=== design 1 ===
design_1/drive_strength.png
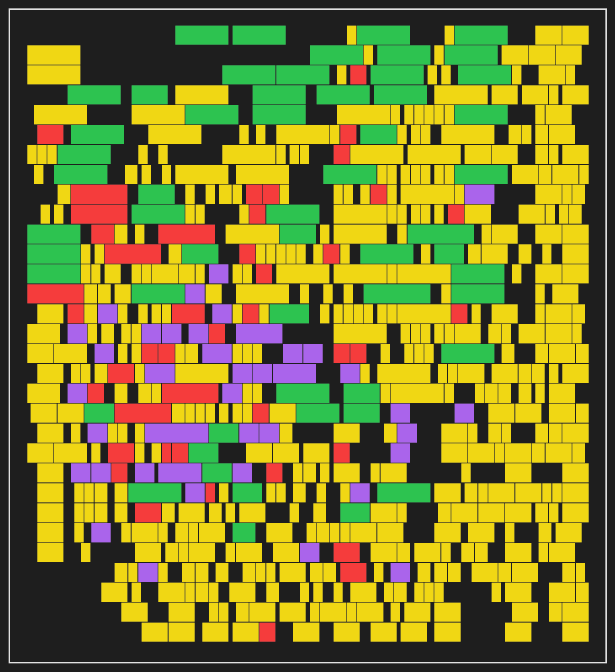
design_1/registers.png
The bar under the picture is 20 µm long. Other sequential cells in the stronger grey, the rest of the logic in the fainter grey.
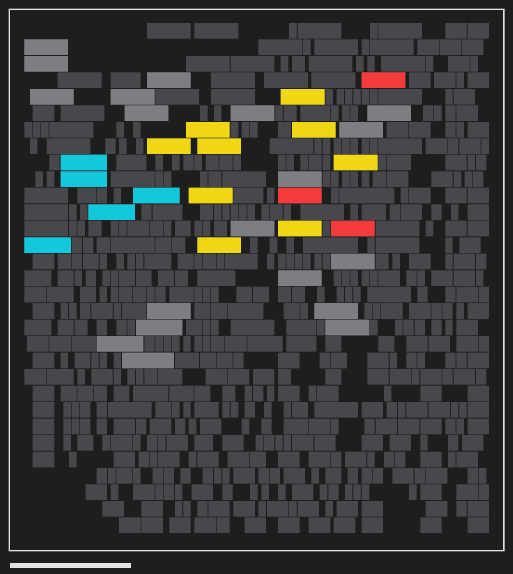
`src/rtl/vga_draw_arbiter.sv`:
```
`default_nettype none
// ============================================================================
//  Module   : vga_draw_arbiter
//  Purpose  : Grants the single VGA write port to one of five pixel-burst
//             requesters and registers the granted pixel stream with clipping.
//             Define ARB_ROUND_ROBIN_EN for round-robin arbitration; the
//             default build uses fixed priority (highest index wins).
//  Revision : 1.0 - initial release
// ============================================================================
module vga_draw_arbiter #(
    parameter int X_MAX = 320,
    parameter int Y_MAX = 240
) (
    input  logic        CLOCK_50,
    input  logic        resetn,
    input  logic [4:0]  req,
    input  logic [4:0]  last,
    input  logic [44:0] req_x,
    input  logic [44:0] req_y,
    input  logic [14:0] req_colour,
    output logic [4:0]  grant,
    output logic [4:0]  done,
    output logic [8:0]  vga_x,
    output logic [8:0]  vga_y,
    output logic [2:0]  vga_colour,
    output logic        vga_plot,
    output logic        busy
);

    localparam logic [9:0] c_x_lim = 10'(X_MAX);
    localparam logic [9:0] c_y_lim = 10'(Y_MAX);

    typedef enum logic [0:0] {
        ST_IDLE  = 1'b0,
        ST_BURST = 1'b1
    } state_t;

    state_t     r_state, w_state_nxt;
    logic [4:0] r_grant, w_grant_nxt;
    logic [2:0] r_gidx,  w_gidx_nxt;
    logic [4:0] r_done,  w_done_nxt;
    logic [8:0] r_x,     w_x_nxt;
    logic [8:0] r_y,     w_y_nxt;
    logic [2:0] r_colour, w_colour_nxt;
    logic       r_plot,  w_plot_nxt;

    logic [8:0] w_px_x [5];
    logic [8:0] w_px_y [5];
    logic [2:0] w_px_c [5];

    for (genvar gi = 0; gi < 5; gi++) begin : g_unpack
        assign w_px_x[gi] = req_x[9*gi+8 : 9*gi];
        assign w_px_y[gi] = req_y[9*gi+8 : 9*gi];
        assign w_px_c[gi] = req_colour[3*gi+2 : 3*gi];
    end

    logic [8:0] w_sel_x, w_sel_y;
    logic [2:0] w_sel_c;
    logic       w_accept, w_in_range;

    assign w_sel_x    = w_px_x[r_gidx];
    assign w_sel_y    = w_px_y[r_gidx];
    assign w_sel_c    = w_px_c[r_gidx];
    assign w_accept   = req[r_gidx];
    assign w_in_range = ({1'b0, w_sel_x} < c_x_lim) && ({1'b0, w_sel_y} < c_y_lim);

    logic [2:0] w_win_idx;

`ifdef ARB_ROUND_ROBIN_EN
    logic [2:0] r_ptr, w_ptr_nxt;
    logic [3:0] w_cand;
    logic       w_found;

    // Search upward from the index after the last winner, wrapping at 5.
    always_comb begin
        w_win_idx = 3'd0;
        w_found   = 1'b0;
        w_cand    = 4'd0;
        for (int k = 1; k <= 5; k++) begin
            w_cand = {1'b0, r_ptr} + 4'(k);
            if (w_cand >= 4'd5) begin
                w_cand = w_cand - 4'd5;
            end
            if (!w_found && req[w_cand[2:0]]) begin
                w_found   = 1'b1;
                w_win_idx = w_cand[2:0];
            end
        end
    end
`else
    // Later indices overwrite earlier ones, so the highest requester wins.
    always_comb begin
        w_win_idx = 3'd0;
        for (int k = 0; k < 5; k++) begin
            if (req[k]) begin
                w_win_idx = 3'(k);
            end
        end
    end
`endif

    always_comb begin
        w_state_nxt  = r_state;
        w_grant_nxt  = r_grant;
        w_gidx_nxt   = r_gidx;
        w_done_nxt   = 5'd0;
        w_plot_nxt   = 1'b0;
        w_x_nxt      = r_x;
        w_y_nxt      = r_y;
        w_colour_nxt = r_colour;
`ifdef ARB_ROUND_ROBIN_EN
        w_ptr_nxt    = r_ptr;
`endif
        case (r_state)
            ST_IDLE: begin
                if (|req) begin
                    w_state_nxt = ST_BURST;
                    w_grant_nxt = 5'b00001 << w_win_idx;
                    w_gidx_nxt  = w_win_idx;
`ifdef ARB_ROUND_ROBIN_EN
                    w_ptr_nxt   = w_win_idx;
`endif
                end
            end
            ST_BURST: begin
                if (w_accept) begin
                    // Clipped pixels still consume a beat but leave the port idle.
                    if (w_in_range) begin
                        w_plot_nxt   = 1'b1;
                        w_x_nxt      = w_sel_x;
                        w_y_nxt      = w_sel_y;
                        w_colour_nxt = w_sel_c;
                    end
                    if (last[r_gidx]) begin
                        w_done_nxt  = r_grant;
                        w_grant_nxt = 5'd0;
                        w_state_nxt = ST_IDLE;
                    end
                end else begin
                    w_grant_nxt = 5'd0;
                    w_state_nxt = ST_IDLE;
                end
            end
            default: begin
                w_grant_nxt = 5'd0;
                w_state_nxt = ST_IDLE;
            end
        endcase
    end

    always_ff @(posedge CLOCK_50) begin
        if (!resetn) begin
            r_state  <= ST_IDLE;
            r_grant  <= 5'd0;
            r_gidx   <= 3'd0;
            r_done   <= 5'd0;
            r_plot   <= 1'b0;
            r_x      <= 9'd0;
            r_y      <= 9'd0;
            r_colour <= 3'd0;
        end else begin
            r_state  <= w_state_nxt;
            r_grant  <= w_grant_nxt;
            r_gidx   <= w_gidx_nxt;
            r_done   <= w_done_nxt;
            r_plot   <= w_plot_nxt;
            r_x      <= w_x_nxt;
            r_y      <= w_y_nxt;
            r_colour <= w_colour_nxt;
        end
    end

`ifdef ARB_ROUND_ROBIN_EN
    // Pointer resets to 4 so the first search after reset starts at index 0.
    always_ff @(posedge CLOCK_50) begin
        if (!resetn) begin
            r_ptr <= 3'd4;
        end else begin
            r_ptr <= w_ptr_nxt;
        end
    end
`endif

    assign grant      = r_grant;
    assign done       = r_done;
    assign vga_x      = r_x;
    assign vga_y      = r_y;
    assign vga_colour = r_colour;
    assign vga_plot   = r_plot;
    assign busy       = |r_grant;

endmodule
`default_nettype wire

```
`config.mk`:
```
export PLATFORM = sky130hd
export DESIGN_NAME = vga_draw_arbiter
export DESIGN_NICKNAME = d
export VERILOG_FILES = /design/src/rtl/vga_draw_arbiter.sv
export SDC_FILE = /design/constraint.sdc
export NUM_CORES = 1
export LEC_CHECK = 0
export ABC_AREA = 1
export ABC_CLOCK_PERIOD_IN_PS = 1800
export CAP_MARGIN = 20
export CORE_ASPECT_RATIO = 1.1
export CORE_MARGIN = 2
export CORE_UTILIZATION = 38
export CTS_CLUSTER_SIZE = 30
export DETAILED_ROUTE_END_ITERATION = 8
export GPL_TIMING_DRIVEN = 1
export HOLD_SLACK_MARGIN = 0.12
export PLACE_DENSITY = 0.81
export SLEW_MARGIN = 30
export SYNTH_ARGS = -nofsm -noshare
export SYNTH_HDL_FRONTEND = slang
export SYNTH_SLANG_ARGS = --single-unit
```
`constraint.sdc`:
```
create_clock -name CLOCK_50 -period 1.8 [get_ports CLOCK_50]
set_input_delay 0.45 -clock CLOCK_50 [delete_from_list [all_inputs] [get_ports CLOCK_50]]
set_output_delay 0.45 -clock CLOCK_50 [all_outputs]
set_load 0.1 [all_outputs]
```
==> flow_summary.json <==
{
  "status": "finished, violations left",
  "violations": "negative setup slack",
  "synth_top_cell_by_area": "dfxtp_1",
  "overflow": 0,
  "top_cell": "nand2_1",
  "grt_antenna_before_repair": 0,
  "fin_skew_ps": 8.85,
  "path_class": "register to register",
  "fillers": 489,
  "fp_util": 0.386,
  "cts_tree": "done",
  "place_hpwl_um": 7210,
  "p_leak_nw": 2.24,
  "clkTransAtPathRegs_ps": 70,
  "layout_setup_ws_ps": -25.3,
  "critPathLaunch": "r_gidx[0]",
  "fp.dieW_um": 81.4,
  "cts_buffer_depth": 2,
  "drt.antenna.violating_nets": 0,
  "final_nets": 708,
  "warnings": 27,
  "synthArstFlopShare": 0,
  "drt-pass1-iter-count": 4,
  "cp_max_fo": 21,
  "finalSetupViolCount": 2,
  "holdPathStages": 2,
  "xor_area_frac": 0,
  "worstPathArrival_ps": 2010,
  "lay_top_count": "nand2_1",
  "cpMaxStageDelayCell": "dfxtp_4",
  "place.gp.congestion": 0.888,
  "path_cells": "buf_6, buf_12, nand2_1, nand3_2, nand3_2, nand2_2, o21ai_4, nand3_4, clkbuf_16, nor2_1, nor2_1",
  "synth-main-ff-cell": "dfxtp_1",
  "hp-class": "register to register",
  "drive_gt1_frac": 0.234,
  "reg2reg_slack_ps": -30,
  "power_mw": 2.92,
  "fmax_mhz": 548,
  "hold_end": "r_gidx[2]",
  "tns_ps": -26.7,
  "adder_share": 0,
  "grt_pass1_wl_um": 13400,
  "cellPowerDensity_nw_per_um2": 593,
  "n_antenna_cell": 0,
  "post_drt_wl_per_cell_um": 14.3,
  "coreArea_um2": 6480,
  "fp_nets": 529,
  "period_used_share": 1.01
}
## Picture notes: design_1/drive_strength.png
Key: drive 2 = red [cells 43, most used nand2_2]; drive 3 to 4 = purple [cells 40, most used buf_4]; drive 6 and up = green [cells 55, most used buf_12]; drive 1 or less = yellow [cells 453, most used nand2_1]
post-route cell area: 4920 µm²
number of non-clock buffers: 194
synthesis-to-layout area growth: 96.7%
Setup WS post-layout: -25.3 ps

## Picture notes: design_1/registers.png
Key: `vga_colour` = red [placed flops 3]; `vga_y` = yellow [placed flops 9, where top centre]; `grant` = cyan [placed flops 5]
Another 19 sequential cells are not coloured.

==> report_power, final <==
part	leakage, nW	total [mW]	internal [mW]	switching (mW)
logic	1.90	1.41	0.670	0.737
clock network	0.0503	0.615	0.341	0.274
registers	0.296	0.897	0.843	0.0544
==> final cells by class <==
type | count | area, µm² | area share
sequential | 36 | 733 | 0.149
clock buffer | 7 | 96.3 | 0.0196
inverter | 53 | 211 | 0.0429
multi-input combinational | 299 | 1490 | 0.302
timing repair inverter | 2 | 20.0 | 0.00407
tap | 82 | 103 | 0.0208
timing repair buffer | 194 | 2270 | 0.461
==> flip-flops by register name, summed over array words and instances (netlist names) <==
signal,count
vga_plot,1
done,5
grant,5
r_state,1
vga_x,9
r_gidx,3
vga_y,9
vga_colour,3
==> layer usage <==
metal,share of wire,GRT usage
met2,0.53,0.487
met5,0,0
met3,0.094,0.0707
met4,0.021,0.0832
met1,0.35,0.223
==> what timing repair did <==
action                                 in CTS  in global routing
endpoints found under the hold margin       0                  0
gates cloned                                0                  5
setup buffers                               0                 12
gates resized                               4                 37
setup endpoints to repair                   9                 26
pin swaps                                   0                 12

=== design 2 ===
design_2/drive_strength.png
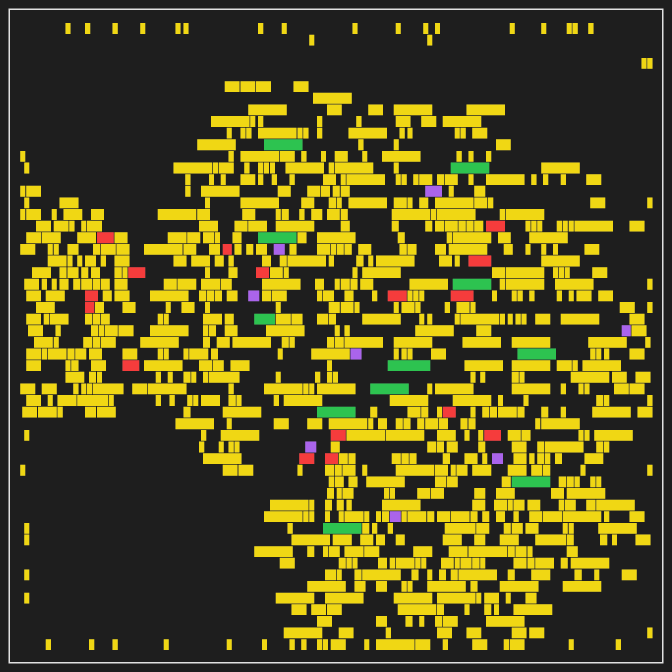
==> config.mk <==
export PLATFORM = sky130hd
export DESIGN_NAME = sad_candidate_streamer
export DESIGN_NICKNAME = d
export VERILOG_FILES = /design/src/rtl/sad_candidate_streamer.sv
export SDC_FILE = /design/constraint.sdc
export NUM_CORES = 1
export LEC_CHECK = 0
export ABC_AREA = 0
export ABC_CLOCK_PERIOD_IN_PS = 6270
export CAP_MARGIN = 25
export CORE_MARGIN = 2
export CORE_UTILIZATION = 30
export DETAILED_ROUTE_END_ITERATION = 10
export PLACE_DENSITY = 0.62
export SLEW_MARGIN = 20
export SYNTH_ARGS = -nofsm -noshare
export SYNTH_HDL_FRONTEND = slang
export SYNTH_SLANG_ARGS = --single-unit
==> constraint.sdc <==
create_clock -name Clk -period 6.27 [get_ports Clk]
set_clock_uncertainty 0.1 [all_clocks]
set_input_delay 0.627 -clock Clk [delete_from_list [all_inputs] [get_ports Clk]]
set_output_delay 0.627 -clock Clk [all_outputs]
set_load 0.005 [all_outputs]
==> src/rtl/sad_candidate_streamer.sv <==
// Raster-scans every BLK x BLK candidate position of a search frame and streams one
// (x, y, SAD) record per candidate, with synchronous-read reference/frame memories.
module sad_candidate_streamer #(
   parameter int unsigned PIX_W = 8,
   parameter int unsigned BLK   = 4,
   parameter int unsigned FRM_W = 16,
   parameter int unsigned FRM_H = 16
) (
   input  logic                           Clk,
   input  logic                           Rst,
   input  logic                           start,
   output logic                           busy,
   output logic                           done,
   output logic [$clog2(BLK*BLK)-1:0]     ref_addr,
   input  logic [PIX_W-1:0]               ref_data,
   output logic [$clog2(FRM_W*FRM_H)-1:0] frm_addr,
   input  logic [PIX_W-1:0]               frm_data,
   output logic signed [31:0]             x_coor,
   output logic signed [31:0]             y_coor,
   output logic signed [31:0]             newSad,
   output logic                           sad_valid
);

   localparam int unsigned RAW  = $clog2(BLK*BLK);
   localparam int unsigned FAW  = $clog2(FRM_W*FRM_H);
   localparam int unsigned CW   = $clog2(BLK) + 1;
   localparam int unsigned XW   = $clog2(FRM_W) + 1;
   localparam int unsigned YW   = $clog2(FRM_H) + 1;
   localparam int unsigned XMAX = FRM_W - BLK;
   localparam int unsigned YMAX = FRM_H - BLK;

   typedef enum logic [2:0] {IDLE, ACC, DRAIN, EMIT, DONE} state_t;

   state_t state_q, state_nx;

   logic [CW-1:0]    i_q, j_q, i_d, j_d, ni, nj;
   logic [XW-1:0]    x_q, x_d, nx;
   logic [YW-1:0]    y_q, y_d, ny;
   logic [31:0]      acc_q, acc_d;
   logic [RAW-1:0]   ref_addr_d;
   logic [FAW-1:0]   frm_addr_d;
   logic [31:0]      x_coor_d, y_coor_d, newSad_d;
   logic             sad_valid_d, busy_d, done_d;
   logic [PIX_W-1:0] diff;
   logic             last_pair, last_cand;

   function automatic logic [FAW-1:0] frm_at(input logic [XW-1:0] xa, input logic [YW-1:0] ya,
                                             input logic [CW-1:0] ia, input logic [CW-1:0] ja);
      logic [31:0] a;
      a = (32'(ya) + 32'(ia)) * FRM_W + 32'(xa) + 32'(ja);
      return FAW'(a);
   endfunction

   function automatic logic [RAW-1:0] ref_at(input logic [CW-1:0] ia, input logic [CW-1:0] ja);
      logic [31:0] a;
      a = 32'(ia) * BLK + 32'(ja);
      return RAW'(a);
   endfunction

   assign last_pair = (i_q == CW'(BLK-1)) && (j_q == CW'(BLK-1));
   assign last_cand = (x_q == XW'(XMAX)) && (y_q == YW'(YMAX));
   assign diff      = (ref_data > frm_data) ? (ref_data - frm_data) : (frm_data - ref_data);

   // Next pixel pair within the block (j fastest) and next candidate in raster order.
   always_comb begin
      nj = j_q + CW'(1);
      ni = i_q;
      if (j_q == CW'(BLK-1)) begin
         nj = '0;
         ni = i_q + CW'(1);
      end
      nx = x_q + XW'(1);
      ny = y_q;
      if (x_q == XW'(XMAX)) begin
         nx = '0;
         ny = y_q + YW'(1);
      end
   end

   // State register
   always_ff @(posedge Clk or posedge Rst) begin
      if (Rst) state_q <= IDLE;
      else     state_q <= state_nx;
   end

   // Next-state logic
   always_comb begin
      state_nx = state_q;
      case (state_q)
         IDLE:    if (start) state_nx = ACC;
         ACC:     if (last_pair) state_nx = DRAIN;
         DRAIN:   state_nx = EMIT;
         EMIT:    state_nx = last_cand ? DONE : ACC;
         DONE:    state_nx = IDLE;
         default: state_nx = IDLE;
      endcase
   end

   // Output and datapath next values
   always_comb begin
      i_d         = i_q;
      j_d         = j_q;
      x_d         = x_q;
      y_d         = y_q;
      acc_d       = acc_q;
      ref_addr_d  = ref_addr;
      frm_addr_d  = frm_addr;
      x_coor_d    = x_coor;
      y_coor_d    = y_coor;
      newSad_d    = newSad;
      sad_valid_d = 1'b0;
      done_d      = (state_q == DONE);
      busy_d      = (state_nx != IDLE);
      case (state_q)
         IDLE: begin
            if (start) begin
               i_d        = '0;
               j_d        = '0;
               x_d        = '0;
               y_d        = '0;
               acc_d      = '0;
               ref_addr_d = '0;
               frm_addr_d = '0;
            end
         end
         ACC: begin
            // The pair issued on the first cycle of a candidate returns one cycle later.
            if ((i_q != '0) || (j_q != '0)) acc_d = acc_q + 32'(diff);
            if (!last_pair) begin
               i_d        = ni;
               j_d        = nj;
               ref_addr_d = ref_at(ni, nj);
               frm_addr_d = frm_at(x_q, y_q, ni, nj);
            end
         end
         DRAIN: acc_d = acc_q + 32'(diff);
         EMIT: begin
            newSad_d    = acc_q;
            x_coor_d    = 32'(x_q);
            y_coor_d    = 32'(y_q);
            sad_valid_d = 1'b1;
            acc_d       = '0;
            i_d         = '0;
            j_d         = '0;
            if (!last_cand) begin
               x_d        = nx;
               y_d        = ny;
               ref_addr_d = '0;
               frm_addr_d = frm_at(nx, ny, '0, '0);
            end
         end
         default: ;
      endcase
   end

   // Registered datapath and outputs
   always_ff @(posedge Clk or posedge Rst) begin
      if (Rst) begin
         i_q       <= '0;
         j_q       <= '0;
         x_q       <= '0;
         y_q       <= '0;
         acc_q     <= '0;
         ref_addr  <= '0;
         frm_addr  <= '0;
         x_coor    <= '0;
         y_coor    <= '0;
         newSad    <= '0;
         sad_valid <= 1'b0;
         busy      <= 1'b0;
         done      <= 1'b0;
      end else begin
         i_q       <= i_d;
         j_q       <= j_d;
         x_q       <= x_d;
         y_q       <= y_d;
         acc_q     <= acc_d;
         ref_addr  <= ref_addr_d;
         frm_addr  <= frm_addr_d;
         x_coor    <= x_coor_d;
         y_coor    <= y_coor_d;
         newSad    <= newSad_d;
         sad_valid <= sad_valid_d;
         busy      <= busy_d;
         done      <= done_d;
      end
   end

endmodule

==> flow_summary.json <==
{
  "min_period_ps": 4580,
  "holdPathStages": 2,
  "numClockSinks": 108,
  "grtUsageMet2": 0.199,
  "warnings": 39,
  "portBuffers": 75,
  "boundaryPins": 130,
  "seqPwrFrac": 0.429,
  "via_per_inst": 4.66,
  "dr_total_vias": 5089,
  "htreeDepth": 3,
  "met2WireLength_um": 6810,
  "wl_met3_um": 635,
  "drt.antenna.violating_nets": 0,
  "crit-reg2reg-launch": "j_q[0]",
  "topCombFamilyByArea": "simple AND/OR/NAND/NOR gates",
  "lay_top_count": "nand2_1",
  "cts_hold_buf": 0,
  "grt_pass1_wl_um": 24100,
  "combPwrFrac": 0.307,
  "rsz0062_at_grt": "false",
  "chipHeight_um": 153,
  "reg2reg_slack_ps": 3200,
  "ys_cells": 748,
  "path_delay_family": "AND-OR/OR-AND gates",
  "power_mw": 1.94,
  "crit_path_frequent_cell": "ha_1",
  "synth-main-ff-cell": "dfrtp_1",
  "drt_drc_violations_left": 0,
  "overflow": 0,
  "tns_ps": 0,
  "critical_path_buf_inv_count": 2,
  "ys_ff": 108,
  "coreArea_um2": 21800,
  "slowest_delay_ps": 480,
  "xor_area_frac": 0.0608,
  "switchingPower_mw": 0.628,
  "status": "complete, no violations",
  "place.gp.congestion": 0.837,
  "layout_setup_ws_ps": 1690,
  "grt_antenna_before_repair": 0,
  "area_leaders": "dfrtp_1 41%, nand2_1 9.1%, ha_1 8.3%, buf_4 6.1%, xnor2_1 3.3%",
  "drive_gt1_frac": 0.0431,
  "finalMaxSlewViolations": 0,
  "grt_start_max_net_pins": 63,
  "simple_gate_share": 0.206,
  "vdd_drop_max_uv": 170,
  "synthArstFlopShare": 1.00,
  "initialDrtViolationCount": 215,
  "hold_viol_final": 0,
  "aoi_share": 0.109,
  "clkPwrFrac": 0.264
}
About design_2/drive_strength.png:
Key: drive 1 or less = yellow [cells 777, most used nand2_1]; drive 6 and up = green [cells 11, most used clkbuf_16]; drive 2 = red [cells 16, most used mux2_2]; drive 3 to 4 = purple [cells 8, most used buf_4]

==> through the flow <==
step / utilization / cells / area [µm²]
4_1_cts: 0.355 / 1092 / 7730
2_1_floorplan: - / 801 / 6820
3_5_place_dp: 0.344 / 1080 / 7480
5_1_grt: 0.355 / 1092 / 7730
3_3_place_gp: 0.343 / 1079 / 7460
6_report: 0.355 / 1092 / 7730
==> worst max-delay path by stage <==
stage,start,end,slack [ps],cells past startpoint
finish,ref_data[5],acc_q[17],1690,16
detailed placement,ref_data[5],acc_q[17],1340,16
global placement,ref_data[5],acc_q[26],1460,17
floorplan,ref_data[0],acc_q[26],1960,18
global route,ref_data[5],acc_q[29],1400,16
CTS,ref_data[5],acc_q[17],1720,16
==> area by class of cell <==
cell class | instances | area, µm²
repair buffers | 82 | 823
multi-input cells | 570 | 3450
inverters | 40 | 153
fillers | 2286 | 14000
flip-flops and latches | 108 | 2700
well taps | 280 | 350
clock buffers | 12 | 246
==> power groups by stage <==
stage	sequential [mW]	clock (mW)	combinational, mW
CTS	0.835	0.532	0.600
floorplan	0.837	0	0.410
global placement	0.846	0	0.588
global route	0.847	0.557	0.669
detailed placement	0.847	0	0.596
finish	0.833	0.512	0.595

=== design 3 ===
==> src/rtl/program_sequencer_pkg.sv <==
// program_sequencer_pkg: shared sizes, reset address and sequencer state type
package program_sequencer_pkg;
  localparam int DEF_PC_W = 8;
  localparam int DEF_CNT_W = 16;
  localparam logic [DEF_PC_W-1:0] DEF_RESET_ADDR = 8'h00;
  typedef enum logic [1:0] {BOOT, RUN, HALT, STEP} seq_state_t;
endpackage

==> src/rtl/program_sequencer_if.sv <==
// program_sequencer_if: decoder/debug inputs and fetch/observation outputs of the sequencer
interface program_sequencer_if #(
  parameter int PC_W = 8,
  parameter int CNT_W = 16
);
  logic jmp;
  logic jmp_nz;
  logic [3:0] jmp_addr;
  logic dont_jmp;
  logic halt_req;
  logic step_req;
  logic resume;
  logic bp_en;
  logic [PC_W-1:0] bp_addr;
  logic [PC_W-1:0] pm_addr;
  logic [PC_W-1:0] pc;
  logic halted;
  logic [CNT_W-1:0] instr_count;
  logic [7:0] from_PS;
  modport master (
    output jmp, jmp_nz, jmp_addr, dont_jmp, halt_req, step_req, resume, bp_en, bp_addr,
    input pm_addr, pc, halted, instr_count, from_PS
  );
  modport slave (
    input jmp, jmp_nz, jmp_addr, dont_jmp, halt_req, step_req, resume, bp_en, bp_addr,
    output pm_addr, pc, halted, instr_count, from_PS
  );
endinterface

==> src/rtl/program_sequencer_step_edge_detect.sv <==
// step_edge_detect: one-cycle pulse on each rising edge of a level input
module step_edge_detect (
  input  logic clk,
  input  logic reset_n,
  input  logic d_i,
  output logic pulse_o
);
  logic d_q;
  // remember last cycle's level
  always_ff @(posedge clk or negedge reset_n) begin
    if (!reset_n) d_q <= 1'b0;
    else d_q <= d_i;
  end
  assign pulse_o = d_i & ~d_q;
endmodule

==> src/rtl/program_sequencer.sv <==
// program_sequencer: PC/fetch-address generation with halt, single-step, breakpoint and fetch counter
module program_sequencer
  import program_sequencer_pkg::*;
#(
  parameter int PC_W = DEF_PC_W,
  parameter int CNT_W = DEF_CNT_W,
  parameter logic [PC_W-1:0] RESET_ADDR = DEF_RESET_ADDR
) (
  input logic clk,
  input logic reset_n,
  program_sequencer_if.slave bus
);
  seq_state_t state_q, state_d;
  logic [PC_W-1:0] pc_q, pm_addr_d, adv_addr;
  logic [CNT_W-1:0] cnt_q, cnt_d;
  logic bp_mask_q, bp_mask_d;
  logic step_pulse, bp_hit, stop, adv;
  step_edge_detect u_step (
    .clk(clk),
    .reset_n(reset_n),
    .d_i(bus.step_req),
    .pulse_o(step_pulse)
  );
  assign bp_hit = bus.bp_en & (pc_q == bus.bp_addr) & ~bp_mask_q;
  assign stop = bus.halt_req | bp_hit;
  assign adv_addr = (bus.jmp | (bus.jmp_nz & ~bus.dont_jmp)) ? {pc_q[PC_W-1:4], bus.jmp_addr}
                                                              : pc_q + PC_W'(1);
  // state and datapath registers
  always_ff @(posedge clk or negedge reset_n) begin
    if (!reset_n) begin
      state_q <= BOOT;
      pc_q <= RESET_ADDR;
      cnt_q <= '0;
      bp_mask_q <= 1'b0;
    end else begin
      state_q <= state_d;
      pc_q <= pm_addr_d;
      cnt_q <= cnt_d;
      bp_mask_q <= bp_mask_d;
    end
  end
  // next-state selection; a halting RUN cycle already uses HALT semantics
  always_comb begin
    state_d = state_q;
    case (state_q)
      BOOT: state_d = RUN;
      RUN: state_d = stop ? HALT : RUN;
      HALT: state_d = (bus.resume & ~bus.halt_req) ? RUN : step_pulse ? STEP : HALT;
      STEP: state_d = HALT;
      default: state_d = BOOT;
    endcase
  end
  // fetch address, counter and breakpoint mask for this cycle
  always_comb begin
    adv = ((state_q == RUN) & ~stop) | (state_q == STEP);
    pm_addr_d = (state_q == BOOT) ? RESET_ADDR : adv ? adv_addr : pc_q;
    cnt_d = (adv && cnt_q != '1) ? cnt_q + CNT_W'(1) : cnt_q;
    bp_mask_d = (state_q == HALT) & (state_d != HALT);
  end
  assign bus.pm_addr = pm_addr_d;
  assign bus.pc = pc_q;
  assign bus.halted = (state_q == HALT);
  assign bus.instr_count = cnt_q;
  assign bus.from_PS = 8'(pc_q);
endmodule

==> src/flat_wrapper.sv <==
// flat-port wrapper written by rule: the top's interface ports become plain ports
module program_sequencer_flat import program_sequencer_pkg::*;
#(
  parameter int PC_W = DEF_PC_W,
  parameter int CNT_W = DEF_CNT_W,
  parameter logic [PC_W-1:0] RESET_ADDR = DEF_RESET_ADDR
)
  (clk, reset_n, bus_jmp, bus_jmp_nz, bus_jmp_addr, bus_dont_jmp, bus_halt_req, bus_step_req, bus_resume, bus_bp_en, bus_bp_addr, bus_pm_addr, bus_pc, bus_halted, bus_instr_count, bus_from_PS);
  program_sequencer_if #(.PC_W(PC_W), .CNT_W(CNT_W)) bus_i ();
  input logic clk;
  input logic reset_n;
  input wire logic [$bits(bus_i.jmp)-1:0] bus_jmp;
  input wire logic [$bits(bus_i.jmp_nz)-1:0] bus_jmp_nz;
  input wire logic [$bits(bus_i.jmp_addr)-1:0] bus_jmp_addr;
  input wire logic [$bits(bus_i.dont_jmp)-1:0] bus_dont_jmp;
  input wire logic [$bits(bus_i.halt_req)-1:0] bus_halt_req;
  input wire logic [$bits(bus_i.step_req)-1:0] bus_step_req;
  input wire logic [$bits(bus_i.resume)-1:0] bus_resume;
  input wire logic [$bits(bus_i.bp_en)-1:0] bus_bp_en;
  input wire logic [$bits(bus_i.bp_addr)-1:0] bus_bp_addr;
  output wire logic [$bits(bus_i.pm_addr)-1:0] bus_pm_addr;
  output wire logic [$bits(bus_i.pc)-1:0] bus_pc;
  output wire logic [$bits(bus_i.halted)-1:0] bus_halted;
  output wire logic [$bits(bus_i.instr_count)-1:0] bus_instr_count;
  output wire logic [$bits(bus_i.from_PS)-1:0] bus_from_PS;
  assign bus_i.jmp = bus_jmp;
  assign bus_i.jmp_nz = bus_jmp_nz;
  assign bus_i.jmp_addr = bus_jmp_addr;
  assign bus_i.dont_jmp = bus_dont_jmp;
  assign bus_i.halt_req = bus_halt_req;
  assign bus_i.step_req = bus_step_req;
  assign bus_i.resume = bus_resume;
  assign bus_i.bp_en = bus_bp_en;
  assign bus_i.bp_addr = bus_bp_addr;
  assign bus_pm_addr = bus_i.pm_addr;
  assign bus_pc = bus_i.pc;
  assign bus_halted = bus_i.halted;
  assign bus_instr_count = bus_i.instr_count;
  assign bus_from_PS = bus_i.from_PS;
  program_sequencer #(.PC_W(PC_W), .CNT_W(CNT_W), .RESET_ADDR(RESET_ADDR)) u_core (.clk(clk), .reset_n(reset_n), .bus(bus_i));
endmodule
==> config.mk <==
export PLATFORM = sky130hd
export DESIGN_NAME = program_sequencer_flat
export DESIGN_NICKNAME = d
export VERILOG_FILES = /design/src/rtl/program_sequencer_pkg.sv /design/src/rtl/program_sequencer_if.sv /design/src/rtl/program_sequencer_step_edge_detect.sv /design/src/rtl/program_sequencer.sv /design/src/flat_wrapper.sv
export SDC_FILE = /design/constraint.sdc
export NUM_CORES = 1
export LEC_CHECK = 0
export CAP_MARGIN = 20
export CORE_MARGIN = 2
export CORE_UTILIZATION = 30
export DETAILED_ROUTE_END_ITERATION = 10
export GPL_TIMING_DRIVEN = 0
export PLACE_DENSITY = 0.6
export SLEW_MARGIN = 20
export SYNTH_ARGS = -nofsm -noshare
export SYNTH_HDL_FRONTEND = slang
export SYNTH_SLANG_ARGS = --single-unit
==> constraint.sdc <==
create_clock -name clk -period 5.4 [get_ports clk]
set_clock_uncertainty 0.1 [all_clocks]
set_input_delay 1.62 -clock clk [delete_from_list [all_inputs] [get_ports clk]]
set_output_delay 1.62 -clock clk [all_outputs]
set_load 0.02 [all_outputs]
design_3/final_placement.png
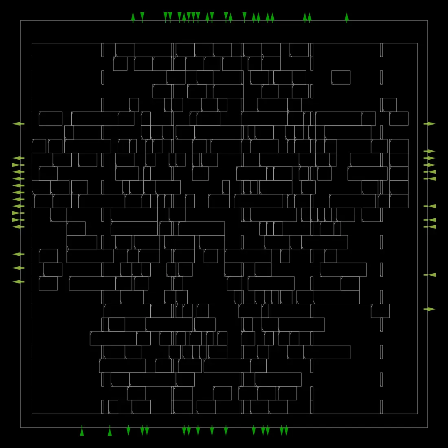
flip-flops: 28
fin cells: 322
Tap Count: 72
sequential portion of the cell area: 0.269

design_3/drive_strength.png
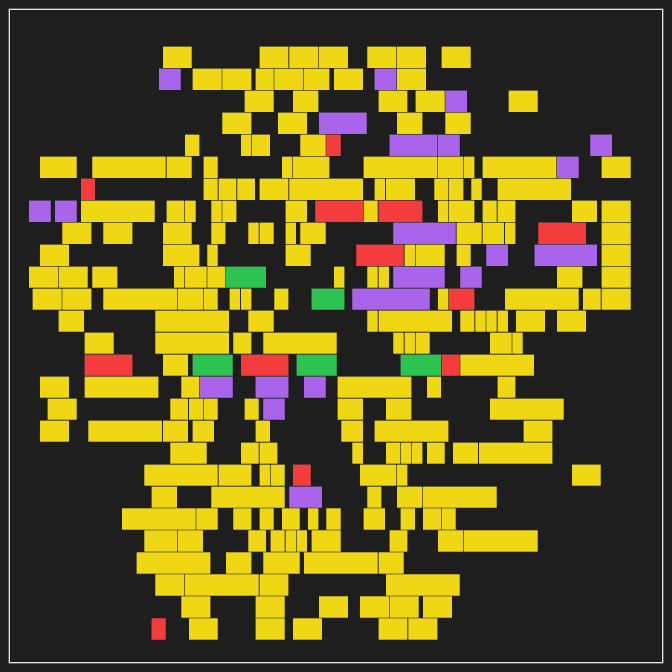
Key: drive 1 or less = yellow [cells 212, most used clkdlybuf4s50_1]; drive 6 and up = green [cells 5, most used clkbuf_8]; drive 2 = red [cells 12, most used xor2_2]; drive 3 to 4 = purple [cells 21, most used buf_4]
Setup WS post-layout: 12.3 ps
post-route cell area: 2600 µm²
number of non-clock buffers: 78
synthesis-to-layout area growth: 47.6%

==> flow_summary.json <==
{
  "status": "complete, no violations",
  "initialDrtViolationCount": 125,
  "coreArea_um2": 5610,
  "combAreaFraction": 0.391,
  "grt_util_met1": 0.215,
  "via_per_inst": 4.92,
  "simple_gate_share": 0.253,
  "hold_ws_ps": 408,
  "reg2regPathDepth": 6,
  "xor_area_frac": 0.117,
  "n_antenna_cell": 0,
  "warnings": 28,
  "numCtsBuffers": 3,
  "crit-reg2reg-launch": "u_core.bus.from_PS[6]",
  "path_class": "input port to output port",
  "vdd_drop_max_uv": 280,
  "synth_top_cell_by_area": "dfrtp_1",
  "cts_buffer_depth": 2,
  "crit_required_ps": 3680,
  "holdPathStages": 1,
  "slowest_delay_ps": 470,
  "place_hpwl_um": 3320,
  "numClockSinks": 28,
  "grtUsageMet2": 0.223,
  "synthesis.area_um2": 1760,
  "portBuffers": 61,
  "power_mw": 1.20,
  "area_leaders": "dfrtp_1 40%, xor2_1 5.0%, nand3_1 4.0%, xnor2_1 4.0%, buf_4 3.8%",
  "ys_warn_count": 0,
  "final_nets": 274,
  "largest_class": "multi-input combinational cells",
  "clkTransAtPathRegs_ps": 100,
  "p_leak_nw": 1.12,
  "inverters": 7,
  "root_buffer": "clkbuf_8",
  "setup.worst_path.start_class": "input port",
  "grt_pass1_vias": 1525,
  "cts_hold_buf": 0,
  "overflow": 0,
  "grtUsageMet3": 0.0292,
  "adder_share": 0.0142,
  "edf_count": 0,
  "routed_wl_um": 4640,
  "mostFrequentLayoutCells": "52 x clkdlybuf4s50_1, 28 x dfrtp_1, 14 x nand3_1, 14 x nand2_1, 12 x buf_4",
  "grt_start_max_net_pins": 29,
  "comb_cells": 133,
  "yosys_area_um2": 1760,
  "boundaryPins": 62,
  "place.gp.congestion": 0.791,
  "finalMaxSlewViolations": 0,
  "synthArstFlopShare": 1.00,
  "seq_area_um2": 701,
  "slew_headroom": 0.565,
  "placedCellCount": 314,
  "worstPathArrival_ps": 3670
}
==> what timing repair did <==
action	4_1_cts	5_1_grt
hold endpoints to repair	0	0
endpoints found under the setup margin	8	8
gates resized	15	8
gates cloned	0	0
buffers inserted	1	3
pin swaps	1	1
==> critical path: cells and delay by family <==
kind / cells / cell delay [ps]
xor+xnor: 1 / 300
buf+inv: 3 / 1030
compound gates: 2 / 600
simple gates: 1 / 120
==> worst max-delay path by stage <==
stage / slack (ps) / cells past startpoint / end
after floorplan: 770 / 4 / bus_pm_addr[4]
after global placement: -440 / 7 / bus_pm_addr[3]
after detailed placement: -440 / 7 / bus_pm_addr[3]
after CTS: -170 / 7 / bus_pm_addr[3]
after global routing: -70 / 8 / bus_pm_addr[7]
final: 10 / 7 / bus_pm_addr[2]
==> sequential cells by signal, summed over array words and instances, names as in the netlist <==
name	count
u_core.state_q	2
u_core.bus.instr_count	16
u_core.bp_mask_q	1
u_core.u_step.d_q	1
u_core.bus.from_PS	8
==> where the power goes <==
part           leakage, nW  switching (mW)  internal (mW)
sequential           0.356           0.101          0.269
clock               0.0288          0.0676         0.0653
combinational        0.731           0.374          0.322

=== design 4 ===
design_4/drive_strength.png
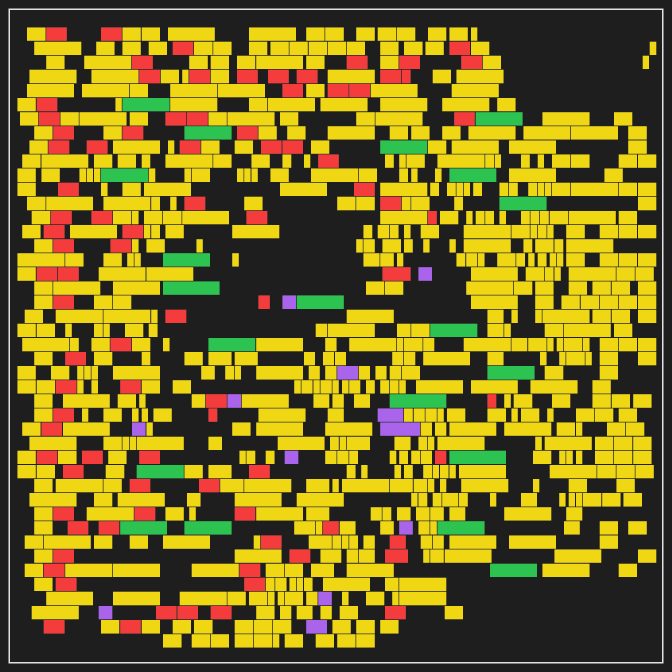
design_4/clock_map.png
The bar under the picture is 50 µm long.
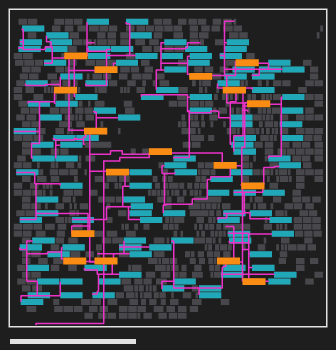
design_4/registers.png
The bar under the picture is 50 µm long. Other sequential cells in the stronger grey, the rest of the logic in the fainter grey.
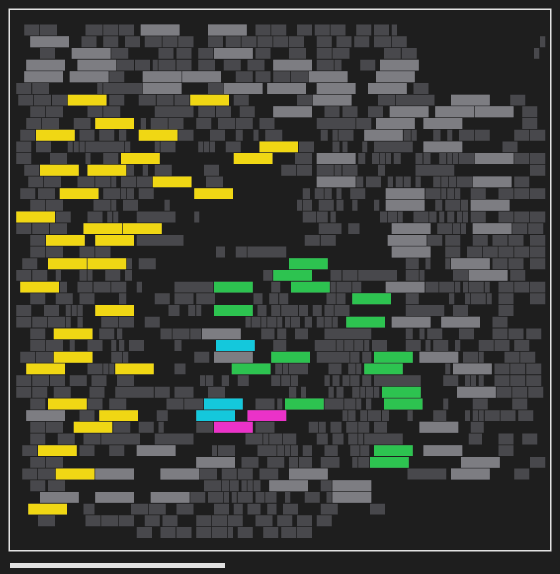
[config.mk]
export PLATFORM = sky130hd
export DESIGN_NAME = load_store_unit
export DESIGN_NICKNAME = d
export VERILOG_FILES = /design/src/rtl/lsu_pkg.sv /design/src/rtl/lsu_align.sv /design/src/rtl/load_store_unit.sv
export SDC_FILE = /design/constraint.sdc
export NUM_CORES = 1
export LEC_CHECK = 0
export CORE_UTILIZATION = 41
export CTS_BUF_LIST = sky130_fd_sc_hd__clkbuf_16
export DETAILED_ROUTE_END_ITERATION = 12
export HOLD_SLACK_MARGIN = 0.06
export PLACE_DENSITY = 0.73
export SKIP_LAST_GASP = 1
export SLEW_MARGIN = 20
export SYNTH_ARGS = -nofsm -noshare
export SYNTH_HDL_FRONTEND = slang
export SYNTH_SLANG_ARGS = --single-unit
export TNS_END_PERCENT = 30
[constraint.sdc]
create_clock -name clk -period 7.4 [get_ports clk]
set_input_delay 1.48 -clock clk [delete_from_list [all_inputs] [get_ports clk]]
set_output_delay 1.48 -clock clk [all_outputs]
set_load 0.02 [all_outputs]
[src/rtl/lsu_pkg.sv]
// lsu_pkg: shared funct3, FSM state and byte-enable encodings for the load/store unit
package lsu_pkg;
  localparam logic [2:0] F3_B  = 3'b000;
  localparam logic [2:0] F3_H  = 3'b001;
  localparam logic [2:0] F3_W  = 3'b010;
  localparam logic [2:0] F3_BU = 3'b100;
  localparam logic [2:0] F3_HU = 3'b101;
  localparam logic [3:0] BE_B    = 4'b0001;
  localparam logic [3:0] BE_H    = 4'b0011;
  localparam logic [3:0] BE_W    = 4'b1111;
  localparam logic [3:0] BE_NONE = 4'b0000;
  typedef enum logic [1:0] {
    IDLE     = 2'd0,
    REQ      = 2'd1,
    WAIT_RSP = 2'd2,
    DONE     = 2'd3
  } state_t;
  function automatic logic f3_legal(input logic [2:0] f3);
    return f3 inside {F3_B, F3_H, F3_W, F3_BU, F3_HU};
  endfunction
  function automatic logic f3_misaligned(input logic [2:0] f3, input logic [1:0] off);
    return (f3[1:0] == F3_H[1:0] && off[0]) || (f3[1:0] == F3_W[1:0] && off != 2'b00);
  endfunction
endpackage

[src/rtl/lsu_align.sv]
// lsu_align: store lane steering / byte enables and load lane select with sign or zero extension
module lsu_align
  import lsu_pkg::*;
(
  input  logic [2:0]  funct3,
  input  logic [1:0]  off,
  input  logic [31:0] st_data,
  input  logic [31:0] ld_raw,
  output logic [31:0] st_wdata,
  output logic [3:0]  st_be,
  output logic [31:0] ld_data
);
  logic        is_b;
  logic        is_h;
  logic        sext;
  logic [31:0] shifted;
  // size decode drives both the store replication and the load extension
  always_comb begin
    is_b     = funct3[1:0] == F3_B[1:0];
    is_h     = funct3[1:0] == F3_H[1:0];
    sext     = ~funct3[2];
    st_wdata = is_b ? {4{st_data[7:0]}} : is_h ? {2{st_data[15:0]}} : st_data;
    st_be    = is_b ? BE_B << off : is_h ? BE_H << off : BE_W;
    shifted  = ld_raw >> {off, 3'b000};
    ld_data  = is_b ? {{24{sext & shifted[7]}}, shifted[7:0]}
             : is_h ? {{16{sext & shifted[15]}}, shifted[15:0]}
             : shifted;
  end
endmodule

[src/rtl/load_store_unit.sv]
// load_store_unit: M-stage load/store FSM bridging the pipeline to a valid/ready bus with read timeout
module load_store_unit
  import lsu_pkg::*;
#(
  parameter int DATA_WIDTH = 32,
  parameter int ADDR_WIDTH = 32,
  parameter int TIMEOUT    = 255
) (
  input  logic                  clk,
  input  logic                  rst,
  input  logic                  i_mem_read_M,
  input  logic                  i_mem_write_M,
  input  logic [2:0]            i_funct3_M,
  input  logic [ADDR_WIDTH-1:0] i_addr_M,
  input  logic [DATA_WIDTH-1:0] i_write_data_M,
  output logic                  o_req_valid,
  output logic                  o_req_we,
  input  logic                  i_req_ready,
  output logic [ADDR_WIDTH-1:0] o_req_addr,
  output logic [DATA_WIDTH-1:0] o_req_wdata,
  output logic [3:0]            o_req_be,
  input  logic                  i_rsp_valid,
  input  logic [DATA_WIDTH-1:0] i_rsp_rdata,
  output logic                  o_stall,
  output logic [DATA_WIDTH-1:0] o_read_data_M,
  output logic                  o_misaligned,
  output logic                  o_fault
);
  state_t                state_q, state_d;
  logic [ADDR_WIDTH-1:0] addr_q, addr_d;
  logic [DATA_WIDTH-1:0] wdata_q, wdata_d;
  logic [2:0]            f3_q, f3_d;
  logic                  we_q, we_d;
  logic [15:0]           cnt_q, cnt_d;
  logic [DATA_WIDTH-1:0] rdata_q, rdata_d;
  logic                  mis_q, mis_d;
  logic                  fault_q, fault_d;
  logic                  req;
  logic                  bad;
  logic                  mis;
  logic                  start;
  logic [3:0]            be_raw;
  logic [DATA_WIDTH-1:0] ld_data;

  lsu_align u_align (
    .funct3   (f3_q),
    .off      (addr_q[1:0]),
    .st_data  (wdata_q),
    .ld_raw   (i_rsp_rdata),
    .st_wdata (o_req_wdata),
    .st_be    (be_raw),
    .ld_data  (ld_data)
  );

  // request screening in IDLE, then next-state, capture and pulse logic
  always_comb begin
    req     = i_mem_read_M | i_mem_write_M;
    bad     = (i_mem_read_M & i_mem_write_M) | (req & ~f3_legal(i_funct3_M));
    mis     = req & ~bad & f3_misaligned(i_funct3_M, i_addr_M[1:0]);
    start   = (state_q == IDLE) & req & ~bad & ~mis;
    state_d = state_q;
    addr_d  = addr_q;
    wdata_d = wdata_q;
    f3_d    = f3_q;
    we_d    = we_q;
    cnt_d   = cnt_q;
    rdata_d = rdata_q;
    mis_d   = 1'b0;
    fault_d = 1'b0;
    case (state_q)
      IDLE: begin
        mis_d   = mis;
        fault_d = bad;
        if (start) begin
          state_d = REQ;
          addr_d  = i_addr_M;
          wdata_d = i_write_data_M;
          f3_d    = i_funct3_M;
          we_d    = i_mem_write_M;
          cnt_d   = 16'd0;
        end
      end
      REQ: begin
        if (i_req_ready) begin
          state_d = (we_q | i_rsp_valid) ? DONE : WAIT_RSP;
          rdata_d = (~we_q & i_rsp_valid) ? ld_data : rdata_q;
        end
      end
      WAIT_RSP: begin
        if (i_rsp_valid) begin
          state_d = DONE;
          rdata_d = ld_data;
        end else if (cnt_q == 16'(TIMEOUT - 1)) begin
          state_d = DONE;
          rdata_d = '0;
          fault_d = 1'b1;
        end else begin
          cnt_d = cnt_q + 16'd1;
        end
      end
      default: state_d = IDLE;
    endcase
  end

  // state and captured-field registers; reset abandons any access in flight
  always_ff @(posedge clk or negedge rst) begin
    if (!rst) begin
      state_q <= IDLE;
      addr_q  <= '0;
      wdata_q <= '0;
      f3_q    <= 3'b000;
      we_q    <= 1'b0;
      cnt_q   <= 16'd0;
      rdata_q <= '0;
      mis_q   <= 1'b0;
      fault_q <= 1'b0;
    end else begin
      state_q <= state_d;
      addr_q  <= addr_d;
      wdata_q <= wdata_d;
      f3_q    <= f3_d;
      we_q    <= we_d;
      cnt_q   <= cnt_d;
      rdata_q <= rdata_d;
      mis_q   <= mis_d;
      fault_q <= fault_d;
    end
  end

  // bus and pipeline outputs; loads drive no byte enables
  always_comb begin
    o_req_valid   = state_q == REQ;
    o_req_we      = we_q;
    o_req_addr    = {addr_q[ADDR_WIDTH-1:2], 2'b00};
    o_req_be      = we_q ? be_raw : BE_NONE;
    o_stall       = start | (state_q == REQ) | (state_q == WAIT_RSP);
    o_read_data_M = rdata_q;
    o_misaligned  = mis_q;
    o_fault       = fault_q;
  end
endmodule
==> flow_summary.json <==
{
  "clkPwrFrac": 0.199,
  "boundaryPins": 210,
  "place_ws_ps": 2600,
  "min_period_ps": 4860,
  "hp-class": "register to register",
  "simple_gate_share": 0.113,
  "post-route-util": 0.595,
  "drt_drc_violations_left": 0,
  "ys_warn_count": 0,
  "status": "complete, no violations",
  "r2r-end": "o_read_data_M[26]",
  "topCombFamilyByArea": "multiplexers",
  "grt_pass1_wl_um": 27300,
  "top_cell_area_share": 0.479,
  "setup.worst_path.start_class": "input port",
  "portBuffers": 207,
  "ctsResizeCount": 0,
  "warnings": 33,
  "n_antenna_cell": 0,
  "critical_path_buf_inv_count": 2,
  "path_class": "input port to output port",
  "numCtsBuffers": 17,
  "die-area_um2": 15800,
  "top_usage_layer": "met2",
  "place_area_um2": 8210,
  "via_per_inst": 5.41,
  "overflow": 0,
  "synth_top_cell_by_area": "dfrtp_1",
  "reg2regPathDepth": 7,
  "slew_headroom": 0.389,
  "grtUsageMet2": 0.365,
  "maxCapViolCount": 0,
  "min-delay-start": "o_read_data_M[15]",
  "numClockSinks": 120,
  "grt_use_total": 0.220,
  "synth-main-ff-cell": "dfrtp_1",
  "mostFrequentLayoutCells": "206 x clkdlybuf4s50_1, 120 x dfrtp_1, 81 x nand2_1",
  "place.gp.congestion": 0.860,
  "switching_share": 0.386
}
Notes on design_4/drive_strength.png above:
Key: drive 6 and up = green [cells 20, most used clkbuf_16]; drive 3 to 4 = purple [cells 12, most used buf_4]; drive 1 or less = yellow [cells 635, most used clkdlybuf4s50_1]; drive 2 = red [cells 88, most used mux2_2]
number of non-clock buffers: 213
synthesis-to-layout area growth: 39.9%
post-route cell area: 8780 µm²
Setup WS post-layout: 2540 ps

Notes on design_4/clock_map.png above:
Key: flip-flops = cyan [count 120]; clock wires = magenta [length 1610 µm]; cells driving clock nets = orange [count 17]
There are 18 routed clock nets.

Notes on design_4/registers.png above:
Key: `cnt_q` = green [placed flops 16]; `state_q` = magenta [placed flops 2]; `f3_q` = cyan [placed flops 3]; `wdata_q` = yellow [placed flops 32]
Another 67 sequential cells are not coloured.
register area: 3000 µm²
flip-flop and latch power: 1.17 mW
sequential portion of the cell area: 0.342

[final cells by class]
| class | count | share of cell area |
|---|---|---|
| clock buffer | 17 | 0.0485 |
| timing repair buffer | 213 | 0.241 |
| tap | 184 | 0.0262 |
| clock inverter | 15 | 0.0164 |
| multi-input combinational | 379 | 0.321 |
| inverter | 11 | 0.00470 |
| sequential | 120 | 0.342 |
[flip-flops by register name, indices dropped and copies added, names as in the netlist]
name and count:
addr_q 32, o_read_data_M 32, wdata_q 32, cnt_q 16, f3_q 3, state_q 2
o_fault 1, o_misaligned 1, o_req_we 1
[cells in the mapped netlist (4+ instances only)]
| cell type | number |
|---|---|
| o21ai_0 | 34 |
| nand3_1 | 9 |
| nand2_1 | 81 |
| a211o_1 | 7 |
| inv_1 | 11 |
| and3_1 | 7 |
| a31oi_1 | 13 |
| a221o_1 | 13 |
| mux2i_1 | 32 |
| o21a_1 | 6 |
| buf_4 | 40 |
| mux2_2 | 78 |
| dfrtp_1 | 120 |
| nor3_1 | 5 |
| clkbuf_1 | 28 |
| ha_1 | 10 |
| a32o_1 | 7 |
| nor2_1 | 18 |
| a21oi_1 | 11 |
| o211ai_1 | 4 |
| nor2b_1 | 5 |
| nand2b_1 | 4 |

=== design 5 ===
design_5/drive_strength.png
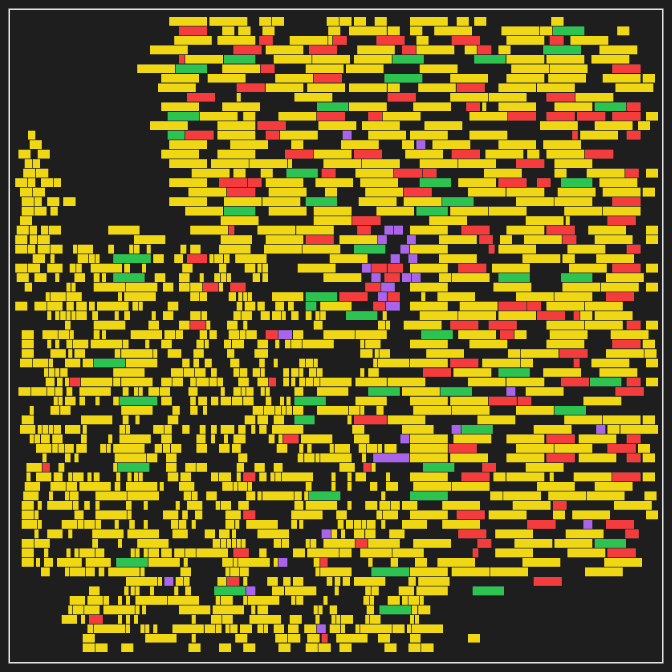
design_5/final_placement.png
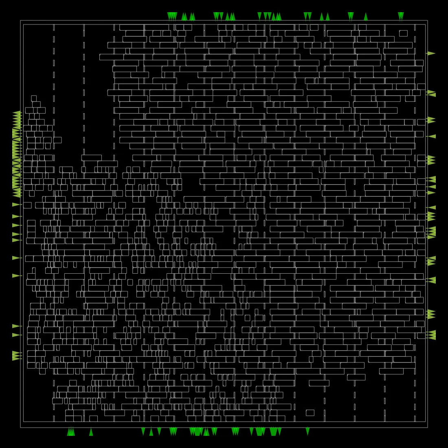
File: config.mk
export PLATFORM = sky130hd
export DESIGN_NAME = fir_stream_sequencer
export DESIGN_NICKNAME = d
export VERILOG_FILES = /design/src/rtl/fir_stream_sequencer.sv
export SDC_FILE = /design/constraint.sdc
export NUM_CORES = 1
export LEC_CHECK = 0
export ABC_CLOCK_PERIOD_IN_PS = 6100
export CAP_MARGIN = 10
export CORE_UTILIZATION = 45
export DETAILED_ROUTE_END_ITERATION = 16
export SLEW_MARGIN = 20
export SYNTH_ARGS = -nofsm -noshare
export SYNTH_HDL_FRONTEND = slang
export SYNTH_SLANG_ARGS = --single-unit
File: constraint.sdc
create_clock -name i_clk -period 6.1 [get_ports i_clk]
set_clock_uncertainty 0.2 [all_clocks]
set_input_delay 1.22 -clock i_clk [delete_from_list [all_inputs] [get_ports i_clk]]
set_output_delay 1.22 -clock i_clk [all_outputs]
set_load 0.01 [all_outputs]
File: src/rtl/fir_stream_sequencer.sv
// +--------------------------------------------------------------------------+
// | fir_stream_sequencer: run controller feeding a FIR datapath, flushing it |
// | with zero samples and buffering valid results in an output FIFO. Rev 1.0 |
// +--------------------------------------------------------------------------+
`default_nettype none

module fir_stream_sequencer #(
    parameter int NTAPS     = 8,
    parameter int IW        = 12,
    parameter int OW        = 31,
    parameter int OUT_DEPTH = 8
) (
    input  logic          i_clk,
    input  logic          i_reset,
    input  logic          i_start,
    input  logic          i_abort,
    input  logic [3:0]    i_ntaps,
    input  logic [15:0]   i_in_len,
    input  logic [IW-1:0] s_sample,
    input  logic          s_valid,
    output logic          s_ready,
    output logic          fir_reset,
    output logic          fir_ce,
    output logic [IW-1:0] fir_sample,
    input  logic [OW-1:0] fir_result,
    output logic [OW-1:0] m_result,
    output logic          m_valid,
    input  logic          m_ready,
    output logic          o_busy,
    output logic          o_done,
    output logic          o_err,
    output logic [15:0]   o_out_cnt
);

    localparam int AW = $clog2(OUT_DEPTH);
    localparam logic [AW:0] DEPTH = (AW+1)'(OUT_DEPTH);

    localparam logic [2:0] S_IDLE  = 3'd0;
    localparam logic [2:0] S_CLEAR = 3'd1;
    localparam logic [2:0] S_FEED  = 3'd2;
    localparam logic [2:0] S_FLUSH = 3'd3;
    localparam logic [2:0] S_LAST  = 3'd4;

    logic [2:0]    state_q, state_d;
    logic [15:0]   n_q, n_d;
    logic [15:0]   in_len_q, in_len_d;
    logic [15:0]   skip_q, skip_d;
    logic [15:0]   total_q, total_d;
    logic          cap_q, cap_d;
    logic [15:0]   out_cnt_q, out_cnt_d;
    logic          err_q, err_d;
    logic [AW-1:0] wr_ptr_q, rd_ptr_q;
    logic [AW:0]   cnt_q;
    logic [OW-1:0] mem_q [OUT_DEPTH];

    logic          cfg_ok;
    logic          space;
    logic          ce;
    logic          push;
    logic          pop;
    logic [15:0]   n_next;

    assign cfg_ok = (i_ntaps != 4'd0) && (32'(i_ntaps) <= NTAPS) && (i_in_len != 16'd0);
    // A capture already registered for next cycle claims one free entry.
    assign space  = (DEPTH - cnt_q) > {{AW{1'b0}}, cap_q};
    assign ce     = !i_abort && space
                    && (((state_q == S_FEED) && s_valid) || (state_q == S_FLUSH));
    assign push   = cap_q && !i_abort;
    assign pop    = m_ready && (cnt_q != '0) && !i_abort;
    assign n_next = n_q + 16'd1;

    always_comb begin
        state_d   = state_q;
        n_d       = n_q;
        in_len_d  = in_len_q;
        skip_d    = skip_q;
        total_d   = total_q;
        err_d     = err_q;
        cap_d     = ce && (n_next > skip_q);
        out_cnt_d = (state_q == S_CLEAR) ? 16'd0 : out_cnt_q + {15'd0, push};
        if (i_abort) begin
            state_d = S_IDLE;
        end else begin
            case (state_q)
                S_IDLE: begin
                    if (i_start) begin
                        if (cfg_ok) begin
                            state_d  = S_CLEAR;
                            err_d    = 1'b0;
                            in_len_d = i_in_len;
                            skip_d   = {11'd0, i_ntaps, 1'b0};
                            total_d  = i_in_len + 16'(i_ntaps) * 16'd3 - 16'd1;
                        end else begin
                            err_d = 1'b1;
                        end
                    end
                end
                S_CLEAR: begin
                    n_d     = 16'd0;
                    state_d = S_FEED;
                end
                S_FEED: begin
                    if (ce) begin
                        n_d = n_next;
                        if (n_next == in_len_q) begin
                            state_d = (in_len_q == total_q) ? S_LAST : S_FLUSH;
                        end
                    end
                end
                S_FLUSH: begin
                    if (ce) begin
                        n_d = n_next;
                        if (n_next == total_q) begin
                            state_d = S_LAST;
                        end
                    end
                end
                S_LAST:  state_d = S_IDLE;
                default: state_d = S_IDLE;
            endcase
        end
    end

    always_ff @(posedge i_clk or posedge i_reset) begin
        if (i_reset) begin
            state_q   <= S_IDLE;
            n_q       <= 16'd0;
            in_len_q  <= 16'd0;
            skip_q    <= 16'd0;
            total_q   <= 16'd0;
            cap_q     <= 1'b0;
            out_cnt_q <= 16'd0;
            err_q     <= 1'b0;
        end else begin
            state_q   <= state_d;
            n_q       <= n_d;
            in_len_q  <= in_len_d;
            skip_q    <= skip_d;
            total_q   <= total_d;
            cap_q     <= cap_d;
            out_cnt_q <= out_cnt_d;
            err_q     <= err_d;
        end
    end

    always_ff @(posedge i_clk or posedge i_reset) begin
        if (i_reset) begin
            wr_ptr_q <= '0;
            rd_ptr_q <= '0;
            cnt_q    <= '0;
        end else if (i_abort) begin
            wr_ptr_q <= '0;
            rd_ptr_q <= '0;
            cnt_q    <= '0;
        end else begin
            if (push) wr_ptr_q <= wr_ptr_q + 1'b1;
            if (pop)  rd_ptr_q <= rd_ptr_q + 1'b1;
            case ({push, pop})
                2'b10:   cnt_q <= cnt_q + 1'b1;
                2'b01:   cnt_q <= cnt_q - 1'b1;
                default: cnt_q <= cnt_q;
            endcase
        end
    end

    always_ff @(posedge i_clk) begin
        if (push) mem_q[wr_ptr_q] <= fir_result;
    end

    assign fir_ce     = ce;
    assign s_ready    = ce && (state_q == S_FEED);
    assign fir_sample = (state_q == S_FEED) ? s_sample : '0;
    assign fir_reset  = i_reset || (state_q == S_CLEAR) || (i_abort && (state_q != S_IDLE));
    assign m_result   = mem_q[rd_ptr_q];
    assign m_valid    = (cnt_q != '0);
    assign o_busy     = (state_q != S_IDLE);
    assign o_done     = (state_q == S_LAST) && !i_abort;
    assign o_err      = err_q;
    assign o_out_cnt  = out_cnt_q;

endmodule

`default_nettype wire

==> flow_summary.json <==
{
  "status": "complete, no violations",
  "rsz0062_at_grt": "false",
  "finalSetupViolCount": 0,
  "powerComb_mw": 1.73,
  "worst_pin_slew_ps": 921,
  "drt_drc_violations_left": 0,
  "synthToLayoutAreaGrowth_pct": 20.6,
  "yosys-top-cells-count": "248 x edfxtp_1, 92 x nand2_1, 83 x dfrtp_1",
  "path_cells": "clkdlybuf4s50_1, inv_1, ha_1, fa_1, inv_1, fa_1, a211oi_1, o21bai_1, a31oi_1, o21ai_0, o41ai_1, o21ai_0, xor2_1, o21ai_1",
  "boundaryPins": 135,
  "critical_path_buf_inv_count": 3,
  "reg2regPathDepth": 9,
  "ys_warn_count": 0,
  "yosys_area_um2": 15400,
  "mux_share": 0.118,
  "path_class": "input port to register",
  "place_area_um2": 17300,
  "initialDrtViolationCount": 516,
  "combPwrFrac": 0.251,
  "fp.dieW_um": 187,
  "cellPowerDensity_nw_per_um2": 372,
  "adder_share": 0.0394,
  "crit-reg2reg-launch": "n_q[0]",
  "topCombFamilyByArea": "multiplexers",
  "cts_tree": "done",
  "seqPwrFrac": 0.421,
  "crit_required_ps": 6270,
  "portBuffers": 134,
  "numCtsBuffers": 36,
  "chipHeight_um": 187,
  "top_cell_area_share": 0.484,
  "drt.antenna.violating_nets": 0,
  "synth-main-ff-cell": "edfxtp_1",
  "warnings": 34,
  "hold_end": "skip_q[3]",
  "worstPathArrival_ps": 4880,
  "grt_antenna_before_repair": 0,
  "slew_headroom": 0.386,
  "cp_max_fo": 4,
  "top_cell": "edfxtp_1"
}
About design_5/drive_strength.png:
Key: drive 3 to 4 = purple [cells 28, most used buf_4]; drive 6 and up = green [cells 47, most used clkbuf_16]; drive 1 or less = yellow [cells 1047, most used edfxtp_1]; drive 2 = red [cells 125, most used mux4_2]

About design_5/final_placement.png:
final core occ: 0.551
row cnt: 67

==> how the worst max path moves through the flow <==
stage,startpoint,to,slack (ps),depth (start not counted)
global placement,i_ntaps[2],total_q[15],900,14
detailed placement,i_ntaps[2],total_q[15],870,14
finish,i_ntaps[2],total_q[15],1400,14
CTS,rd_ptr_q[0],m_result[29],1310,4
floorplan,i_abort,mem_q[4][0],1360,4
global route,i_ntaps[2],total_q[15],1120,14
==> state kept, by name (all words and copies together) (netlist names) <==
signal     count
o_out_cnt     16
wr_ptr_q       3
state_q        3
total_q       16
o_err          1
n_q           16
skip_q         4
cnt_q          4
in_len_q      16
mem_q        248
cap_q          1
rd_ptr_q       3
==> final cells by class <==
| class | count | share of cell area |
|---|---|---|
| flip-flops and latches | 331 | 0.514 |
| multi-input cells | 647 | 0.297 |
| repair buffers | 157 | 0.0817 |
| clock buffers | 46 | 0.0535 |
| well taps | 448 | 0.0302 |
| clock inverters | 20 | 0.0142 |
| inverters | 46 | 0.00938 |
==> layer usage <==
layer	vias to the layer above	track usage	share of wire
li1	4312	-	-
met1	4517	0.262	0.45
met2	194	0.319	0.49
met3	46	0.0296	0.036
met4	0	0.0558	0.023
met5	-	0	0

=== design 6 ===
**src/rtl/mmm_pkg.sv**
```systemverilog
// Shared predictor definitions: datapath width, BTB update record and FSM
// state encoding for the BTB update arbiter.
package mmm_pkg;

   localparam int XLEN               = 32;
   localparam int BTB_UPD_FIFO_DEPTH = 4;

   typedef struct packed {
      logic            del;
      logic [XLEN-1:0] pc;
      logic [XLEN-1:0] target;
   } btb_upd_t;

   typedef enum logic {
      ARB_RUN   = 1'b0,
      ARB_FLUSH = 1'b1
   } btb_arb_state_e;

endpackage

```
**src/rtl/btb_upd_fifo.sv**
```systemverilog
// Dual-push / single-pop in-order FIFO of BTB updates with synchronous clear.
// With BTB_UPD_MERGE_EN defined, pushes matching the youngest PC merge in place.
module btb_upd_fifo
   import mmm_pkg::*;
#(
   parameter  int DEPTH = BTB_UPD_FIFO_DEPTH,
   localparam int PTR_W = $clog2(DEPTH),
   localparam int CNT_W = PTR_W + 1
) (
   input  logic             clk_i,
   input  logic             rst_n_i,
   input  logic             clear_i,
   input  logic             push0_i,
   input  btb_upd_t         push0_data_i,
   input  logic             push1_i,
   input  btb_upd_t         push1_data_i,
   input  logic             pop_i,
   output btb_upd_t         head_o,
   output logic [CNT_W-1:0] count_o
);

   btb_upd_t         mem_q [DEPTH];
   logic [PTR_W-1:0] rd_ptr_q, rd_ptr_d;
   logic [PTR_W-1:0] wr_ptr_q, wr_ptr_d;
   logic [CNT_W-1:0] count_q, count_d;
   logic             alloc0, alloc1;
   logic [PTR_W-1:0] wr0_idx, wr1_idx;
   logic [1:0]       n_alloc;
`ifdef BTB_UPD_MERGE_EN
   logic             merge_ok;
   logic [PTR_W-1:0] youngest;
`endif

   always_comb begin
      alloc0  = push0_i;
      alloc1  = push1_i;
      wr0_idx = wr_ptr_q;
      wr1_idx = wr_ptr_q + PTR_W'(push0_i);
`ifdef BTB_UPD_MERGE_EN
      // The head leaving this cycle is not a merge candidate.
      merge_ok = (count_q != '0) && !(pop_i && (count_q == CNT_W'(1)));
      youngest = wr_ptr_q - PTR_W'(1);
      if (push0_i && merge_ok && (mem_q[youngest].pc == push0_data_i.pc)) begin
         alloc0  = 1'b0;
         wr0_idx = youngest;
      end
      if (push1_i) begin
         if (push0_i) begin
            if (push1_data_i.pc == push0_data_i.pc) begin
               alloc1  = 1'b0;
               wr1_idx = wr0_idx;
            end else begin
               wr1_idx = wr_ptr_q + PTR_W'(alloc0);
            end
         end else if (merge_ok && (mem_q[youngest].pc == push1_data_i.pc)) begin
            alloc1  = 1'b0;
            wr1_idx = youngest;
         end
      end
`endif
      n_alloc = {1'b0, alloc0} + {1'b0, alloc1};
      if (clear_i) begin
         rd_ptr_d = '0;
         wr_ptr_d = '0;
         count_d  = '0;
      end else begin
         rd_ptr_d = rd_ptr_q + PTR_W'(pop_i);
         wr_ptr_d = wr_ptr_q + PTR_W'(n_alloc);
         count_d  = count_q + CNT_W'(n_alloc) - CNT_W'(pop_i);
      end
   end

   // NOTE: storage is reset so the BTB data outputs read 0 out of reset.
   always_ff @(posedge clk_i or negedge rst_n_i) begin
      if (!rst_n_i) begin
         mem_q <= '{default: '0};
      end else if (!clear_i) begin
         if (push0_i) mem_q[wr0_idx] <= push0_data_i;
         if (push1_i) mem_q[wr1_idx] <= push1_data_i;
      end
   end

   always_ff @(posedge clk_i or negedge rst_n_i) begin
      if (!rst_n_i) begin
         rd_ptr_q <= '0;
         wr_ptr_q <= '0;
         count_q  <= '0;
      end else begin
         rd_ptr_q <= rd_ptr_d;
         wr_ptr_q <= wr_ptr_d;
         count_q  <= count_d;
      end
   end

   assign head_o  = mem_q[rd_ptr_q];
   assign count_o = count_q;

endmodule

```
**src/rtl/btb_upd_arbiter.sv**
```systemverilog
// Shares the BTB update port between the branch unit (port 0) and jump unit
// (port 1); sequences flushes. Optional in-place merge: BTB_UPD_MERGE_EN.
module btb_upd_arbiter
   import mmm_pkg::*;
#(
   parameter int UPD_FIFO_DEPTH = BTB_UPD_FIFO_DEPTH
) (
   input  logic                 clk_i,
   input  logic                 rst_n_i,
   input  logic                 flush_i,
   input  logic [1:0]           req_valid_i,
   output logic [1:0]           req_ready_o,
   input  logic [1:0]           req_del_i,
   input  logic [1:0][XLEN-1:0] req_pc_i,
   input  logic [1:0][XLEN-1:0] req_target_i,
   output logic                 btb_update_valid_o,
   output logic                 btb_del_entry_o,
   output logic [XLEN-1:0]      btb_res_pc_o,
   output logic [XLEN-1:0]      btb_res_target_o,
   output logic                 btb_flush_o,
   output logic                 busy_o
);

   localparam int CNT_W = $clog2(UPD_FIFO_DEPTH) + 1;

   btb_arb_state_e   state_q, state_d;
   logic             rr_q, rr_d;
   logic [CNT_W-1:0] count;
   logic [CNT_W-1:0] free;
   logic             pop;
   logic [1:0]       ready, xfer;
   logic             first_push, second_push;
   btb_upd_t         first_data, second_data, head;
   btb_upd_t         req_upd [2];

   always_comb begin
      for (int p = 0; p < 2; p++) begin
         req_upd[p] = '{del: req_del_i[p], pc: req_pc_i[p], target: req_target_i[p]};
      end
   end

   always_comb begin
      state_d = state_q;
      case (state_q)
         ARB_RUN:   if (flush_i)  state_d = ARB_FLUSH;
         ARB_FLUSH: if (!flush_i) state_d = ARB_RUN;
         default:   state_d = ARB_RUN;
      endcase

      pop  = (count != '0) && (state_q == ARB_RUN) && !flush_i;
      free = CNT_W'(UPD_FIFO_DEPTH) - count + CNT_W'(pop);

      // Ready is a function of occupancy and rr_q only, never of req_valid_i.
      ready = 2'b00;
      if ((state_q == ARB_RUN) && !flush_i) begin
         if (free >= CNT_W'(2))     ready = 2'b11;
         else if (free == CNT_W'(1)) ready[rr_q] = 1'b1;
      end
      xfer = req_valid_i & ready;

      first_push  = 1'b0;
      second_push = 1'b0;
      first_data  = req_upd[rr_q];
      second_data = req_upd[~rr_q];
      if (xfer[rr_q]) begin
         first_push  = 1'b1;
         second_push = xfer[~rr_q];
      end else if (xfer[~rr_q]) begin
         first_push = 1'b1;
         first_data = req_upd[~rr_q];
      end
      rr_d = rr_q ^ xfer[rr_q];
   end

   // NOTE: state registers use non-blocking assignment; all decode lives in always_comb.
   always_ff @(posedge clk_i or negedge rst_n_i) begin
      if (!rst_n_i) begin
         state_q <= ARB_RUN;
         rr_q    <= 1'b0;
      end else begin
         state_q <= state_d;
         rr_q    <= rr_d;
      end
   end

   btb_upd_fifo #(.DEPTH(UPD_FIFO_DEPTH)) u_fifo (
      .clk_i        (clk_i),
      .rst_n_i      (rst_n_i),
      .clear_i      (flush_i),
      .push0_i      (first_push),
      .push0_data_i (first_data),
      .push1_i      (second_push),
      .push1_data_i (second_data),
      .pop_i        (pop),
      .head_o       (head),
      .count_o      (count)
   );

   assign req_ready_o        = ready;
   assign btb_update_valid_o = pop;
   assign btb_del_entry_o    = head.del;
   assign btb_res_pc_o       = head.pc;
   assign btb_res_target_o   = head.target;
   assign btb_flush_o        = flush_i;
   assign busy_o             = (count != '0) || (state_q == ARB_FLUSH);

endmodule

```
**config.mk**
```make
export PLATFORM = sky130hd
export DESIGN_NAME = btb_upd_arbiter
export DESIGN_NICKNAME = d
export VERILOG_FILES = /design/src/rtl/mmm_pkg.sv /design/src/rtl/btb_upd_fifo.sv /design/src/rtl/btb_upd_arbiter.sv
export SDC_FILE = /design/constraint.sdc
export NUM_CORES = 1
export LEC_CHECK = 0
export CORE_UTILIZATION = 64
export DETAILED_ROUTE_END_ITERATION = 8
export DONT_BUFFER_PORTS = 1
export GPL_TIMING_DRIVEN = 0
export HOLD_SLACK_MARGIN = 0.06
export PLACE_DENSITY = 0.8
export SYNTH_ARGS = -nofsm -noshare
export SYNTH_HDL_FRONTEND = slang
export SYNTH_SLANG_ARGS = --single-unit
```
**constraint.sdc**
```tcl
create_clock -name clk_i -period 5.3 [get_ports clk_i]
set_clock_uncertainty 0.05 [all_clocks]
set_input_delay 0.795 -clock clk_i [delete_from_list [all_inputs] [get_ports clk_i]]
set_output_delay 0.795 -clock clk_i [all_outputs]
set_load 0.01 [all_outputs]
```
design_6/final_placement.png
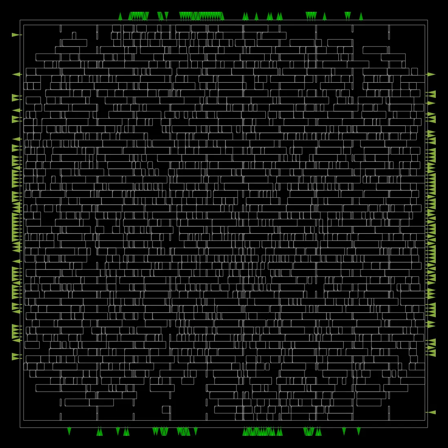
Filler cells: 1642
row cnt: 55
flip-flops: 269
sequential portion of the cell area: 0.416
fin cells: 1678

==> flow_summary.json <==
{
  "die-area_um2": 23800,
  "violations": "negative hold slack",
  "hold_viol_final": 98,
  "fp_util": 0.653,
  "seqPwrFrac": 0.346,
  "root_buffer": "clkbuf_16",
  "cts_setup_buffers": 0,
  "grt_use_total": 0.408,
  "setup.worst_path.start_class": "register",
  "grt_util_met1": 0.512,
  "status": "finished, violations left",
  "cts_buffer_depth": 3,
  "yosys_area_um2": 14800,
  "fmax_mhz": 194,
  "portBuffers": 0,
  "synth_cell_type_count": 40,
  "design_area_um2": 16200,
  "hold_ws_ps": -111,
  "clkbuf_count": 36,
  "grtUsageMet2": 0.648,
  "grt_pass1_vias": 13366,
  "grt_start_max_net_pins": 270,
  "p_clk_mw": 2.16
}
state kept, by name, summed over array words and instances, names as in the netlist:
register and cells:
u_fifo.count_o 3, u_fifo.wr0_idx 2, u_fifo.rd_ptr_q 2, state_q 1, rr_q 1, u_fifo.mem_q 260
metrics by stage:
step                      setup TNS [ps]   util  hold slack [ps]
after floorplan                        0      -              445
after global placement                 0  0.669              457
after detailed placement           -2720  0.669              459
after CTS                              0  0.713             -115
after global routing                   0  0.713             -109
final                                  0  0.713             -111
cell usage after synthesis, drive strengths merged (10+ instances only):
library cell,instances,area (µm²)
and2,68,425
inv,76,285
a211oi,65,488
ha,10,125
dfrtp,269,6730
a222oi,65,651
a221oi,229,2140
clkbuf,101,379
mux2i,63,631
nor2,238,896
buf,39,194
mux4,65,1460
worst paths after layout:
kind	end	from	slack (ps)	cells after the start
worst max-delay path	u_fifo.mem_q[46]	rr_q	140	14
worst min-delay path	u_fifo.mem_q[240]	rst_n_i	-110	0
worst max register to register	u_fifo.mem_q[46]	rr_q	140	14
min in group clk_i	state_q	flush_i	220	0
max in group asynchronous	u_fifo.mem_q[68]	rst_n_i	4640	0
worst min register to register	u_fifo.mem_q[57]	u_fifo.mem_q[57]	480	2

=== design 7 ===
`src/rtl/fetch_queue.sv`:
```
// Instruction fetch front end: sequences the fetch PC against a combinational
// instruction memory and buffers {pc, instr} pairs in a small FIFO for decode.
module fetch_queue #(
   parameter int unsigned DEPTH    = 4,
   parameter logic [31:0] RESET_PC = 32'h0000_0000
) (
   input  logic                     clk,
   input  logic                     reset,
   output logic [5:0]               imem_addr,
   input  logic [31:0]              imem_rdata,
   input  logic                     redirect,
   input  logic [31:0]              redirect_pc,
   output logic                     out_valid,
   input  logic                     out_ready,
   output logic [31:0]              out_instr,
   output logic [31:0]              out_pc,
   output logic [$clog2(DEPTH):0]   count
);

   localparam int unsigned PTR_W        = $clog2(DEPTH);
   localparam int unsigned CNT_W        = PTR_W + 1;
   localparam logic [31:0] RESET_PC_ALN = RESET_PC & ~32'h3;

   typedef struct packed {
      logic [31:0] pc;
      logic [31:0] instr;
   } entry_t;

   entry_t            slot_q [DEPTH];
   logic [31:0]       fetch_pc_q, fetch_pc_d;
   logic [PTR_W-1:0]  head_q, head_d;
   logic [PTR_W-1:0]  tail_q, tail_d;
   logic [CNT_W-1:0]  count_q, count_d;
   logic              push;
   logic              pop;

   // Handshake qualifiers; redirect suppresses both push and the visible head.
   always_comb begin
      out_valid = (count_q != '0) && !redirect;
      push      = !redirect && (count_q != CNT_W'(DEPTH));
      pop       = out_valid && out_ready;
   end

   // Next-state for pointers, occupancy and fetch PC.
   always_comb begin
      fetch_pc_d = fetch_pc_q;
      head_d     = head_q;
      tail_d     = tail_q;
      count_d    = count_q;
      if (redirect) begin
         fetch_pc_d = redirect_pc & ~32'h3;
         head_d     = '0;
         tail_d     = '0;
         count_d    = '0;
      end else begin
         if (push) begin
            tail_d     = tail_q + PTR_W'(1);
            fetch_pc_d = fetch_pc_q + 32'd4;
         end
         if (pop) begin
            head_d = head_q + PTR_W'(1);
         end
         if (push && !pop) begin
            count_d = count_q + CNT_W'(1);
         end else if (!push && pop) begin
            count_d = count_q - CNT_W'(1);
         end
      end
   end

   always_ff @(posedge clk) begin
      if (reset) begin
         fetch_pc_q <= RESET_PC_ALN;
         head_q     <= '0;
         tail_q     <= '0;
         count_q    <= '0;
      end else begin
         fetch_pc_q <= fetch_pc_d;
         head_q     <= head_d;
         tail_q     <= tail_d;
         count_q    <= count_d;
      end
   end

   // Storage captures imem_rdata on the same edge that advances fetch_pc.
   always_ff @(posedge clk) begin
      if (reset) begin
         for (int i = 0; i < int'(DEPTH); i++) begin
            slot_q[i] <= '0;
         end
      end else if (push) begin
         slot_q[tail_q] <= {fetch_pc_q, imem_rdata};
      end
   end

   assign imem_addr = fetch_pc_q[7:2];
   assign out_instr = slot_q[head_q].instr;
   assign out_pc    = slot_q[head_q].pc;
   assign count     = count_q;

endmodule

```
`config.mk`:
```
export PLATFORM = sky130hd
export DESIGN_NAME = fetch_queue
export DESIGN_NICKNAME = d
export VERILOG_FILES = /design/src/rtl/fetch_queue.sv
export SDC_FILE = /design/constraint.sdc
export NUM_CORES = 1
export LEC_CHECK = 0
export ABC_CLOCK_PERIOD_IN_PS = 4100
export CORE_UTILIZATION = 40
export CTS_BUF_LIST = sky130_fd_sc_hd__clkbuf_4 sky130_fd_sc_hd__clkbuf_8
export CTS_CLUSTER_DIAMETER = 150
export DETAILED_ROUTE_END_ITERATION = 7
export MAX_ROUTING_LAYER = met4
export SLEW_MARGIN = 5
export SYNTH_ARGS = -nofsm -noshare
export SYNTH_HDL_FRONTEND = slang
export SYNTH_SLANG_ARGS = --single-unit
```
`constraint.sdc`:
```
create_clock -name clk -period 4.1 [get_ports clk]
set_input_delay 0.82 -clock clk [delete_from_list [all_inputs] [get_ports clk]]
set_output_delay 0.82 -clock clk [all_outputs]
set_load 0.005 [all_outputs]
```
==> flow_summary.json <==
{
  "combPwrFrac": 0.091,
  "grt_util_met1": 0.252,
  "htreeDepth": 2,
  "status": "complete, no violations",
  "fillers": 2756,
  "warnings": 28,
  "clkTransAtPathRegs_ps": 60,
  "fp_util": 0.406,
  "comb_cells": 515,
  "place_hpwl_um": 17200,
  "synth_cell_type_count": 46,
  "area_leaders": "edfxtp_1 58%, and2_1 12%, mux4_2 11%, dfxtp_1 6.1%, clkbuf_1 1.5%",
  "synthesis.area_um2": 12800,
  "cts_setup_buffers": 0,
  "final_nets": 1094,
  "mostFrequentLayoutCells": "248 x edfxtp_1, 242 x and2_1, 137 x clkdlybuf4s50_1",
  "ys_warn_count": 0,
  "drt.antenna.violating_nets": 0,
  "std_cell_rows": 65,
  "simple_gate_share": 0.175
}
critical path, cell delays in order (launching register included):
cell and delay (ps):
dfxtp_4 830, buf_4 350, mux4_2 340, clkdlybuf4s50_1 470
power groups by stage:
stage               Combinational, mW  Clock (mW)  Sequential, mW
floorplan                       0.293           0            3.46
global placement                0.593           0            3.50
detailed placement              0.596           0            3.50
CTS                             0.598        2.49            3.45
global route                    0.634        2.63            3.46
finish                          0.587        2.43            3.44
per-stage QoR:
stage | total power, mW | utilization | std cells | instance area [µm²]
final | 6.46 | 0.495 | 1465 | 15600
after global routing | 6.73 | 0.495 | 1465 | 15600
after CTS | 6.54 | 0.495 | 1465 | 15600
after detailed placement | 4.10 | 0.466 | 1374 | 14700
after global placement | 4.09 | 0.466 | 1374 | 14700
after floorplan | 3.76 | - | 883 | 12800
state kept, by name, indices dropped and copies added (netlist names), named ones only:
name        flops
tail_q          2
head_q          2
count           3
fetch_pc_q     30
slot_q        248
final timing paths:
check,cells after the start,startpoint,endpoint,slack [ps]
max,3,register,out_pc[25],720
max reg2reg,9,count[0],count[2],1650
min,2,head_q[1],register,520
min reg2reg,2,head_q[1],register,520
design_7/registers.png
The bar under the picture is 50 µm long. Other sequential cells in the stronger grey, the rest of the logic in the fainter grey.
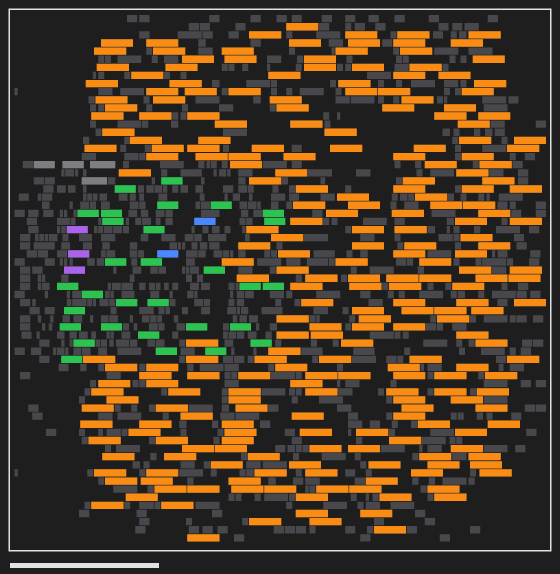
Key: `slot_q` = orange [placed flops 248, where all over the die]; `tail_q` = blue [placed flops 2]; `fetch_pc_q` = green [placed flops 30]; `count` = purple [placed flops 3]

design_7/clock_map.png
The bar under the picture is 50 µm long.
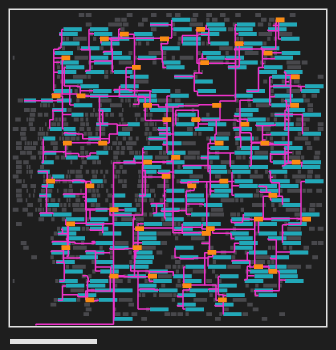
Key: cells driving clock nets = orange [count 49]; flip-flops = cyan [count 287]; clock wires = magenta [length 3810 µm]
Position of the flops: all over the die.
P_clk: 2.43 mW
clk_skew: 20.0 ps


=== design 8 ===
design_8/final_placement.png
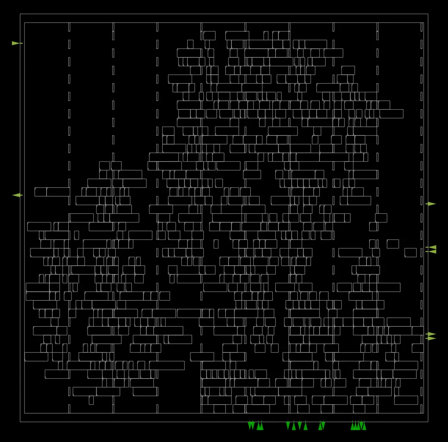
design_8/wire_density.png
The die is cut into 26 by 26 equal tiles; dark blue is low, red is high, scaled to the fullest tile. Values are wire area over tile area, all layers added.
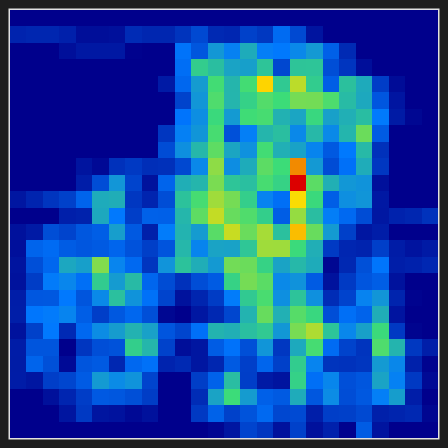
--- config.mk ---
export PLATFORM = sky130hd
export DESIGN_NAME = pulse_generator
export DESIGN_NICKNAME = d
export VERILOG_FILES = /design/src/rtl/pulse_generator.sv
export SDC_FILE = /design/constraint.sdc
export NUM_CORES = 1
export LEC_CHECK = 0
export CORE_UTILIZATION = 35
export CTS_BUF_LIST = sky130_fd_sc_hd__clkbuf_16
export CTS_CLUSTER_DIAMETER = 40
export CTS_CLUSTER_SIZE = 28
export DETAILED_ROUTE_END_ITERATION = 12
export PLACE_DENSITY_LB_ADDON = 0.25
export RECOVER_POWER = 100
export SLEW_MARGIN = 20
export SYNTH_ARGS = -nofsm -noshare
export SYNTH_HDL_FRONTEND = slang
export SYNTH_SLANG_ARGS = --single-unit
--- constraint.sdc ---
create_clock -name clk_in -period 5.61 [get_ports clk_in]
set_input_delay 0.8415 -clock clk_in [delete_from_list [all_inputs] [get_ports clk_in]]
set_output_delay 0.8415 -clock clk_in [all_outputs]
set_load 0.01 [all_outputs]
--- src/rtl/pulse_generator.sv ---
// pulse_generator: programmable pulse train, N single-cycle pulses per
// CNT_WINDOW-cycle gate window, spread evenly by a modular accumulator.
//
// Ports:
//   clk_in      system clock, rising edge
//   rst_in      synchronous reset, active-high
//   en_in       run enable; low holds the generator idle
//   load_in     one-cycle strobe, captures count_in as the pending count
//   count_in    requested pulses per window (N)
//   pulse_out   registered pulse train
//   window_out  high on the first cycle of each running window
//   count_out   N in effect for the current window
module pulse_generator #(
    parameter int unsigned CNT_WINDOW = 200000000
) (
    input  logic       clk_in,
    input  logic       rst_in,
    input  logic       en_in,
    input  logic       load_in,
    input  logic [7:0] count_in,
    output logic       pulse_out,
    output logic       window_out,
    output logic [7:0] count_out
);

    localparam logic [31:0] W_LAST = 32'(CNT_WINDOW - 1);
    localparam logic [32:0] W_33   = 33'(CNT_WINDOW);

    logic [31:0] tim_cnt_q, tim_cnt_d;
    logic [32:0] acc_q, acc_d;
    logic [7:0]  pend_q, pend_d;
    logic [7:0]  active_q, active_d;
    logic        run_q, run_d;
    logic        pulse_q, pulse_d;

    logic        at_start;
    logic        step;
    logic [7:0]  n_eff;
    logic [32:0] sum;
    logic        fire;

    always_comb begin
        at_start = (tim_cnt_q == 32'd0);
        // The run flag arms on the first edge that sees en_in high, so the
        // window starts (index 0) on the cycle where window_out is visible.
        step     = en_in && run_q;
        n_eff    = at_start ? (load_in ? count_in : pend_q) : active_q;
        // The accumulator restarts at each window so it is exactly 0 there.
        sum      = (at_start ? 33'd0 : acc_q) + {25'd0, n_eff};
        fire     = (sum >= W_33);

        pend_d   = load_in ? count_in : pend_q;
        run_d    = en_in;
        active_d = active_q;
        tim_cnt_d = 32'd0;
        acc_d    = 33'd0;
        pulse_d  = 1'b0;

        if (step) begin
            if (at_start) begin
                active_d = n_eff;
            end
            tim_cnt_d = (tim_cnt_q == W_LAST) ? 32'd0 : tim_cnt_q + 32'd1;
            acc_d     = fire ? (sum - W_33) : sum;
            pulse_d   = fire;
        end
    end

    always_ff @(posedge clk_in) begin
        if (rst_in) begin
            tim_cnt_q <= 32'd0;
            acc_q     <= 33'd0;
            pend_q    <= 8'd0;
            active_q  <= 8'd0;
            run_q     <= 1'b0;
            pulse_q   <= 1'b0;
        end else begin
            tim_cnt_q <= tim_cnt_d;
            acc_q     <= acc_d;
            pend_q    <= pend_d;
            active_q  <= active_d;
            run_q     <= run_d;
            pulse_q   <= pulse_d;
        end
    end

    assign pulse_out  = pulse_q;
    assign window_out = run_q && (tim_cnt_q == 32'd0);
    assign count_out  = active_q;

endmodule

==> flow_summary.json <==
{
  "reg2regPathDepth": 22,
  "cellPowerDensity_nw_per_um2": 205,
  "post_drt_wl_per_cell_um": 16.1,
  "inverters": 9,
  "violations": "max-capacitance violations, max-slew violations",
  "end_kind": "register",
  "n_antenna_cell": 0,
  "crit_path_end": "acc_q[13]",
  "synth_cell_type_count": 86,
  "drt-pass1-iter-count": 5,
  "fmax_mhz": 191,
  "maxCapViolCount": 3,
  "seq_area_um2": 1660,
  "root_buffer": "clkbuf_16",
  "numClockSinks": 83,
  "aoi_share": 0.195,
  "worstPathArrival_ps": 5480,
  "final_nets": 740,
  "worst_pin_slew_ps": 1850,
  "htreeDepth": 3,
  "xor_area_frac": 0.0711,
  "top_cell_area_share": 0.300,
  "drive_gt1_frac": 0.114,
  "routed_wl_um": 15000,
  "boundaryPins": 22,
  "place.gp.congestion": 0.870,
  "grt_pass1_wl_um": 25100,
  "clk_latency_ps": 360,
  "path_delay_family": "AND-OR/OR-AND gates",
  "cp_max_fo": 39,
  "fp_util": 0.362,
  "synthesis.area_um2": 5540,
  "num-nonclk-buffers": 49,
  "die-area_um2": 16300,
  "combAreaFraction": 0.577,
  "std_cell_rows": 45,
  "final-comb-area_um2": 3680,
  "synth-main-ff-cell": "dfxtp_1",
  "status": "finished, violations left",
  "warnings": 27,
  "drt_drc_violations_left": 0,
  "ff_count": 83,
  "nWellTaps": 211,
  "finalMaxSlewViolations": 69,
  "clkCellAreaFrac": 0.0482,
  "dr_total_vias": 5232,
  "edf_count": 0,
  "min-delay-start": "tim_cnt_q[0]",
  "holdPathStages": 1,
  "postSynthAreaPerCell_um2": 8.05,
  "grt_antenna_before_repair": 0,
  "critPathLaunch": "tim_cnt_q[0]",
  "tns_ps": 0,
  "ys_cells": 689,
  "cts_setup_buffers": 0
}
## Picture notes: design_8/final_placement.png
CORE AREA: 15300 µm²
Filler cells: 1574

## Picture notes: design_8/wire_density.png
The fullest tile reaches 0.78. 28% of the tiles are nearly empty. The densest ninth of the die: centre. The emptiest ninth of the die: upper left. The mean over all tiles is 0.15. 7.5% of the tiles are over half the peak.

[power by group]
part	switching, mW	leakage, nW	internal (mW)
combinational	0.0477	1.31	0.0346
sequential	0.00303	0.671	0.595
clock	0.274	0.145	0.353
total	0.324	2.13	0.983
[registers in the layout, summed over array words and instances, names as in the netlist]
name	count
run_q	1
pulse_out	1
count_out	8
tim_cnt_q	32
pend_q	8
acc_q	33
[synth_stat cells (all sizes together), types with 16 or more instances]
cell type,number
nor2,91
dfxtp,83
nand2,57
o21ai,46
a21oi,40
nand3,38
mux2i,30
xor2,25
nor3,23
clkbuf,21
xnor2,20
nand4,17
and3,16
[metrics by stage]
stage          worst slack, ps  hold WS [ps]  utilization  cells  power [mW]
2_1_floorplan              391           442            -    689       0.663
3_3_place_gp             -22.6           457        0.396    911       0.693
3_5_place_dp             -20.4           469        0.397    912       0.695
4_1_cts                   8.12           487        0.417    928        1.32
5_1_grt                   39.7           514        0.417    932        1.36
6_report                   362           488        0.417    932        1.31
[layer usage]
layer,vias to the layer above,GRT usage,share of wire
li1,2554,-,-
met2,144,0.319,0.47
met4,0,0.0685,0.022
met1,2509,0.250,0.46
met5,-,0,0
met3,25,0.0376,0.048

=== design 9 ===
design_9/clock_map.png
The bar under the picture is 100 µm long.
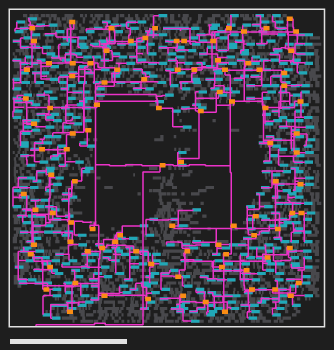
<file path="src/rtl/tpu_host_loader_pkg.sv">
`default_nettype none
// ============================================================================
// Module      : tpu_pkg
// Description : Shared default widths and FSM state encoding for the host
//               loader that fills activation SRAM and the weight FIFO.
// Revision    : 1.0 - initial release
// ============================================================================
package tpu_pkg;

    localparam int c_ADDRESSSIZE  = 10;
    localparam int c_WORDSIZE     = 64;
    localparam int c_WEIGHT_BW    = 8;
    localparam int c_NUM_PE_ROWS  = 8;
    localparam int c_MATRIX_SIZE  = 8;
    localparam int c_DW           = c_WEIGHT_BW * c_NUM_PE_ROWS * c_MATRIX_SIZE;
    localparam int c_FIFO_DEPTH   = 4;

    localparam int c_STATE_W = 3;
    typedef logic [c_STATE_W-1:0] state_t;

    localparam state_t c_ST_IDLE     = 3'd0;
    localparam state_t c_ST_LOAD_ACT = 3'd1;
    localparam state_t c_ST_LOAD_WGT = 3'd2;
    localparam state_t c_ST_WPUSH    = 3'd3;
    localparam state_t c_ST_START    = 3'd4;
    localparam state_t c_ST_LATCH    = 3'd5;
    localparam state_t c_ST_RUN      = 3'd6;

endpackage
`default_nettype wire

</file>
<file path="src/rtl/tpu_host_loader_if.sv">
`default_nettype none
// ============================================================================
// Module      : tpu_host_loader_if
// Description : Command, input stream, SRAM write and weight FIFO signals of
//               the host loader. master = host/environment, slave = loader.
// Revision    : 1.0 - initial release
// ============================================================================
interface tpu_host_loader_if #(
    parameter int ADDRESSSIZE = tpu_pkg::c_ADDRESSSIZE,
    parameter int WORDSIZE    = tpu_pkg::c_WORDSIZE,
    parameter int DW          = tpu_pkg::c_DW
) ();

    logic                   cmd_valid;
    logic                   cmd_ready;
    logic [ADDRESSSIZE-1:0] cmd_base;

    logic                   in_valid;
    logic                   in_ready;
    logic [WORDSIZE-1:0]    in_data;

    logic                   sram_write_enable;
    logic [ADDRESSSIZE-1:0] sram_address;
    logic [WORDSIZE-1:0]    sram_data_in;

    logic                   fifo_write_enable;
    logic [DW-1:0]          fifo_data_in;
    logic                   fifo_full;
    logic                   fifo_read_enable;

    modport master (
        output cmd_valid, cmd_base, in_valid, in_data, fifo_full,
        input  cmd_ready, in_ready, sram_write_enable, sram_address, sram_data_in,
        input  fifo_write_enable, fifo_data_in, fifo_read_enable
    );

    modport slave (
        input  cmd_valid, cmd_base, in_valid, in_data, fifo_full,
        output cmd_ready, in_ready, sram_write_enable, sram_address, sram_data_in,
        output fifo_write_enable, fifo_data_in, fifo_read_enable
    );

endinterface
`default_nettype wire

</file>
<file path="src/rtl/tpu_host_loader_tile_packer.sv">
`default_nettype none
// ============================================================================
// Module      : tpu_tile_packer
// Description : Assembles BEATS words into one wide weight tile; beat k lands
//               in bits [WORDSIZE*k +: WORDSIZE]. Clear discards a partial tile.
// Revision    : 1.0 - initial release
// ============================================================================
module tpu_tile_packer #(
    parameter int WORDSIZE = 64,
    parameter int BEATS    = 8,
    parameter int IDX_W    = 3
) (
    input  logic                      clk,
    input  logic                      rst,
    input  logic                      i_clear,
    input  logic                      i_wr_en,
    input  logic [IDX_W-1:0]          i_idx,
    input  logic [WORDSIZE-1:0]       i_beat,
    output logic [WORDSIZE*BEATS-1:0] o_tile
);

    logic [WORDSIZE*BEATS-1:0] r_tile;

    // Store each accepted beat into its slot; reset or clear empties the tile.
    always_ff @(posedge clk) begin
        if (rst || i_clear) begin
            r_tile <= '0;
        end else if (i_wr_en) begin
            r_tile[i_idx*WORDSIZE +: WORDSIZE] <= i_beat;
        end
    end

    assign o_tile = r_tile;

endmodule
`default_nettype wire

</file>
<file path="src/rtl/tpu_host_loader.sv">
`default_nettype none
// ============================================================================
// Module      : tpu_host_loader
// Description : Loads ACT_ROWS activation words into SRAM, packs FIFO_DEPTH
//               weight tiles into the weight FIFO, then sequences the array
//               through start, latch and run with a run-time watchdog.
// Revision    : 1.0 - initial release
// ============================================================================
module tpu_host_loader
    import tpu_pkg::*;
#(
    parameter int ADDRESSSIZE = c_ADDRESSSIZE,
    parameter int WORDSIZE    = c_WORDSIZE,
    parameter int WEIGHT_BW   = c_WEIGHT_BW,
    parameter int NUM_PE_ROWS = c_NUM_PE_ROWS,
    parameter int MATRIX_SIZE = c_MATRIX_SIZE,
    parameter int FIFO_DEPTH  = c_FIFO_DEPTH,
    parameter int ACT_ROWS    = 8,
    parameter int TIMEOUT     = 1024
) (
    input  logic               clk,
    input  logic               rst,
    tpu_host_loader_if.slave   bus,
    output logic               start,
    output logic               we_rl,
    output logic               addr_ctrl_en,
    output logic               valid_address,
    input  logic               end_,
    output logic               busy,
    output logic               done,
    output logic               error
);

    localparam int c_TILE_BITS = WEIGHT_BW * NUM_PE_ROWS * MATRIX_SIZE;
    localparam int c_BEATS     = c_TILE_BITS / WORDSIZE;
    localparam int c_IDX_W     = (c_BEATS > 1) ? $clog2(c_BEATS) : 1;
    localparam int c_ROW_W     = $clog2(ACT_ROWS + 1);
    localparam int c_TILE_W    = $clog2(FIFO_DEPTH + 1);
    localparam int c_CYC_W     = $clog2(TIMEOUT + 1);

    state_t                 r_state;
    state_t                 w_next;
    logic [ADDRESSSIZE-1:0] r_base;
    logic [c_ROW_W-1:0]     r_row;
    logic [c_IDX_W-1:0]     r_beat;
    logic [c_TILE_W-1:0]    r_tile;
    logic [c_CYC_W-1:0]     r_cyc;
    logic [c_TILE_BITS-1:0] w_tile;

    logic r_start, r_we_rl, r_addr_ctrl_en, r_fifo_rd, r_busy, r_done, r_error;

    logic w_cmd_take, w_act_beat, w_wgt_beat, w_push;
    logic w_last_row, w_last_beat, w_last_tile, w_timeout;

    assign w_cmd_take  = (r_state == c_ST_IDLE) && bus.cmd_valid;
    assign w_act_beat  = (r_state == c_ST_LOAD_ACT) && bus.in_valid;
    assign w_wgt_beat  = (r_state == c_ST_LOAD_WGT) && bus.in_valid && !bus.fifo_full;
    assign w_push      = (r_state == c_ST_WPUSH) && !bus.fifo_full;
    assign w_last_row  = (r_row == c_ROW_W'(ACT_ROWS - 1));
    assign w_last_beat = (r_beat == c_IDX_W'(c_BEATS - 1));
    assign w_last_tile = (r_tile == c_TILE_W'(FIFO_DEPTH - 1));
    assign w_timeout   = (r_cyc == c_CYC_W'(TIMEOUT - 1));

    // Handshake readiness and the zero-latency SRAM write path.
    assign bus.cmd_ready         = (r_state == c_ST_IDLE);
    assign bus.in_ready          = (r_state == c_ST_LOAD_ACT) ||
                                   ((r_state == c_ST_LOAD_WGT) && !bus.fifo_full);
    assign bus.sram_write_enable = w_act_beat;
    assign bus.sram_address      = w_act_beat ? (r_base + ADDRESSSIZE'(r_row)) : '0;
    assign bus.sram_data_in      = w_act_beat ? bus.in_data : '0;
    assign bus.fifo_write_enable = w_push;
    assign bus.fifo_data_in      = w_tile;
    assign bus.fifo_read_enable  = r_fifo_rd;

    assign start         = r_start;
    assign we_rl         = r_we_rl;
    assign addr_ctrl_en  = r_addr_ctrl_en;
    assign valid_address = 1'b0;
    assign busy          = r_busy;
    assign done          = r_done;
    assign error         = r_error;

    tpu_tile_packer #(
        .WORDSIZE (WORDSIZE),
        .BEATS    (c_BEATS),
        .IDX_W    (c_IDX_W)
    ) u_packer (
        .clk     (clk),
        .rst     (rst),
        .i_clear (w_cmd_take || w_push),
        .i_wr_en (w_wgt_beat),
        .i_idx   (r_beat),
        .i_beat  (bus.in_data),
        .o_tile  (w_tile)
    );

    // Next-state selection; end_ only matters while running.
    always_comb begin
        w_next = r_state;
        case (r_state)
            c_ST_IDLE:     if (bus.cmd_valid) w_next = c_ST_LOAD_ACT;
            c_ST_LOAD_ACT: if (w_act_beat && w_last_row) w_next = c_ST_LOAD_WGT;
            c_ST_LOAD_WGT: if (w_wgt_beat && w_last_beat) w_next = c_ST_WPUSH;
            c_ST_WPUSH:    if (w_push) w_next = w_last_tile ? c_ST_START : c_ST_LOAD_WGT;
            c_ST_START:    w_next = c_ST_LATCH;
            c_ST_LATCH:    w_next = c_ST_RUN;
            c_ST_RUN:      if (end_ || w_timeout) w_next = c_ST_IDLE;
            default:       w_next = c_ST_IDLE;
        endcase
    end

    // State, counters and registered control outputs decoded from the next state.
    always_ff @(posedge clk) begin
        if (rst) begin
            r_state        <= c_ST_IDLE;
            r_base         <= '0;
            r_row          <= '0;
            r_beat         <= '0;
            r_tile         <= '0;
            r_cyc          <= '0;
            r_start        <= 1'b0;
            r_we_rl        <= 1'b0;
            r_addr_ctrl_en <= 1'b0;
            r_fifo_rd      <= 1'b0;
            r_busy         <= 1'b0;
            r_done         <= 1'b0;
            r_error        <= 1'b0;
        end else begin
            r_state        <= w_next;
            r_start        <= (w_next == c_ST_START);
            r_we_rl        <= (w_next == c_ST_LATCH);
            r_fifo_rd      <= (w_next == c_ST_START) || (w_next == c_ST_LATCH);
            r_addr_ctrl_en <= (w_next == c_ST_RUN);
            r_busy         <= (w_next != c_ST_IDLE);
            r_done         <= (r_state == c_ST_RUN) && end_;
            r_error        <= (r_state == c_ST_RUN) && !end_ && w_timeout;
            case (r_state)
                c_ST_IDLE: begin
                    if (bus.cmd_valid) begin
                        r_base <= bus.cmd_base;
                        r_row  <= '0;
                        r_beat <= '0;
                        r_tile <= '0;
                        r_cyc  <= '0;
                    end
                end
                c_ST_LOAD_ACT: if (w_act_beat) r_row <= r_row + 1'b1;
                c_ST_LOAD_WGT: if (w_wgt_beat) r_beat <= w_last_beat ? '0 : r_beat + 1'b1;
                c_ST_WPUSH:    if (w_push) r_tile <= r_tile + 1'b1;
                c_ST_RUN:      r_cyc <= r_cyc + 1'b1;
                default:       ;
            endcase
        end
    end

endmodule
`default_nettype wire

</file>
<file path="src/flat_wrapper.sv">
// flat-port wrapper written by rule: the top's interface ports become plain ports
module tpu_host_loader_flat import tpu_pkg::*;
#(
    parameter int ADDRESSSIZE = c_ADDRESSSIZE,
    parameter int WORDSIZE    = c_WORDSIZE,
    parameter int WEIGHT_BW   = c_WEIGHT_BW,
    parameter int NUM_PE_ROWS = c_NUM_PE_ROWS,
    parameter int MATRIX_SIZE = c_MATRIX_SIZE,
    parameter int FIFO_DEPTH  = c_FIFO_DEPTH,
    parameter int ACT_ROWS    = 8,
    parameter int TIMEOUT     = 1024
)
  (clk, rst, start, we_rl, addr_ctrl_en, valid_address, end_, busy, done, error, bus_cmd_valid, bus_cmd_base, bus_in_valid, bus_in_data, bus_fifo_full, bus_cmd_ready, bus_in_ready, bus_sram_write_enable, bus_sram_address, bus_sram_data_in, bus_fifo_write_enable, bus_fifo_data_in, bus_fifo_read_enable);
  tpu_host_loader_if #(.ADDRESSSIZE(ADDRESSSIZE), .WORDSIZE(WORDSIZE), .DW(512)) bus_i ();
  input  logic clk;
  input  logic rst;
  output logic start;
  output logic we_rl;
  output logic addr_ctrl_en;
  output logic valid_address;
  input  logic end_;
  output logic busy;
  output logic done;
  output logic error;
  input wire logic [$bits(bus_i.cmd_valid)-1:0] bus_cmd_valid;
  input wire logic [$bits(bus_i.cmd_base)-1:0] bus_cmd_base;
  input wire logic [$bits(bus_i.in_valid)-1:0] bus_in_valid;
  input wire logic [$bits(bus_i.in_data)-1:0] bus_in_data;
  input wire logic [$bits(bus_i.fifo_full)-1:0] bus_fifo_full;
  output wire logic [$bits(bus_i.cmd_ready)-1:0] bus_cmd_ready;
  output wire logic [$bits(bus_i.in_ready)-1:0] bus_in_ready;
  output wire logic [$bits(bus_i.sram_write_enable)-1:0] bus_sram_write_enable;
  output wire logic [$bits(bus_i.sram_address)-1:0] bus_sram_address;
  output wire logic [$bits(bus_i.sram_data_in)-1:0] bus_sram_data_in;
  output wire logic [$bits(bus_i.fifo_write_enable)-1:0] bus_fifo_write_enable;
  output wire logic [$bits(bus_i.fifo_data_in)-1:0] bus_fifo_data_in;
  output wire logic [$bits(bus_i.fifo_read_enable)-1:0] bus_fifo_read_enable;
  assign bus_i.cmd_valid = bus_cmd_valid;
  assign bus_i.cmd_base = bus_cmd_base;
  assign bus_i.in_valid = bus_in_valid;
  assign bus_i.in_data = bus_in_data;
  assign bus_i.fifo_full = bus_fifo_full;
  assign bus_cmd_ready = bus_i.cmd_ready;
  assign bus_in_ready = bus_i.in_ready;
  assign bus_sram_write_enable = bus_i.sram_write_enable;
  assign bus_sram_address = bus_i.sram_address;
  assign bus_sram_data_in = bus_i.sram_data_in;
  assign bus_fifo_write_enable = bus_i.fifo_write_enable;
  assign bus_fifo_data_in = bus_i.fifo_data_in;
  assign bus_fifo_read_enable = bus_i.fifo_read_enable;
  tpu_host_loader #(.ADDRESSSIZE(ADDRESSSIZE), .WORDSIZE(WORDSIZE), .WEIGHT_BW(WEIGHT_BW), .NUM_PE_ROWS(NUM_PE_ROWS), .MATRIX_SIZE(MATRIX_SIZE), .FIFO_DEPTH(FIFO_DEPTH), .ACT_ROWS(ACT_ROWS), .TIMEOUT(TIMEOUT)) u_core (.clk(clk), .rst(rst), .bus(bus_i), .start(start), .we_rl(we_rl), .addr_ctrl_en(addr_ctrl_en), .valid_address(valid_address), .end_(end_), .busy(busy), .done(done), .error(error));
endmodule
</file>
<file path="config.mk">
export PLATFORM = sky130hd
export DESIGN_NAME = tpu_host_loader_flat
export DESIGN_NICKNAME = d
export VERILOG_FILES = /design/src/rtl/tpu_host_loader_pkg.sv /design/src/rtl/tpu_host_loader_if.sv /design/src/rtl/tpu_host_loader_tile_packer.sv /design/src/rtl/tpu_host_loader.sv /design/src/flat_wrapper.sv
export SDC_FILE = /design/constraint.sdc
export NUM_CORES = 1
export LEC_CHECK = 0
export CAP_MARGIN = 20
export CORE_AREA = 2 2 266 268
export CTS_BUF_LIST = sky130_fd_sc_hd__clkbuf_2 sky130_fd_sc_hd__clkbuf_4 sky130_fd_sc_hd__clkbuf_8
export DETAILED_ROUTE_END_ITERATION = 7
export DIE_AREA = 0 0 268 270
export GPL_ROUTABILITY_DRIVEN = 0
export HOLD_SLACK_MARGIN = 0.1
export SLEW_MARGIN = 20
export SYNTH_ARGS = -nofsm -noshare
export SYNTH_HDL_FRONTEND = slang
export SYNTH_SLANG_ARGS = --single-unit
</file>
<file path="constraint.sdc">
create_clock -name clk -period 4 [get_ports clk]
set_input_delay 1.2 -clock clk [delete_from_list [all_inputs] [get_ports clk]]
set_output_delay 1.2 -clock clk [all_outputs]
set_load 0.02 [all_outputs]
</file>
==> flow_summary.json <==
{
  "status": "complete, no violations",
  "min-delay-start": "u_core.u_packer.o_tile[144]",
  "adder_share": 0.00783,
  "numClockSinks": 553,
  "period_used_share": 0.978,
  "cpMaxStageDelayCell": "clkdlybuf4s50_1",
  "tns_ps": 0,
  "slowest_delay_ps": 480,
  "placedCellCount": 4164,
  "reg2regPathDepth": 7,
  "maxCapViolCount": 0,
  "synth-main-ff-cell": "dfxtp_1",
  "final-comb-area_um2": 9420,
  "cts_tree": "done",
  "grt_antenna_before_repair": 6,
  "drt_drc_violations_left": 0,
  "top_layer_used": "met5",
  "overflow": 0,
  "fp.dieW_um": 268,
  "routed_wl_um": 101000,
  "portBuffers": 676,
  "mostFrequentLayoutCells": "600 x clkdlybuf4s50_1, 590 x nand2_1, 552 x dfxtp_1",
  "post_drt_wl_per_cell_um": 23.2,
  "stdcell_count": 4347,
  "cp_max_fo": 18,
  "reg2reg_slack_ps": 960,
  "top_cell_area_share": 0.510,
  "worstPathArrival_ps": 2710,
  "hold_end": "u_core.u_packer.o_tile[144]",
  "hold_viol_final": 0,
  "post-route-util": 0.458,
  "p_int_mw": 8.98,
  "synthToLayoutAreaGrowth_pct": 46.7,
  "synthesis.area_um2": 21700,
  "worst_pin_slew_ps": 971,
  "chipHeight_um": 270,
  "power_mw": 11.9,
  "cts_hold_buf": 0,
  "finalMaxSlewViolations": 0,
  "die-area_um2": 72400,
  "rsz0062_at_grt": "true",
  "drt.antenna.violating_nets": 0,
  "finalSetupViolCount": 0,
  "grt_use_total": 0.266,
  "crit_required_ps": 2800,
  "critPathLaunch": "bus_in_valid",
  "switchingPower_mw": 2.90,
  "ys_ff": 553,
  "warnings": 33,
  "critical_path_buf_inv_count": 5,
  "r2r-end": "u_core.u_packer.o_tile[283]",
  "hold_ws_ps": 449,
  "drt-pass1-iter-count": 5,
  "wl_met3_um": 8110,
  "edf_count": 0,
  "std_cell_rows": 97,
  "aoi_share": 0.152,
  "seq_area_um2": 11100,
  "place_area_um2": 29900,
  "top_cell": "nand2_1",
  "fillers": 7007,
  "slew_headroom": 0.351,
  "combPwrFrac": 0.053,
  "vdd_drop_max_uv": 240,
  "powerSeq_mw": 5.53,
  "synthArstFlopShare": 0,
  "topCombFamilyByArea": "simple AND/OR/NAND/NOR gates",
  "fp_nets": 2813
}
About design_9/clock_map.png:
Key: cells driving clock nets = orange [count 98]; flip-flops = cyan [count 553]; clock wires = magenta [length 8130 µm]
There are 99 routed clock nets. Position of the flops: all over the die.
P_clk: 5.72 mW
Clock power frac: 0.482
clk_skew: 40.7 ps
Late-Pin Clk Latency: 690 ps

final cells by class:
class,count,share of cell area
clock inverters,14,0.00503
repair buffers,825,0.252
inverters,9,0.00106
clock buffers,162,0.0621
flip-flops and latches,553,0.348
multi-input cells,1841,0.296
well taps,940,0.0369
diodes,3,0.000236
state kept, by name, summed over array words and instances (netlist names):
signal	count
u_core.start	1
u_core.busy	1
u_core.r_base	10
u_core.r_cyc	11
u_core.r_beat	3
u_core.addr_ctrl_en	1
u_core.r_tile	3
u_core.r_row	4
u_core.r_state	3
u_core.done	1
u_core.u_packer.o_tile	512
u_core.bus.fifo_read_enable	1
u_core.error	1
u_core.we_rl	1
cell families (layout without fill, tap and decap cells):
| kind of cell | Yosys count | count (layout) |
|---|---|---|
| AND/OR/NAND/NOR | 1179 | 1179 |
| flip-flops | 553 | 553 |
| buffers and inverters | 326 | 1010 |
| XOR/XNOR | 4 | 4 |
| multiplexers | 2 | 2 |
| other | 1 | 4 |
| AND-OR/OR-AND | 642 | 642 |
| adder cells (fa/ha/maj) | 13 | 13 |
metal layers:
metal,GRT usage,vias up
met4,0.0889,2
met2,0.439,924
li1,-,10509
met5,0,-
met1,0.338,10913
met3,0.0644,153

=== design 10 ===
==> src/rtl/round_robin_lock_arbiter_pkg.sv <==
// ============================================================================
// round_robin_lock_arbiter_pkg
// Shared constants and state type for the router switch-control arbiter.
// Revision: 1.0 - initial release
// ============================================================================
`default_nettype none

package round_robin_lock_arbiter_pkg;

  // Number of router ports and their index assignment
  localparam int NPORT = 5;
  localparam int EAST  = 0;
  localparam int WEST  = 1;
  localparam int NORTH = 2;
  localparam int SOUTH = 3;
  localparam int LOCAL = 4;

  // Arbiter state: waiting for a request, or holding a packet lock
  typedef enum logic [0:0] {
    IDLE   = 1'b0,
    LOCKED = 1'b1
  } arb_state_t;

endpackage

`default_nettype wire

==> src/rtl/round_robin_lock_arbiter_rr_priority_pick.sv <==
// ============================================================================
// rr_priority_pick
// Combinational masked priority encoder: returns the first set request at or
// above ptr, falling back to the lowest set request when none lies above ptr.
// Revision: 1.0 - initial release
// ============================================================================
`default_nettype none

module rr_priority_pick #(
  parameter int size = 5
) (
  input  logic [size-1:0]         requests,
  input  logic [$clog2(size)-1:0] ptr,
  output logic                    found,
  output logic [$clog2(size)-1:0] index
);

  localparam int IW = $clog2(size);

  logic          hit_hi;
  logic [IW-1:0] idx_hi;
  logic [IW-1:0] idx_lo;

  // Scan downward so the lowest qualifying index is the last one written
  always_comb begin
    hit_hi = 1'b0;
    idx_hi = '0;
    idx_lo = '0;
    for (int i = size - 1; i >= 0; i--) begin
      if (requests[i]) begin
        idx_lo = IW'(i);
        if (IW'(i) >= ptr) begin
          hit_hi = 1'b1;
          idx_hi = IW'(i);
        end
      end
    end
    found = |requests;
    index = hit_hi ? idx_hi : idx_lo;
  end

endmodule

`default_nettype wire

==> src/rtl/round_robin_lock_arbiter.sv <==
// ============================================================================
// round_robin_lock_arbiter
// Registered round-robin arbiter with packet lock. A grant is held until the
// owner pulses pkt_release, after which priority rotates past the owner.
// Optional lock timeout: define RR_ARB_LOCK_TIMEOUT_EN to force a release
// after LOCK_TIMEOUT locked cycles (timeoutEvent pulses on that cycle).
// The release input is named pkt_release because `release` is a reserved word.
// Revision: 1.0 - initial release
// ============================================================================
`default_nettype none

module round_robin_lock_arbiter
  import round_robin_lock_arbiter_pkg::*;
#(
  parameter int size         = NPORT,
  parameter int LOCK_TIMEOUT = 255
) (
  input  logic                    clock,
  input  logic                    reset,
  input  logic [size-1:0]         requests,
  input  logic                    enable,
  input  logic                    pkt_release,
  output logic                    isOutputSelected,
  output logic [$clog2(size)-1:0] selectedOutput,
  output logic [size-1:0]         grant,
  output logic                    timeoutEvent
);

  localparam int IW = $clog2(size);

  // Reject configurations the pointer arithmetic and timeout cannot support
  if (size < 2 || LOCK_TIMEOUT < 1) begin : g_param_check
    $error("round_robin_lock_arbiter: size must be >= 2 and LOCK_TIMEOUT >= 1");
  end

  arb_state_t    state_q, state_d;
  logic [IW-1:0] ptr_q, ptr_d;
  logic [IW-1:0] sel_d;
  logic          leave;
  logic          timeout_fire;
  logic          pick_found;
  logic [IW-1:0] pick_index;

  rr_priority_pick #(
    .size (size)
  ) u_pick (
    .requests (requests),
    .ptr      (ptr_q),
    .found    (pick_found),
    .index    (pick_index)
  );

`ifdef RR_ARB_LOCK_TIMEOUT_EN
  localparam int CW = $clog2(LOCK_TIMEOUT + 1);
  logic [CW-1:0] lock_cnt;

  // Count locked cycles; cleared whenever a new lock is taken
  always_ff @(posedge clock or negedge reset) begin
    if (!reset) begin
      lock_cnt <= '0;
    end else if (state_q == IDLE && state_d == LOCKED) begin
      lock_cnt <= '0;
    end else if (state_q == LOCKED && state_d == LOCKED) begin
      lock_cnt <= lock_cnt + 1'b1;
    end
  end
`endif

  // Next-state logic: arbitrate in IDLE, wait for release (or timeout) in LOCKED
  always_comb begin
    state_d      = state_q;
    ptr_d        = ptr_q;
    sel_d        = selectedOutput;
    leave        = 1'b0;
    timeout_fire = 1'b0;
    case (state_q)
      IDLE: begin
        if (enable && pick_found) begin
          state_d = LOCKED;
          sel_d   = pick_index;
        end
      end
      LOCKED: begin
        if (pkt_release) begin
          leave = 1'b1;
        end
`ifdef RR_ARB_LOCK_TIMEOUT_EN
        else if (lock_cnt == CW'(LOCK_TIMEOUT)) begin
          leave        = 1'b1;
          timeout_fire = 1'b1;
        end
`endif
        if (leave) begin
          state_d = IDLE;
          // Rotate priority to the port after the owner, wrapping at size-1
          ptr_d   = (selectedOutput == IW'(size - 1)) ? '0 : selectedOutput + 1'b1;
        end
      end
      default: state_d = IDLE;
    endcase
  end

  // State, pointer and selected-index registers
  always_ff @(posedge clock or negedge reset) begin
    if (!reset) begin
      state_q        <= IDLE;
      ptr_q          <= '0;
      selectedOutput <= '0;
    end else begin
      state_q        <= state_d;
      ptr_q          <= ptr_d;
      selectedOutput <= sel_d;
    end
  end

  assign isOutputSelected = (state_q == LOCKED);
  assign timeoutEvent     = timeout_fire;

  // One-hot grant decoded from the held index, zero whenever no lock is held
  always_comb begin
    grant = '0;
    if (state_q == LOCKED) begin
      grant[selectedOutput] = 1'b1;
    end
  end

endmodule

`default_nettype wire

==> config.mk <==
export PLATFORM = sky130hd
export DESIGN_NAME = round_robin_lock_arbiter
export DESIGN_NICKNAME = d
export VERILOG_FILES = /design/src/rtl/round_robin_lock_arbiter_pkg.sv /design/src/rtl/round_robin_lock_arbiter_rr_priority_pick.sv /design/src/rtl/round_robin_lock_arbiter.sv
export SDC_FILE = /design/constraint.sdc
export NUM_CORES = 1
export LEC_CHECK = 0
export ABC_AREA = 1
export CORE_AREA = 4 4 41 43
export DETAILED_ROUTE_END_ITERATION = 10
export DIE_AREA = 0 0 45 47
export PLACE_DENSITY = 0.75
export SYNTH_ARGS = -nofsm -noshare
export SYNTH_HDL_FRONTEND = slang
export SYNTH_HIERARCHICAL = 1
export SYNTH_SLANG_ARGS = --single-unit
==> constraint.sdc <==
create_clock -name clock -period 2.5 [get_ports clock]
set_clock_uncertainty 0.15 [all_clocks]
set_input_delay 0.625 -clock clock [delete_from_list [all_inputs] [get_ports clock]]
set_output_delay 0.625 -clock clock [all_outputs]
set_load 0.02 [all_outputs]
design_10/zoom.png
The bar under the picture is 10 µm long. Region (10, 20) to (35, 45) µm. Cells in grey, sequential cells in the stronger grey; small squares are vias.
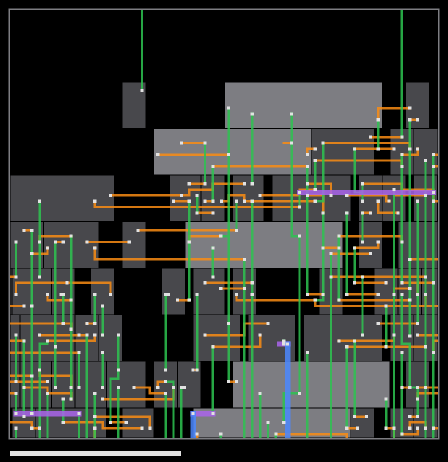
Key: met3 = purple; met1 = orange; met2 = green; met4 = blue
Most frequent: nand2_1 (12), nor2_1 (6), inv_1 (6). 54 logic cells have their middle in the window. Sequential cells in the window: 5. Netlist names of flops here include `selectedOutput` (3).

design_10/clock_map.png
The bar under the picture is 10 µm long.
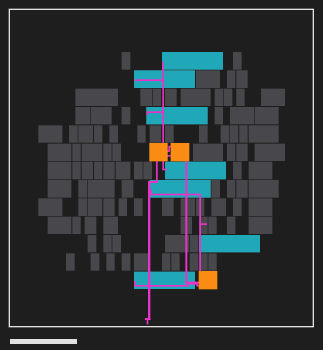
Key: clock wires = magenta [length 113 µm]; cells driving clock nets = orange [count 3]; flip-flops = cyan [count 7]
There are 4 routed clock nets.

## timing repair
action,in CTS,in global routing
buffers inserted,0,0
gates resized,0,3
hold endpoints to repair,0,0
endpoints found under the setup margin,0,3
## synthesized netlist by cell type (2+ instances only)
master	instances	area, µm²
nor3_1	4	20.0
nor2_1	11	41.3
nand3_1	4	20.0
inv_2	5	18.8
nand4_1	2	12.5
inv_1	8	30.0
dfrtp_1	7	175
nand2_1	25	93.8
o21ai_1	4	20.0
ha_1	2	25.0
nor2_2	2	12.5
nand2_2	4	25.0
## per-stage QoR
stage | power (mW) | hold slack [ps] | instances | worst slack (ps) | utilization
3_3_place_gp | 0.629 | 374 | 117 | 357 | 0.570
3_5_place_dp | 0.641 | 379 | 117 | 365 | 0.570
5_1_grt | 0.807 | 431 | 121 | 28.8 | 0.596
2_1_floorplan | 0.486 | 179 | 86 | 596 | -
6_report | 0.741 | 397 | 121 | 124 | 0.596
4_1_cts | 0.747 | 397 | 121 | 95.9 | 0.590
## kinds of logic (layout without fill, tap and decap cells)
family,Yosys count,in the layout
buf+inv,15,35
compound gates,7,7
other cells,1,1
flops,7,7
simple gates,54,54
fa+ha+maj,2,2
==> flow_summary.json <==
{
  "vdd_drop_max_uv": 375,
  "portBuffers": 17,
  "synthToLayoutAreaGrowth_pct": 38.4,
  "power.group.top": "combinational logic",
  "cts_tree": "done",
  "cts_buffer_depth": 2,
  "drive_gt1_frac": 0.170,
  "crit-reg2reg-launch": "ptr_q[0]",
  "grt_pass1_vias": 524,
  "clkPwrFrac": 0.139,
  "coreArea_um2": 1300,
  "top_layer_used": "met4",
  "finalSetupViolCount": 0,
  "end_kind": "output port",
  "ys_cells": 86,
  "routed_wl_um": 1290,
  "slowest_delay_ps": 620,
  "fp_util": 0.431,
  "p_int_mw": 0.393,
  "post_drt_wl_per_cell_um": 10.6,
  "fp.dieW_um": 45,
  "status": "complete, no violations"
}

=== design 11 ===
design_11/final_placement.png
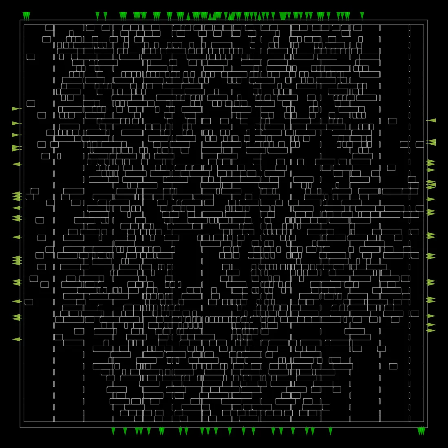
<file path="src/rtl/upe_sqrt64u.sv">
// upe_sqrt64u: sequential unsigned 64-bit integer square root.
// Converts a propagated variance back into a 32-bit standard deviation using
// the restoring digit-by-digit method, one root bit per clock.
// Optional build macro UPE_SQRT_ROUND_EN: round the root to nearest, saturating
// at 0xFFFFFFFF. The floor remainder is reported in both builds.
module upe_sqrt64u (
  input  logic        clk,
  input  logic        rst,
  input  logic [63:0] In,
  input  logic        start,
  output logic        ready,
  output logic [31:0] Out,
  output logic [32:0] Rem,
  output logic        valid
);

  typedef enum logic [1:0] {IDLE, CALC, DONE} state_t;

  state_t      state_q, state_d;
  logic [63:0] op_q, op_d;      // radicand, consumed two bits per iteration from the top
  logic [31:0] root_q, root_d;  // partial root
  logic [33:0] rem_q, rem_d;    // partial remainder, bounded by 2*root+1
  logic [4:0]  cnt_q, cnt_d;    // iterations left; zero marks the last one
  logic [31:0] out_q, out_d;
  logic [32:0] remo_q, remo_d;
  logic        valid_q, valid_d;

  logic [33:0] rem_sh;
  logic [33:0] trial;

`ifdef UPE_SQRT_ROUND_EN
  // Round to nearest: x > r^2 + r exactly when sqrt(x) > r + 0.5.
  function automatic logic [31:0] round_root(input logic [31:0] r,
                                             input logic [33:0] rm);
    if ((rm > {2'b00, r}) && (r != 32'hFFFF_FFFF)) return r + 32'd1;
    return r;
  endfunction
`endif

  // Next-state, datapath iteration and result capture.
  always_comb begin
    state_d = state_q;
    op_d    = op_q;
    root_d  = root_q;
    rem_d   = rem_q;
    cnt_d   = cnt_q;
    out_d   = out_q;
    remo_d  = remo_q;
    valid_d = 1'b0;
    // The shifted remainder always fits in 34 bits because the previous
    // remainder is at most 2*root < 2^32; the cast only drops zero bits.
    rem_sh  = 34'((36'(rem_q) << 2) | 36'(op_q[63:62]));
    trial   = {root_q, 2'b01};
    case (state_q)
      IDLE: begin
        if (start) begin
          op_d    = In;
          root_d  = '0;
          rem_d   = '0;
          cnt_d   = 5'd31;
          state_d = CALC;
        end
      end
      CALC: begin
        op_d = op_q << 2;
        if (rem_sh >= trial) begin
          rem_d  = rem_sh - trial;
          root_d = {root_q[30:0], 1'b1};
        end else begin
          rem_d  = rem_sh;
          root_d = {root_q[30:0], 1'b0};
        end
        cnt_d = cnt_q - 5'd1;
        if (cnt_q == 5'd0) state_d = DONE;
      end
      DONE: begin
`ifdef UPE_SQRT_ROUND_EN
        out_d = round_root(root_q, rem_q);
`else
        out_d = root_q;
`endif
        remo_d  = rem_q[32:0];
        valid_d = 1'b1;
        state_d = IDLE;
      end
      default: state_d = IDLE;
    endcase
  end

  // State and datapath registers; reset aborts any conversion in flight.
  always_ff @(posedge clk or posedge rst) begin
    if (rst) begin
      state_q <= IDLE;
      op_q    <= '0;
      root_q  <= '0;
      rem_q   <= '0;
      cnt_q   <= '0;
      out_q   <= '0;
      remo_q  <= '0;
      valid_q <= 1'b0;
    end else begin
      state_q <= state_d;
      op_q    <= op_d;
      root_q  <= root_d;
      rem_q   <= rem_d;
      cnt_q   <= cnt_d;
      out_q   <= out_d;
      remo_q  <= remo_d;
      valid_q <= valid_d;
    end
  end

  assign ready = (state_q == IDLE);
  assign Out   = out_q;
  assign Rem   = remo_q;
  assign valid = valid_q;

endmodule

</file>
<file path="config.mk">
export PLATFORM = sky130hd
export DESIGN_NAME = upe_sqrt64u
export DESIGN_NICKNAME = d
export VERILOG_FILES = /design/src/rtl/upe_sqrt64u.sv
export SDC_FILE = /design/constraint.sdc
export NUM_CORES = 1
export LEC_CHECK = 0
export CAP_MARGIN = 25
export CORE_MARGIN = 1.5
export CORE_UTILIZATION = 30
export DETAILED_ROUTE_END_ITERATION = 12
export PLACE_DENSITY = 0.48
export SYNTH_ARGS = -nofsm -noshare
export SYNTH_HDL_FRONTEND = slang
export SYNTH_SLANG_ARGS = --single-unit
</file>
<file path="constraint.sdc">
create_clock -name clk -period 9.75 [get_ports clk]
set_input_delay 0.975 -clock clk [delete_from_list [all_inputs] [get_ports clk]]
set_output_delay 0.975 -clock clk [all_outputs]
set_load 0.03 [all_outputs]
</file>
==> flow_summary.json <==
{
  "status": "complete, no violations",
  "cp_max_fo": 17,
  "largest_class": "flip-flops and latches",
  "maxCapViolCount": 0,
  "drt-pass1-iter-count": 5,
  "top_cell": "dfrtp_1",
  "place.gp.congestion": 0.798,
  "drt_drc_violations_left": 0,
  "yosys_area_um2": 10500,
  "fp_nets": 1121,
  "aoi_share": 0.224,
  "place_ws_ps": 6390,
  "ys_cells": 1018,
  "slowest_delay_ps": 740,
  "setup.worst_path.start_class": "register",
  "synth_cell_type_count": 62,
  "cp_num_cells": 10,
  "grt_antenna_before_repair": 0,
  "cts_hold_buf": 0,
  "place_area_um2": 12200,
  "drive_gt1_frac": 0.128,
  "r2r-end": "rem_q[28]",
  "postSynthAreaPerCell_um2": 10.3,
  "grt_pass1_vias": 8081,
  "cts_tree": "done",
  "vdd_drop_max_uv": 273,
  "path_cells": "inv_1, ha_1, a21oi_1, o21ai_1, a2111oi_0, o21ai_0, a21oi_2, o31a_1, or2_1, o21ai_0",
  "hp-class": "register to register",
  "grt_pass1_wl_um": 45800,
  "grt_start_max_net_pins": 132,
  "cellPowerDensity_nw_per_um2": 354,
  "die-area_um2": 36100,
  "mux_share": 0.0852,
  "adder_share": 0.0430,
  "fp.dieW_um": 190,
  "end_kind": "register",
  "combAreaFraction": 0.384,
  "numCtsBuffers": 24,
  "synthArstFlopShare": 1.00,
  "grtUsageMet2": 0.236,
  "chipHeight_um": 190,
  "crit_path_frequent_cell": "o21ai_0",
  "period_used_share": 0.327,
  "final_nets": 1219,
  "slew_headroom": 0.314
}
## Picture notes: design_11/final_placement.png
row cnt: 68
fin cells: 1589
final core occ: 0.376
sequential portion of the cell area: 0.391
Tap Count: 455

## metal layers
layer / wire length, µm / vias up
met1: 13700 / 3916
met5: 0 / -
met2: 12600 / 136
met3: 1100 / 36
li1: - / 3904
met4: 438 / 0
## sequential cells by signal (all words and copies together), names as in the netlist
name,count
Out,32
Rem,33
cnt_q,5
op_q,64
rem_q,33
root_q,32
state_q,2
valid,1
## power by group through the flow
stage | clock network, mW | logic (mW) | registers, mW
after floorplan | 0 | 1.89 | 1.32
after global placement | 0 | 2.39 | 1.35
after detailed placement | 0 | 2.39 | 1.35
after CTS | 0.889 | 2.41 | 1.34
after global routing | 0.922 | 2.70 | 1.38
final | 0.855 | 2.39 | 1.34
## worst min-delay path by stage
stage	slack, ps	endpoint	startpoint
global placement	480	rem_q[32]	rem_q[32]
global route	520	Out[30]	Out[30]
finish	500	Out[11]	root_q[11]
CTS	500	Out[11]	root_q[11]
floorplan	450	rem_q[32]	rem_q[32]
detailed placement	490	Out[21]	root_q[21]
## stage by stage
stage | hold WS, ps | util
2_1_floorplan | 452 | -
3_3_place_gp | 483 | 0.353
3_5_place_dp | 491 | 0.353
4_1_cts | 503 | 0.375
5_1_grt | 516 | 0.376
6_report | 498 | 0.376


==> notes/layouts.md <==
Pictures saved along the way, in no particular order.

Sequential cells grouped by signal name.
Plate I
The bar under the picture is 50 µm long. Other sequential cells in the stronger grey, the rest of the logic in the fainter grey.
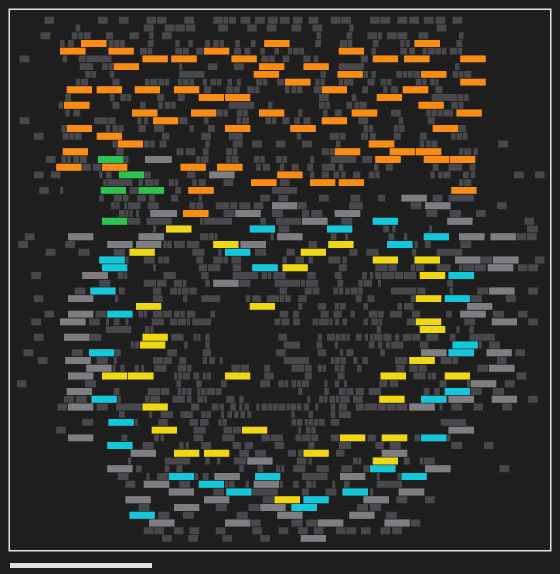
Plate II
The bar under the picture is 50 µm long. Other sequential cells in the stronger grey, the rest of the logic in the fainter grey.
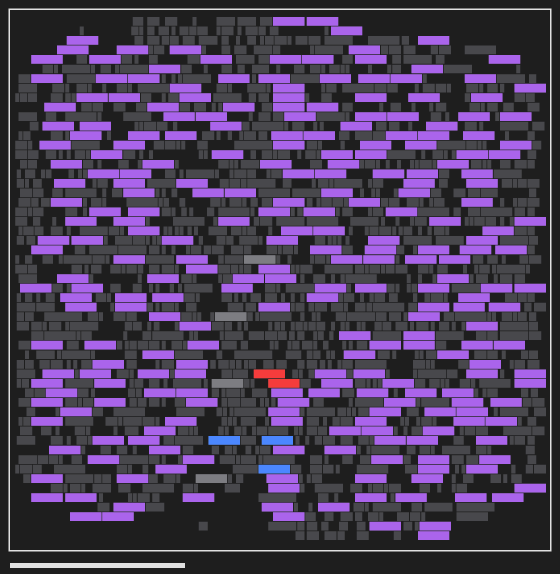
Plate III
The bar under the picture is 20 µm long. Other sequential cells in the stronger grey, the rest of the logic in the fainter grey.
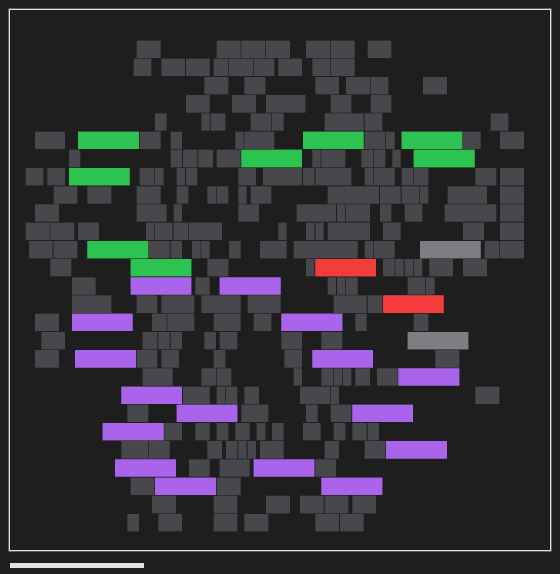
Plate IV
The bar under the picture is 50 µm long. Other sequential cells in the stronger grey, the rest of the logic in the fainter grey.
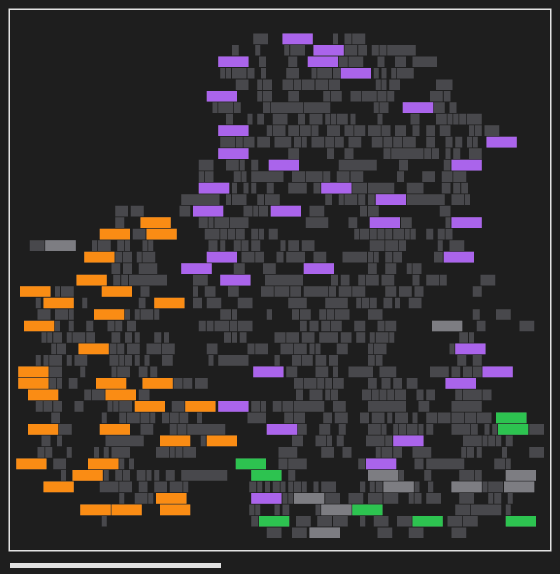
Plate V
The bar under the picture is 50 µm long. Other sequential cells in the stronger grey, the rest of the logic in the fainter grey.
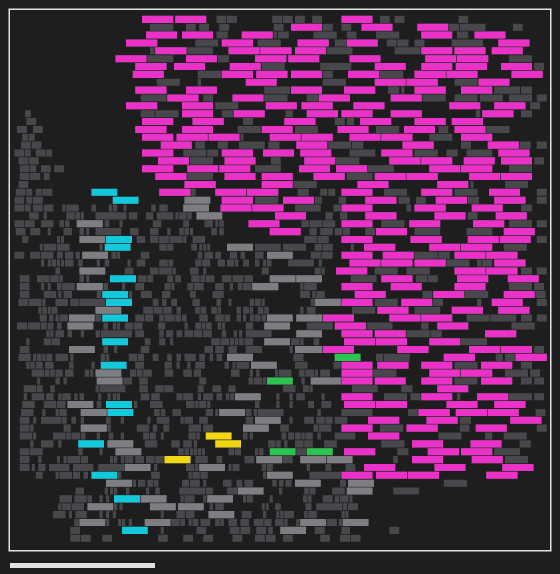
Plate VI
The bar under the picture is 50 µm long. Other sequential cells in the stronger grey, the rest of the logic in the fainter grey.
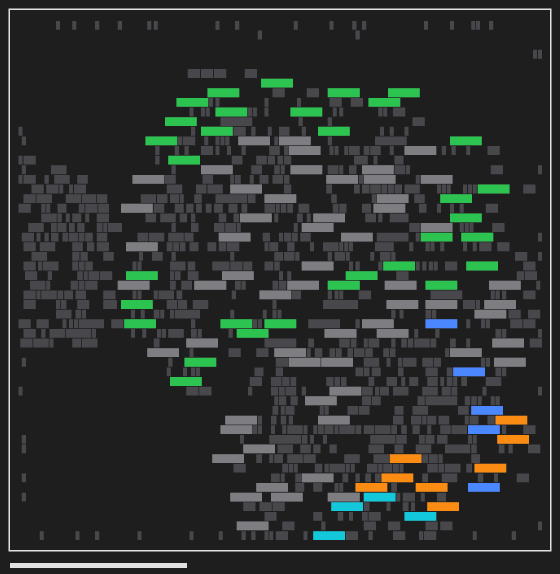
Of these, fewest sequential cells: Plate III
Of these, fewest cells: Plate III
Plate IV -> design 8
Plate II -> design 6
Plate VI -> design 2
Plate III -> design 3
Plate V -> design 5
Plate I -> design 11


==> screenshots <==
Cell outlines without signal wires.
image #1
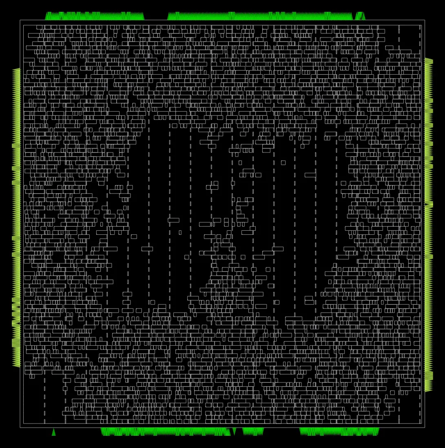
image #2
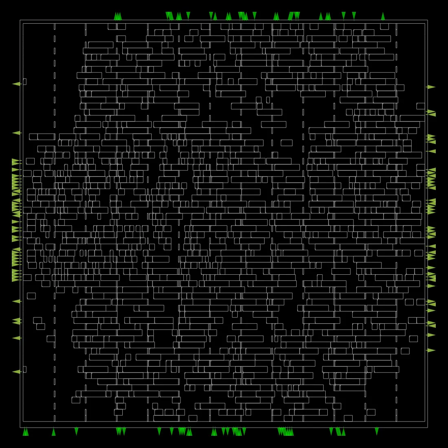
image #3
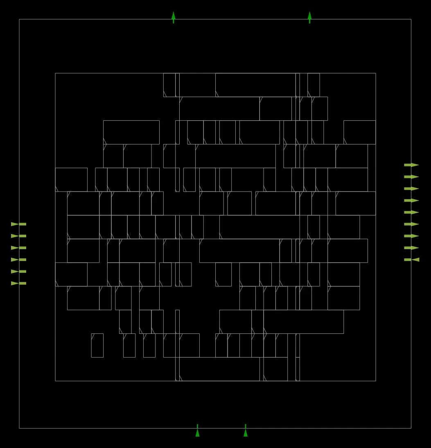
image #4
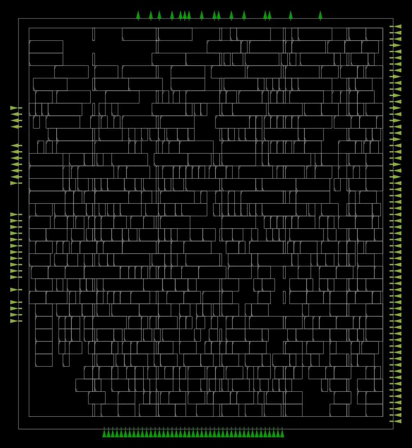
image #1 -> design 9
image #4 -> design 1
image #3 -> design 10
image #2 -> design 7

Power figures rest on the tool's default switching activity, not on a simulated workload.
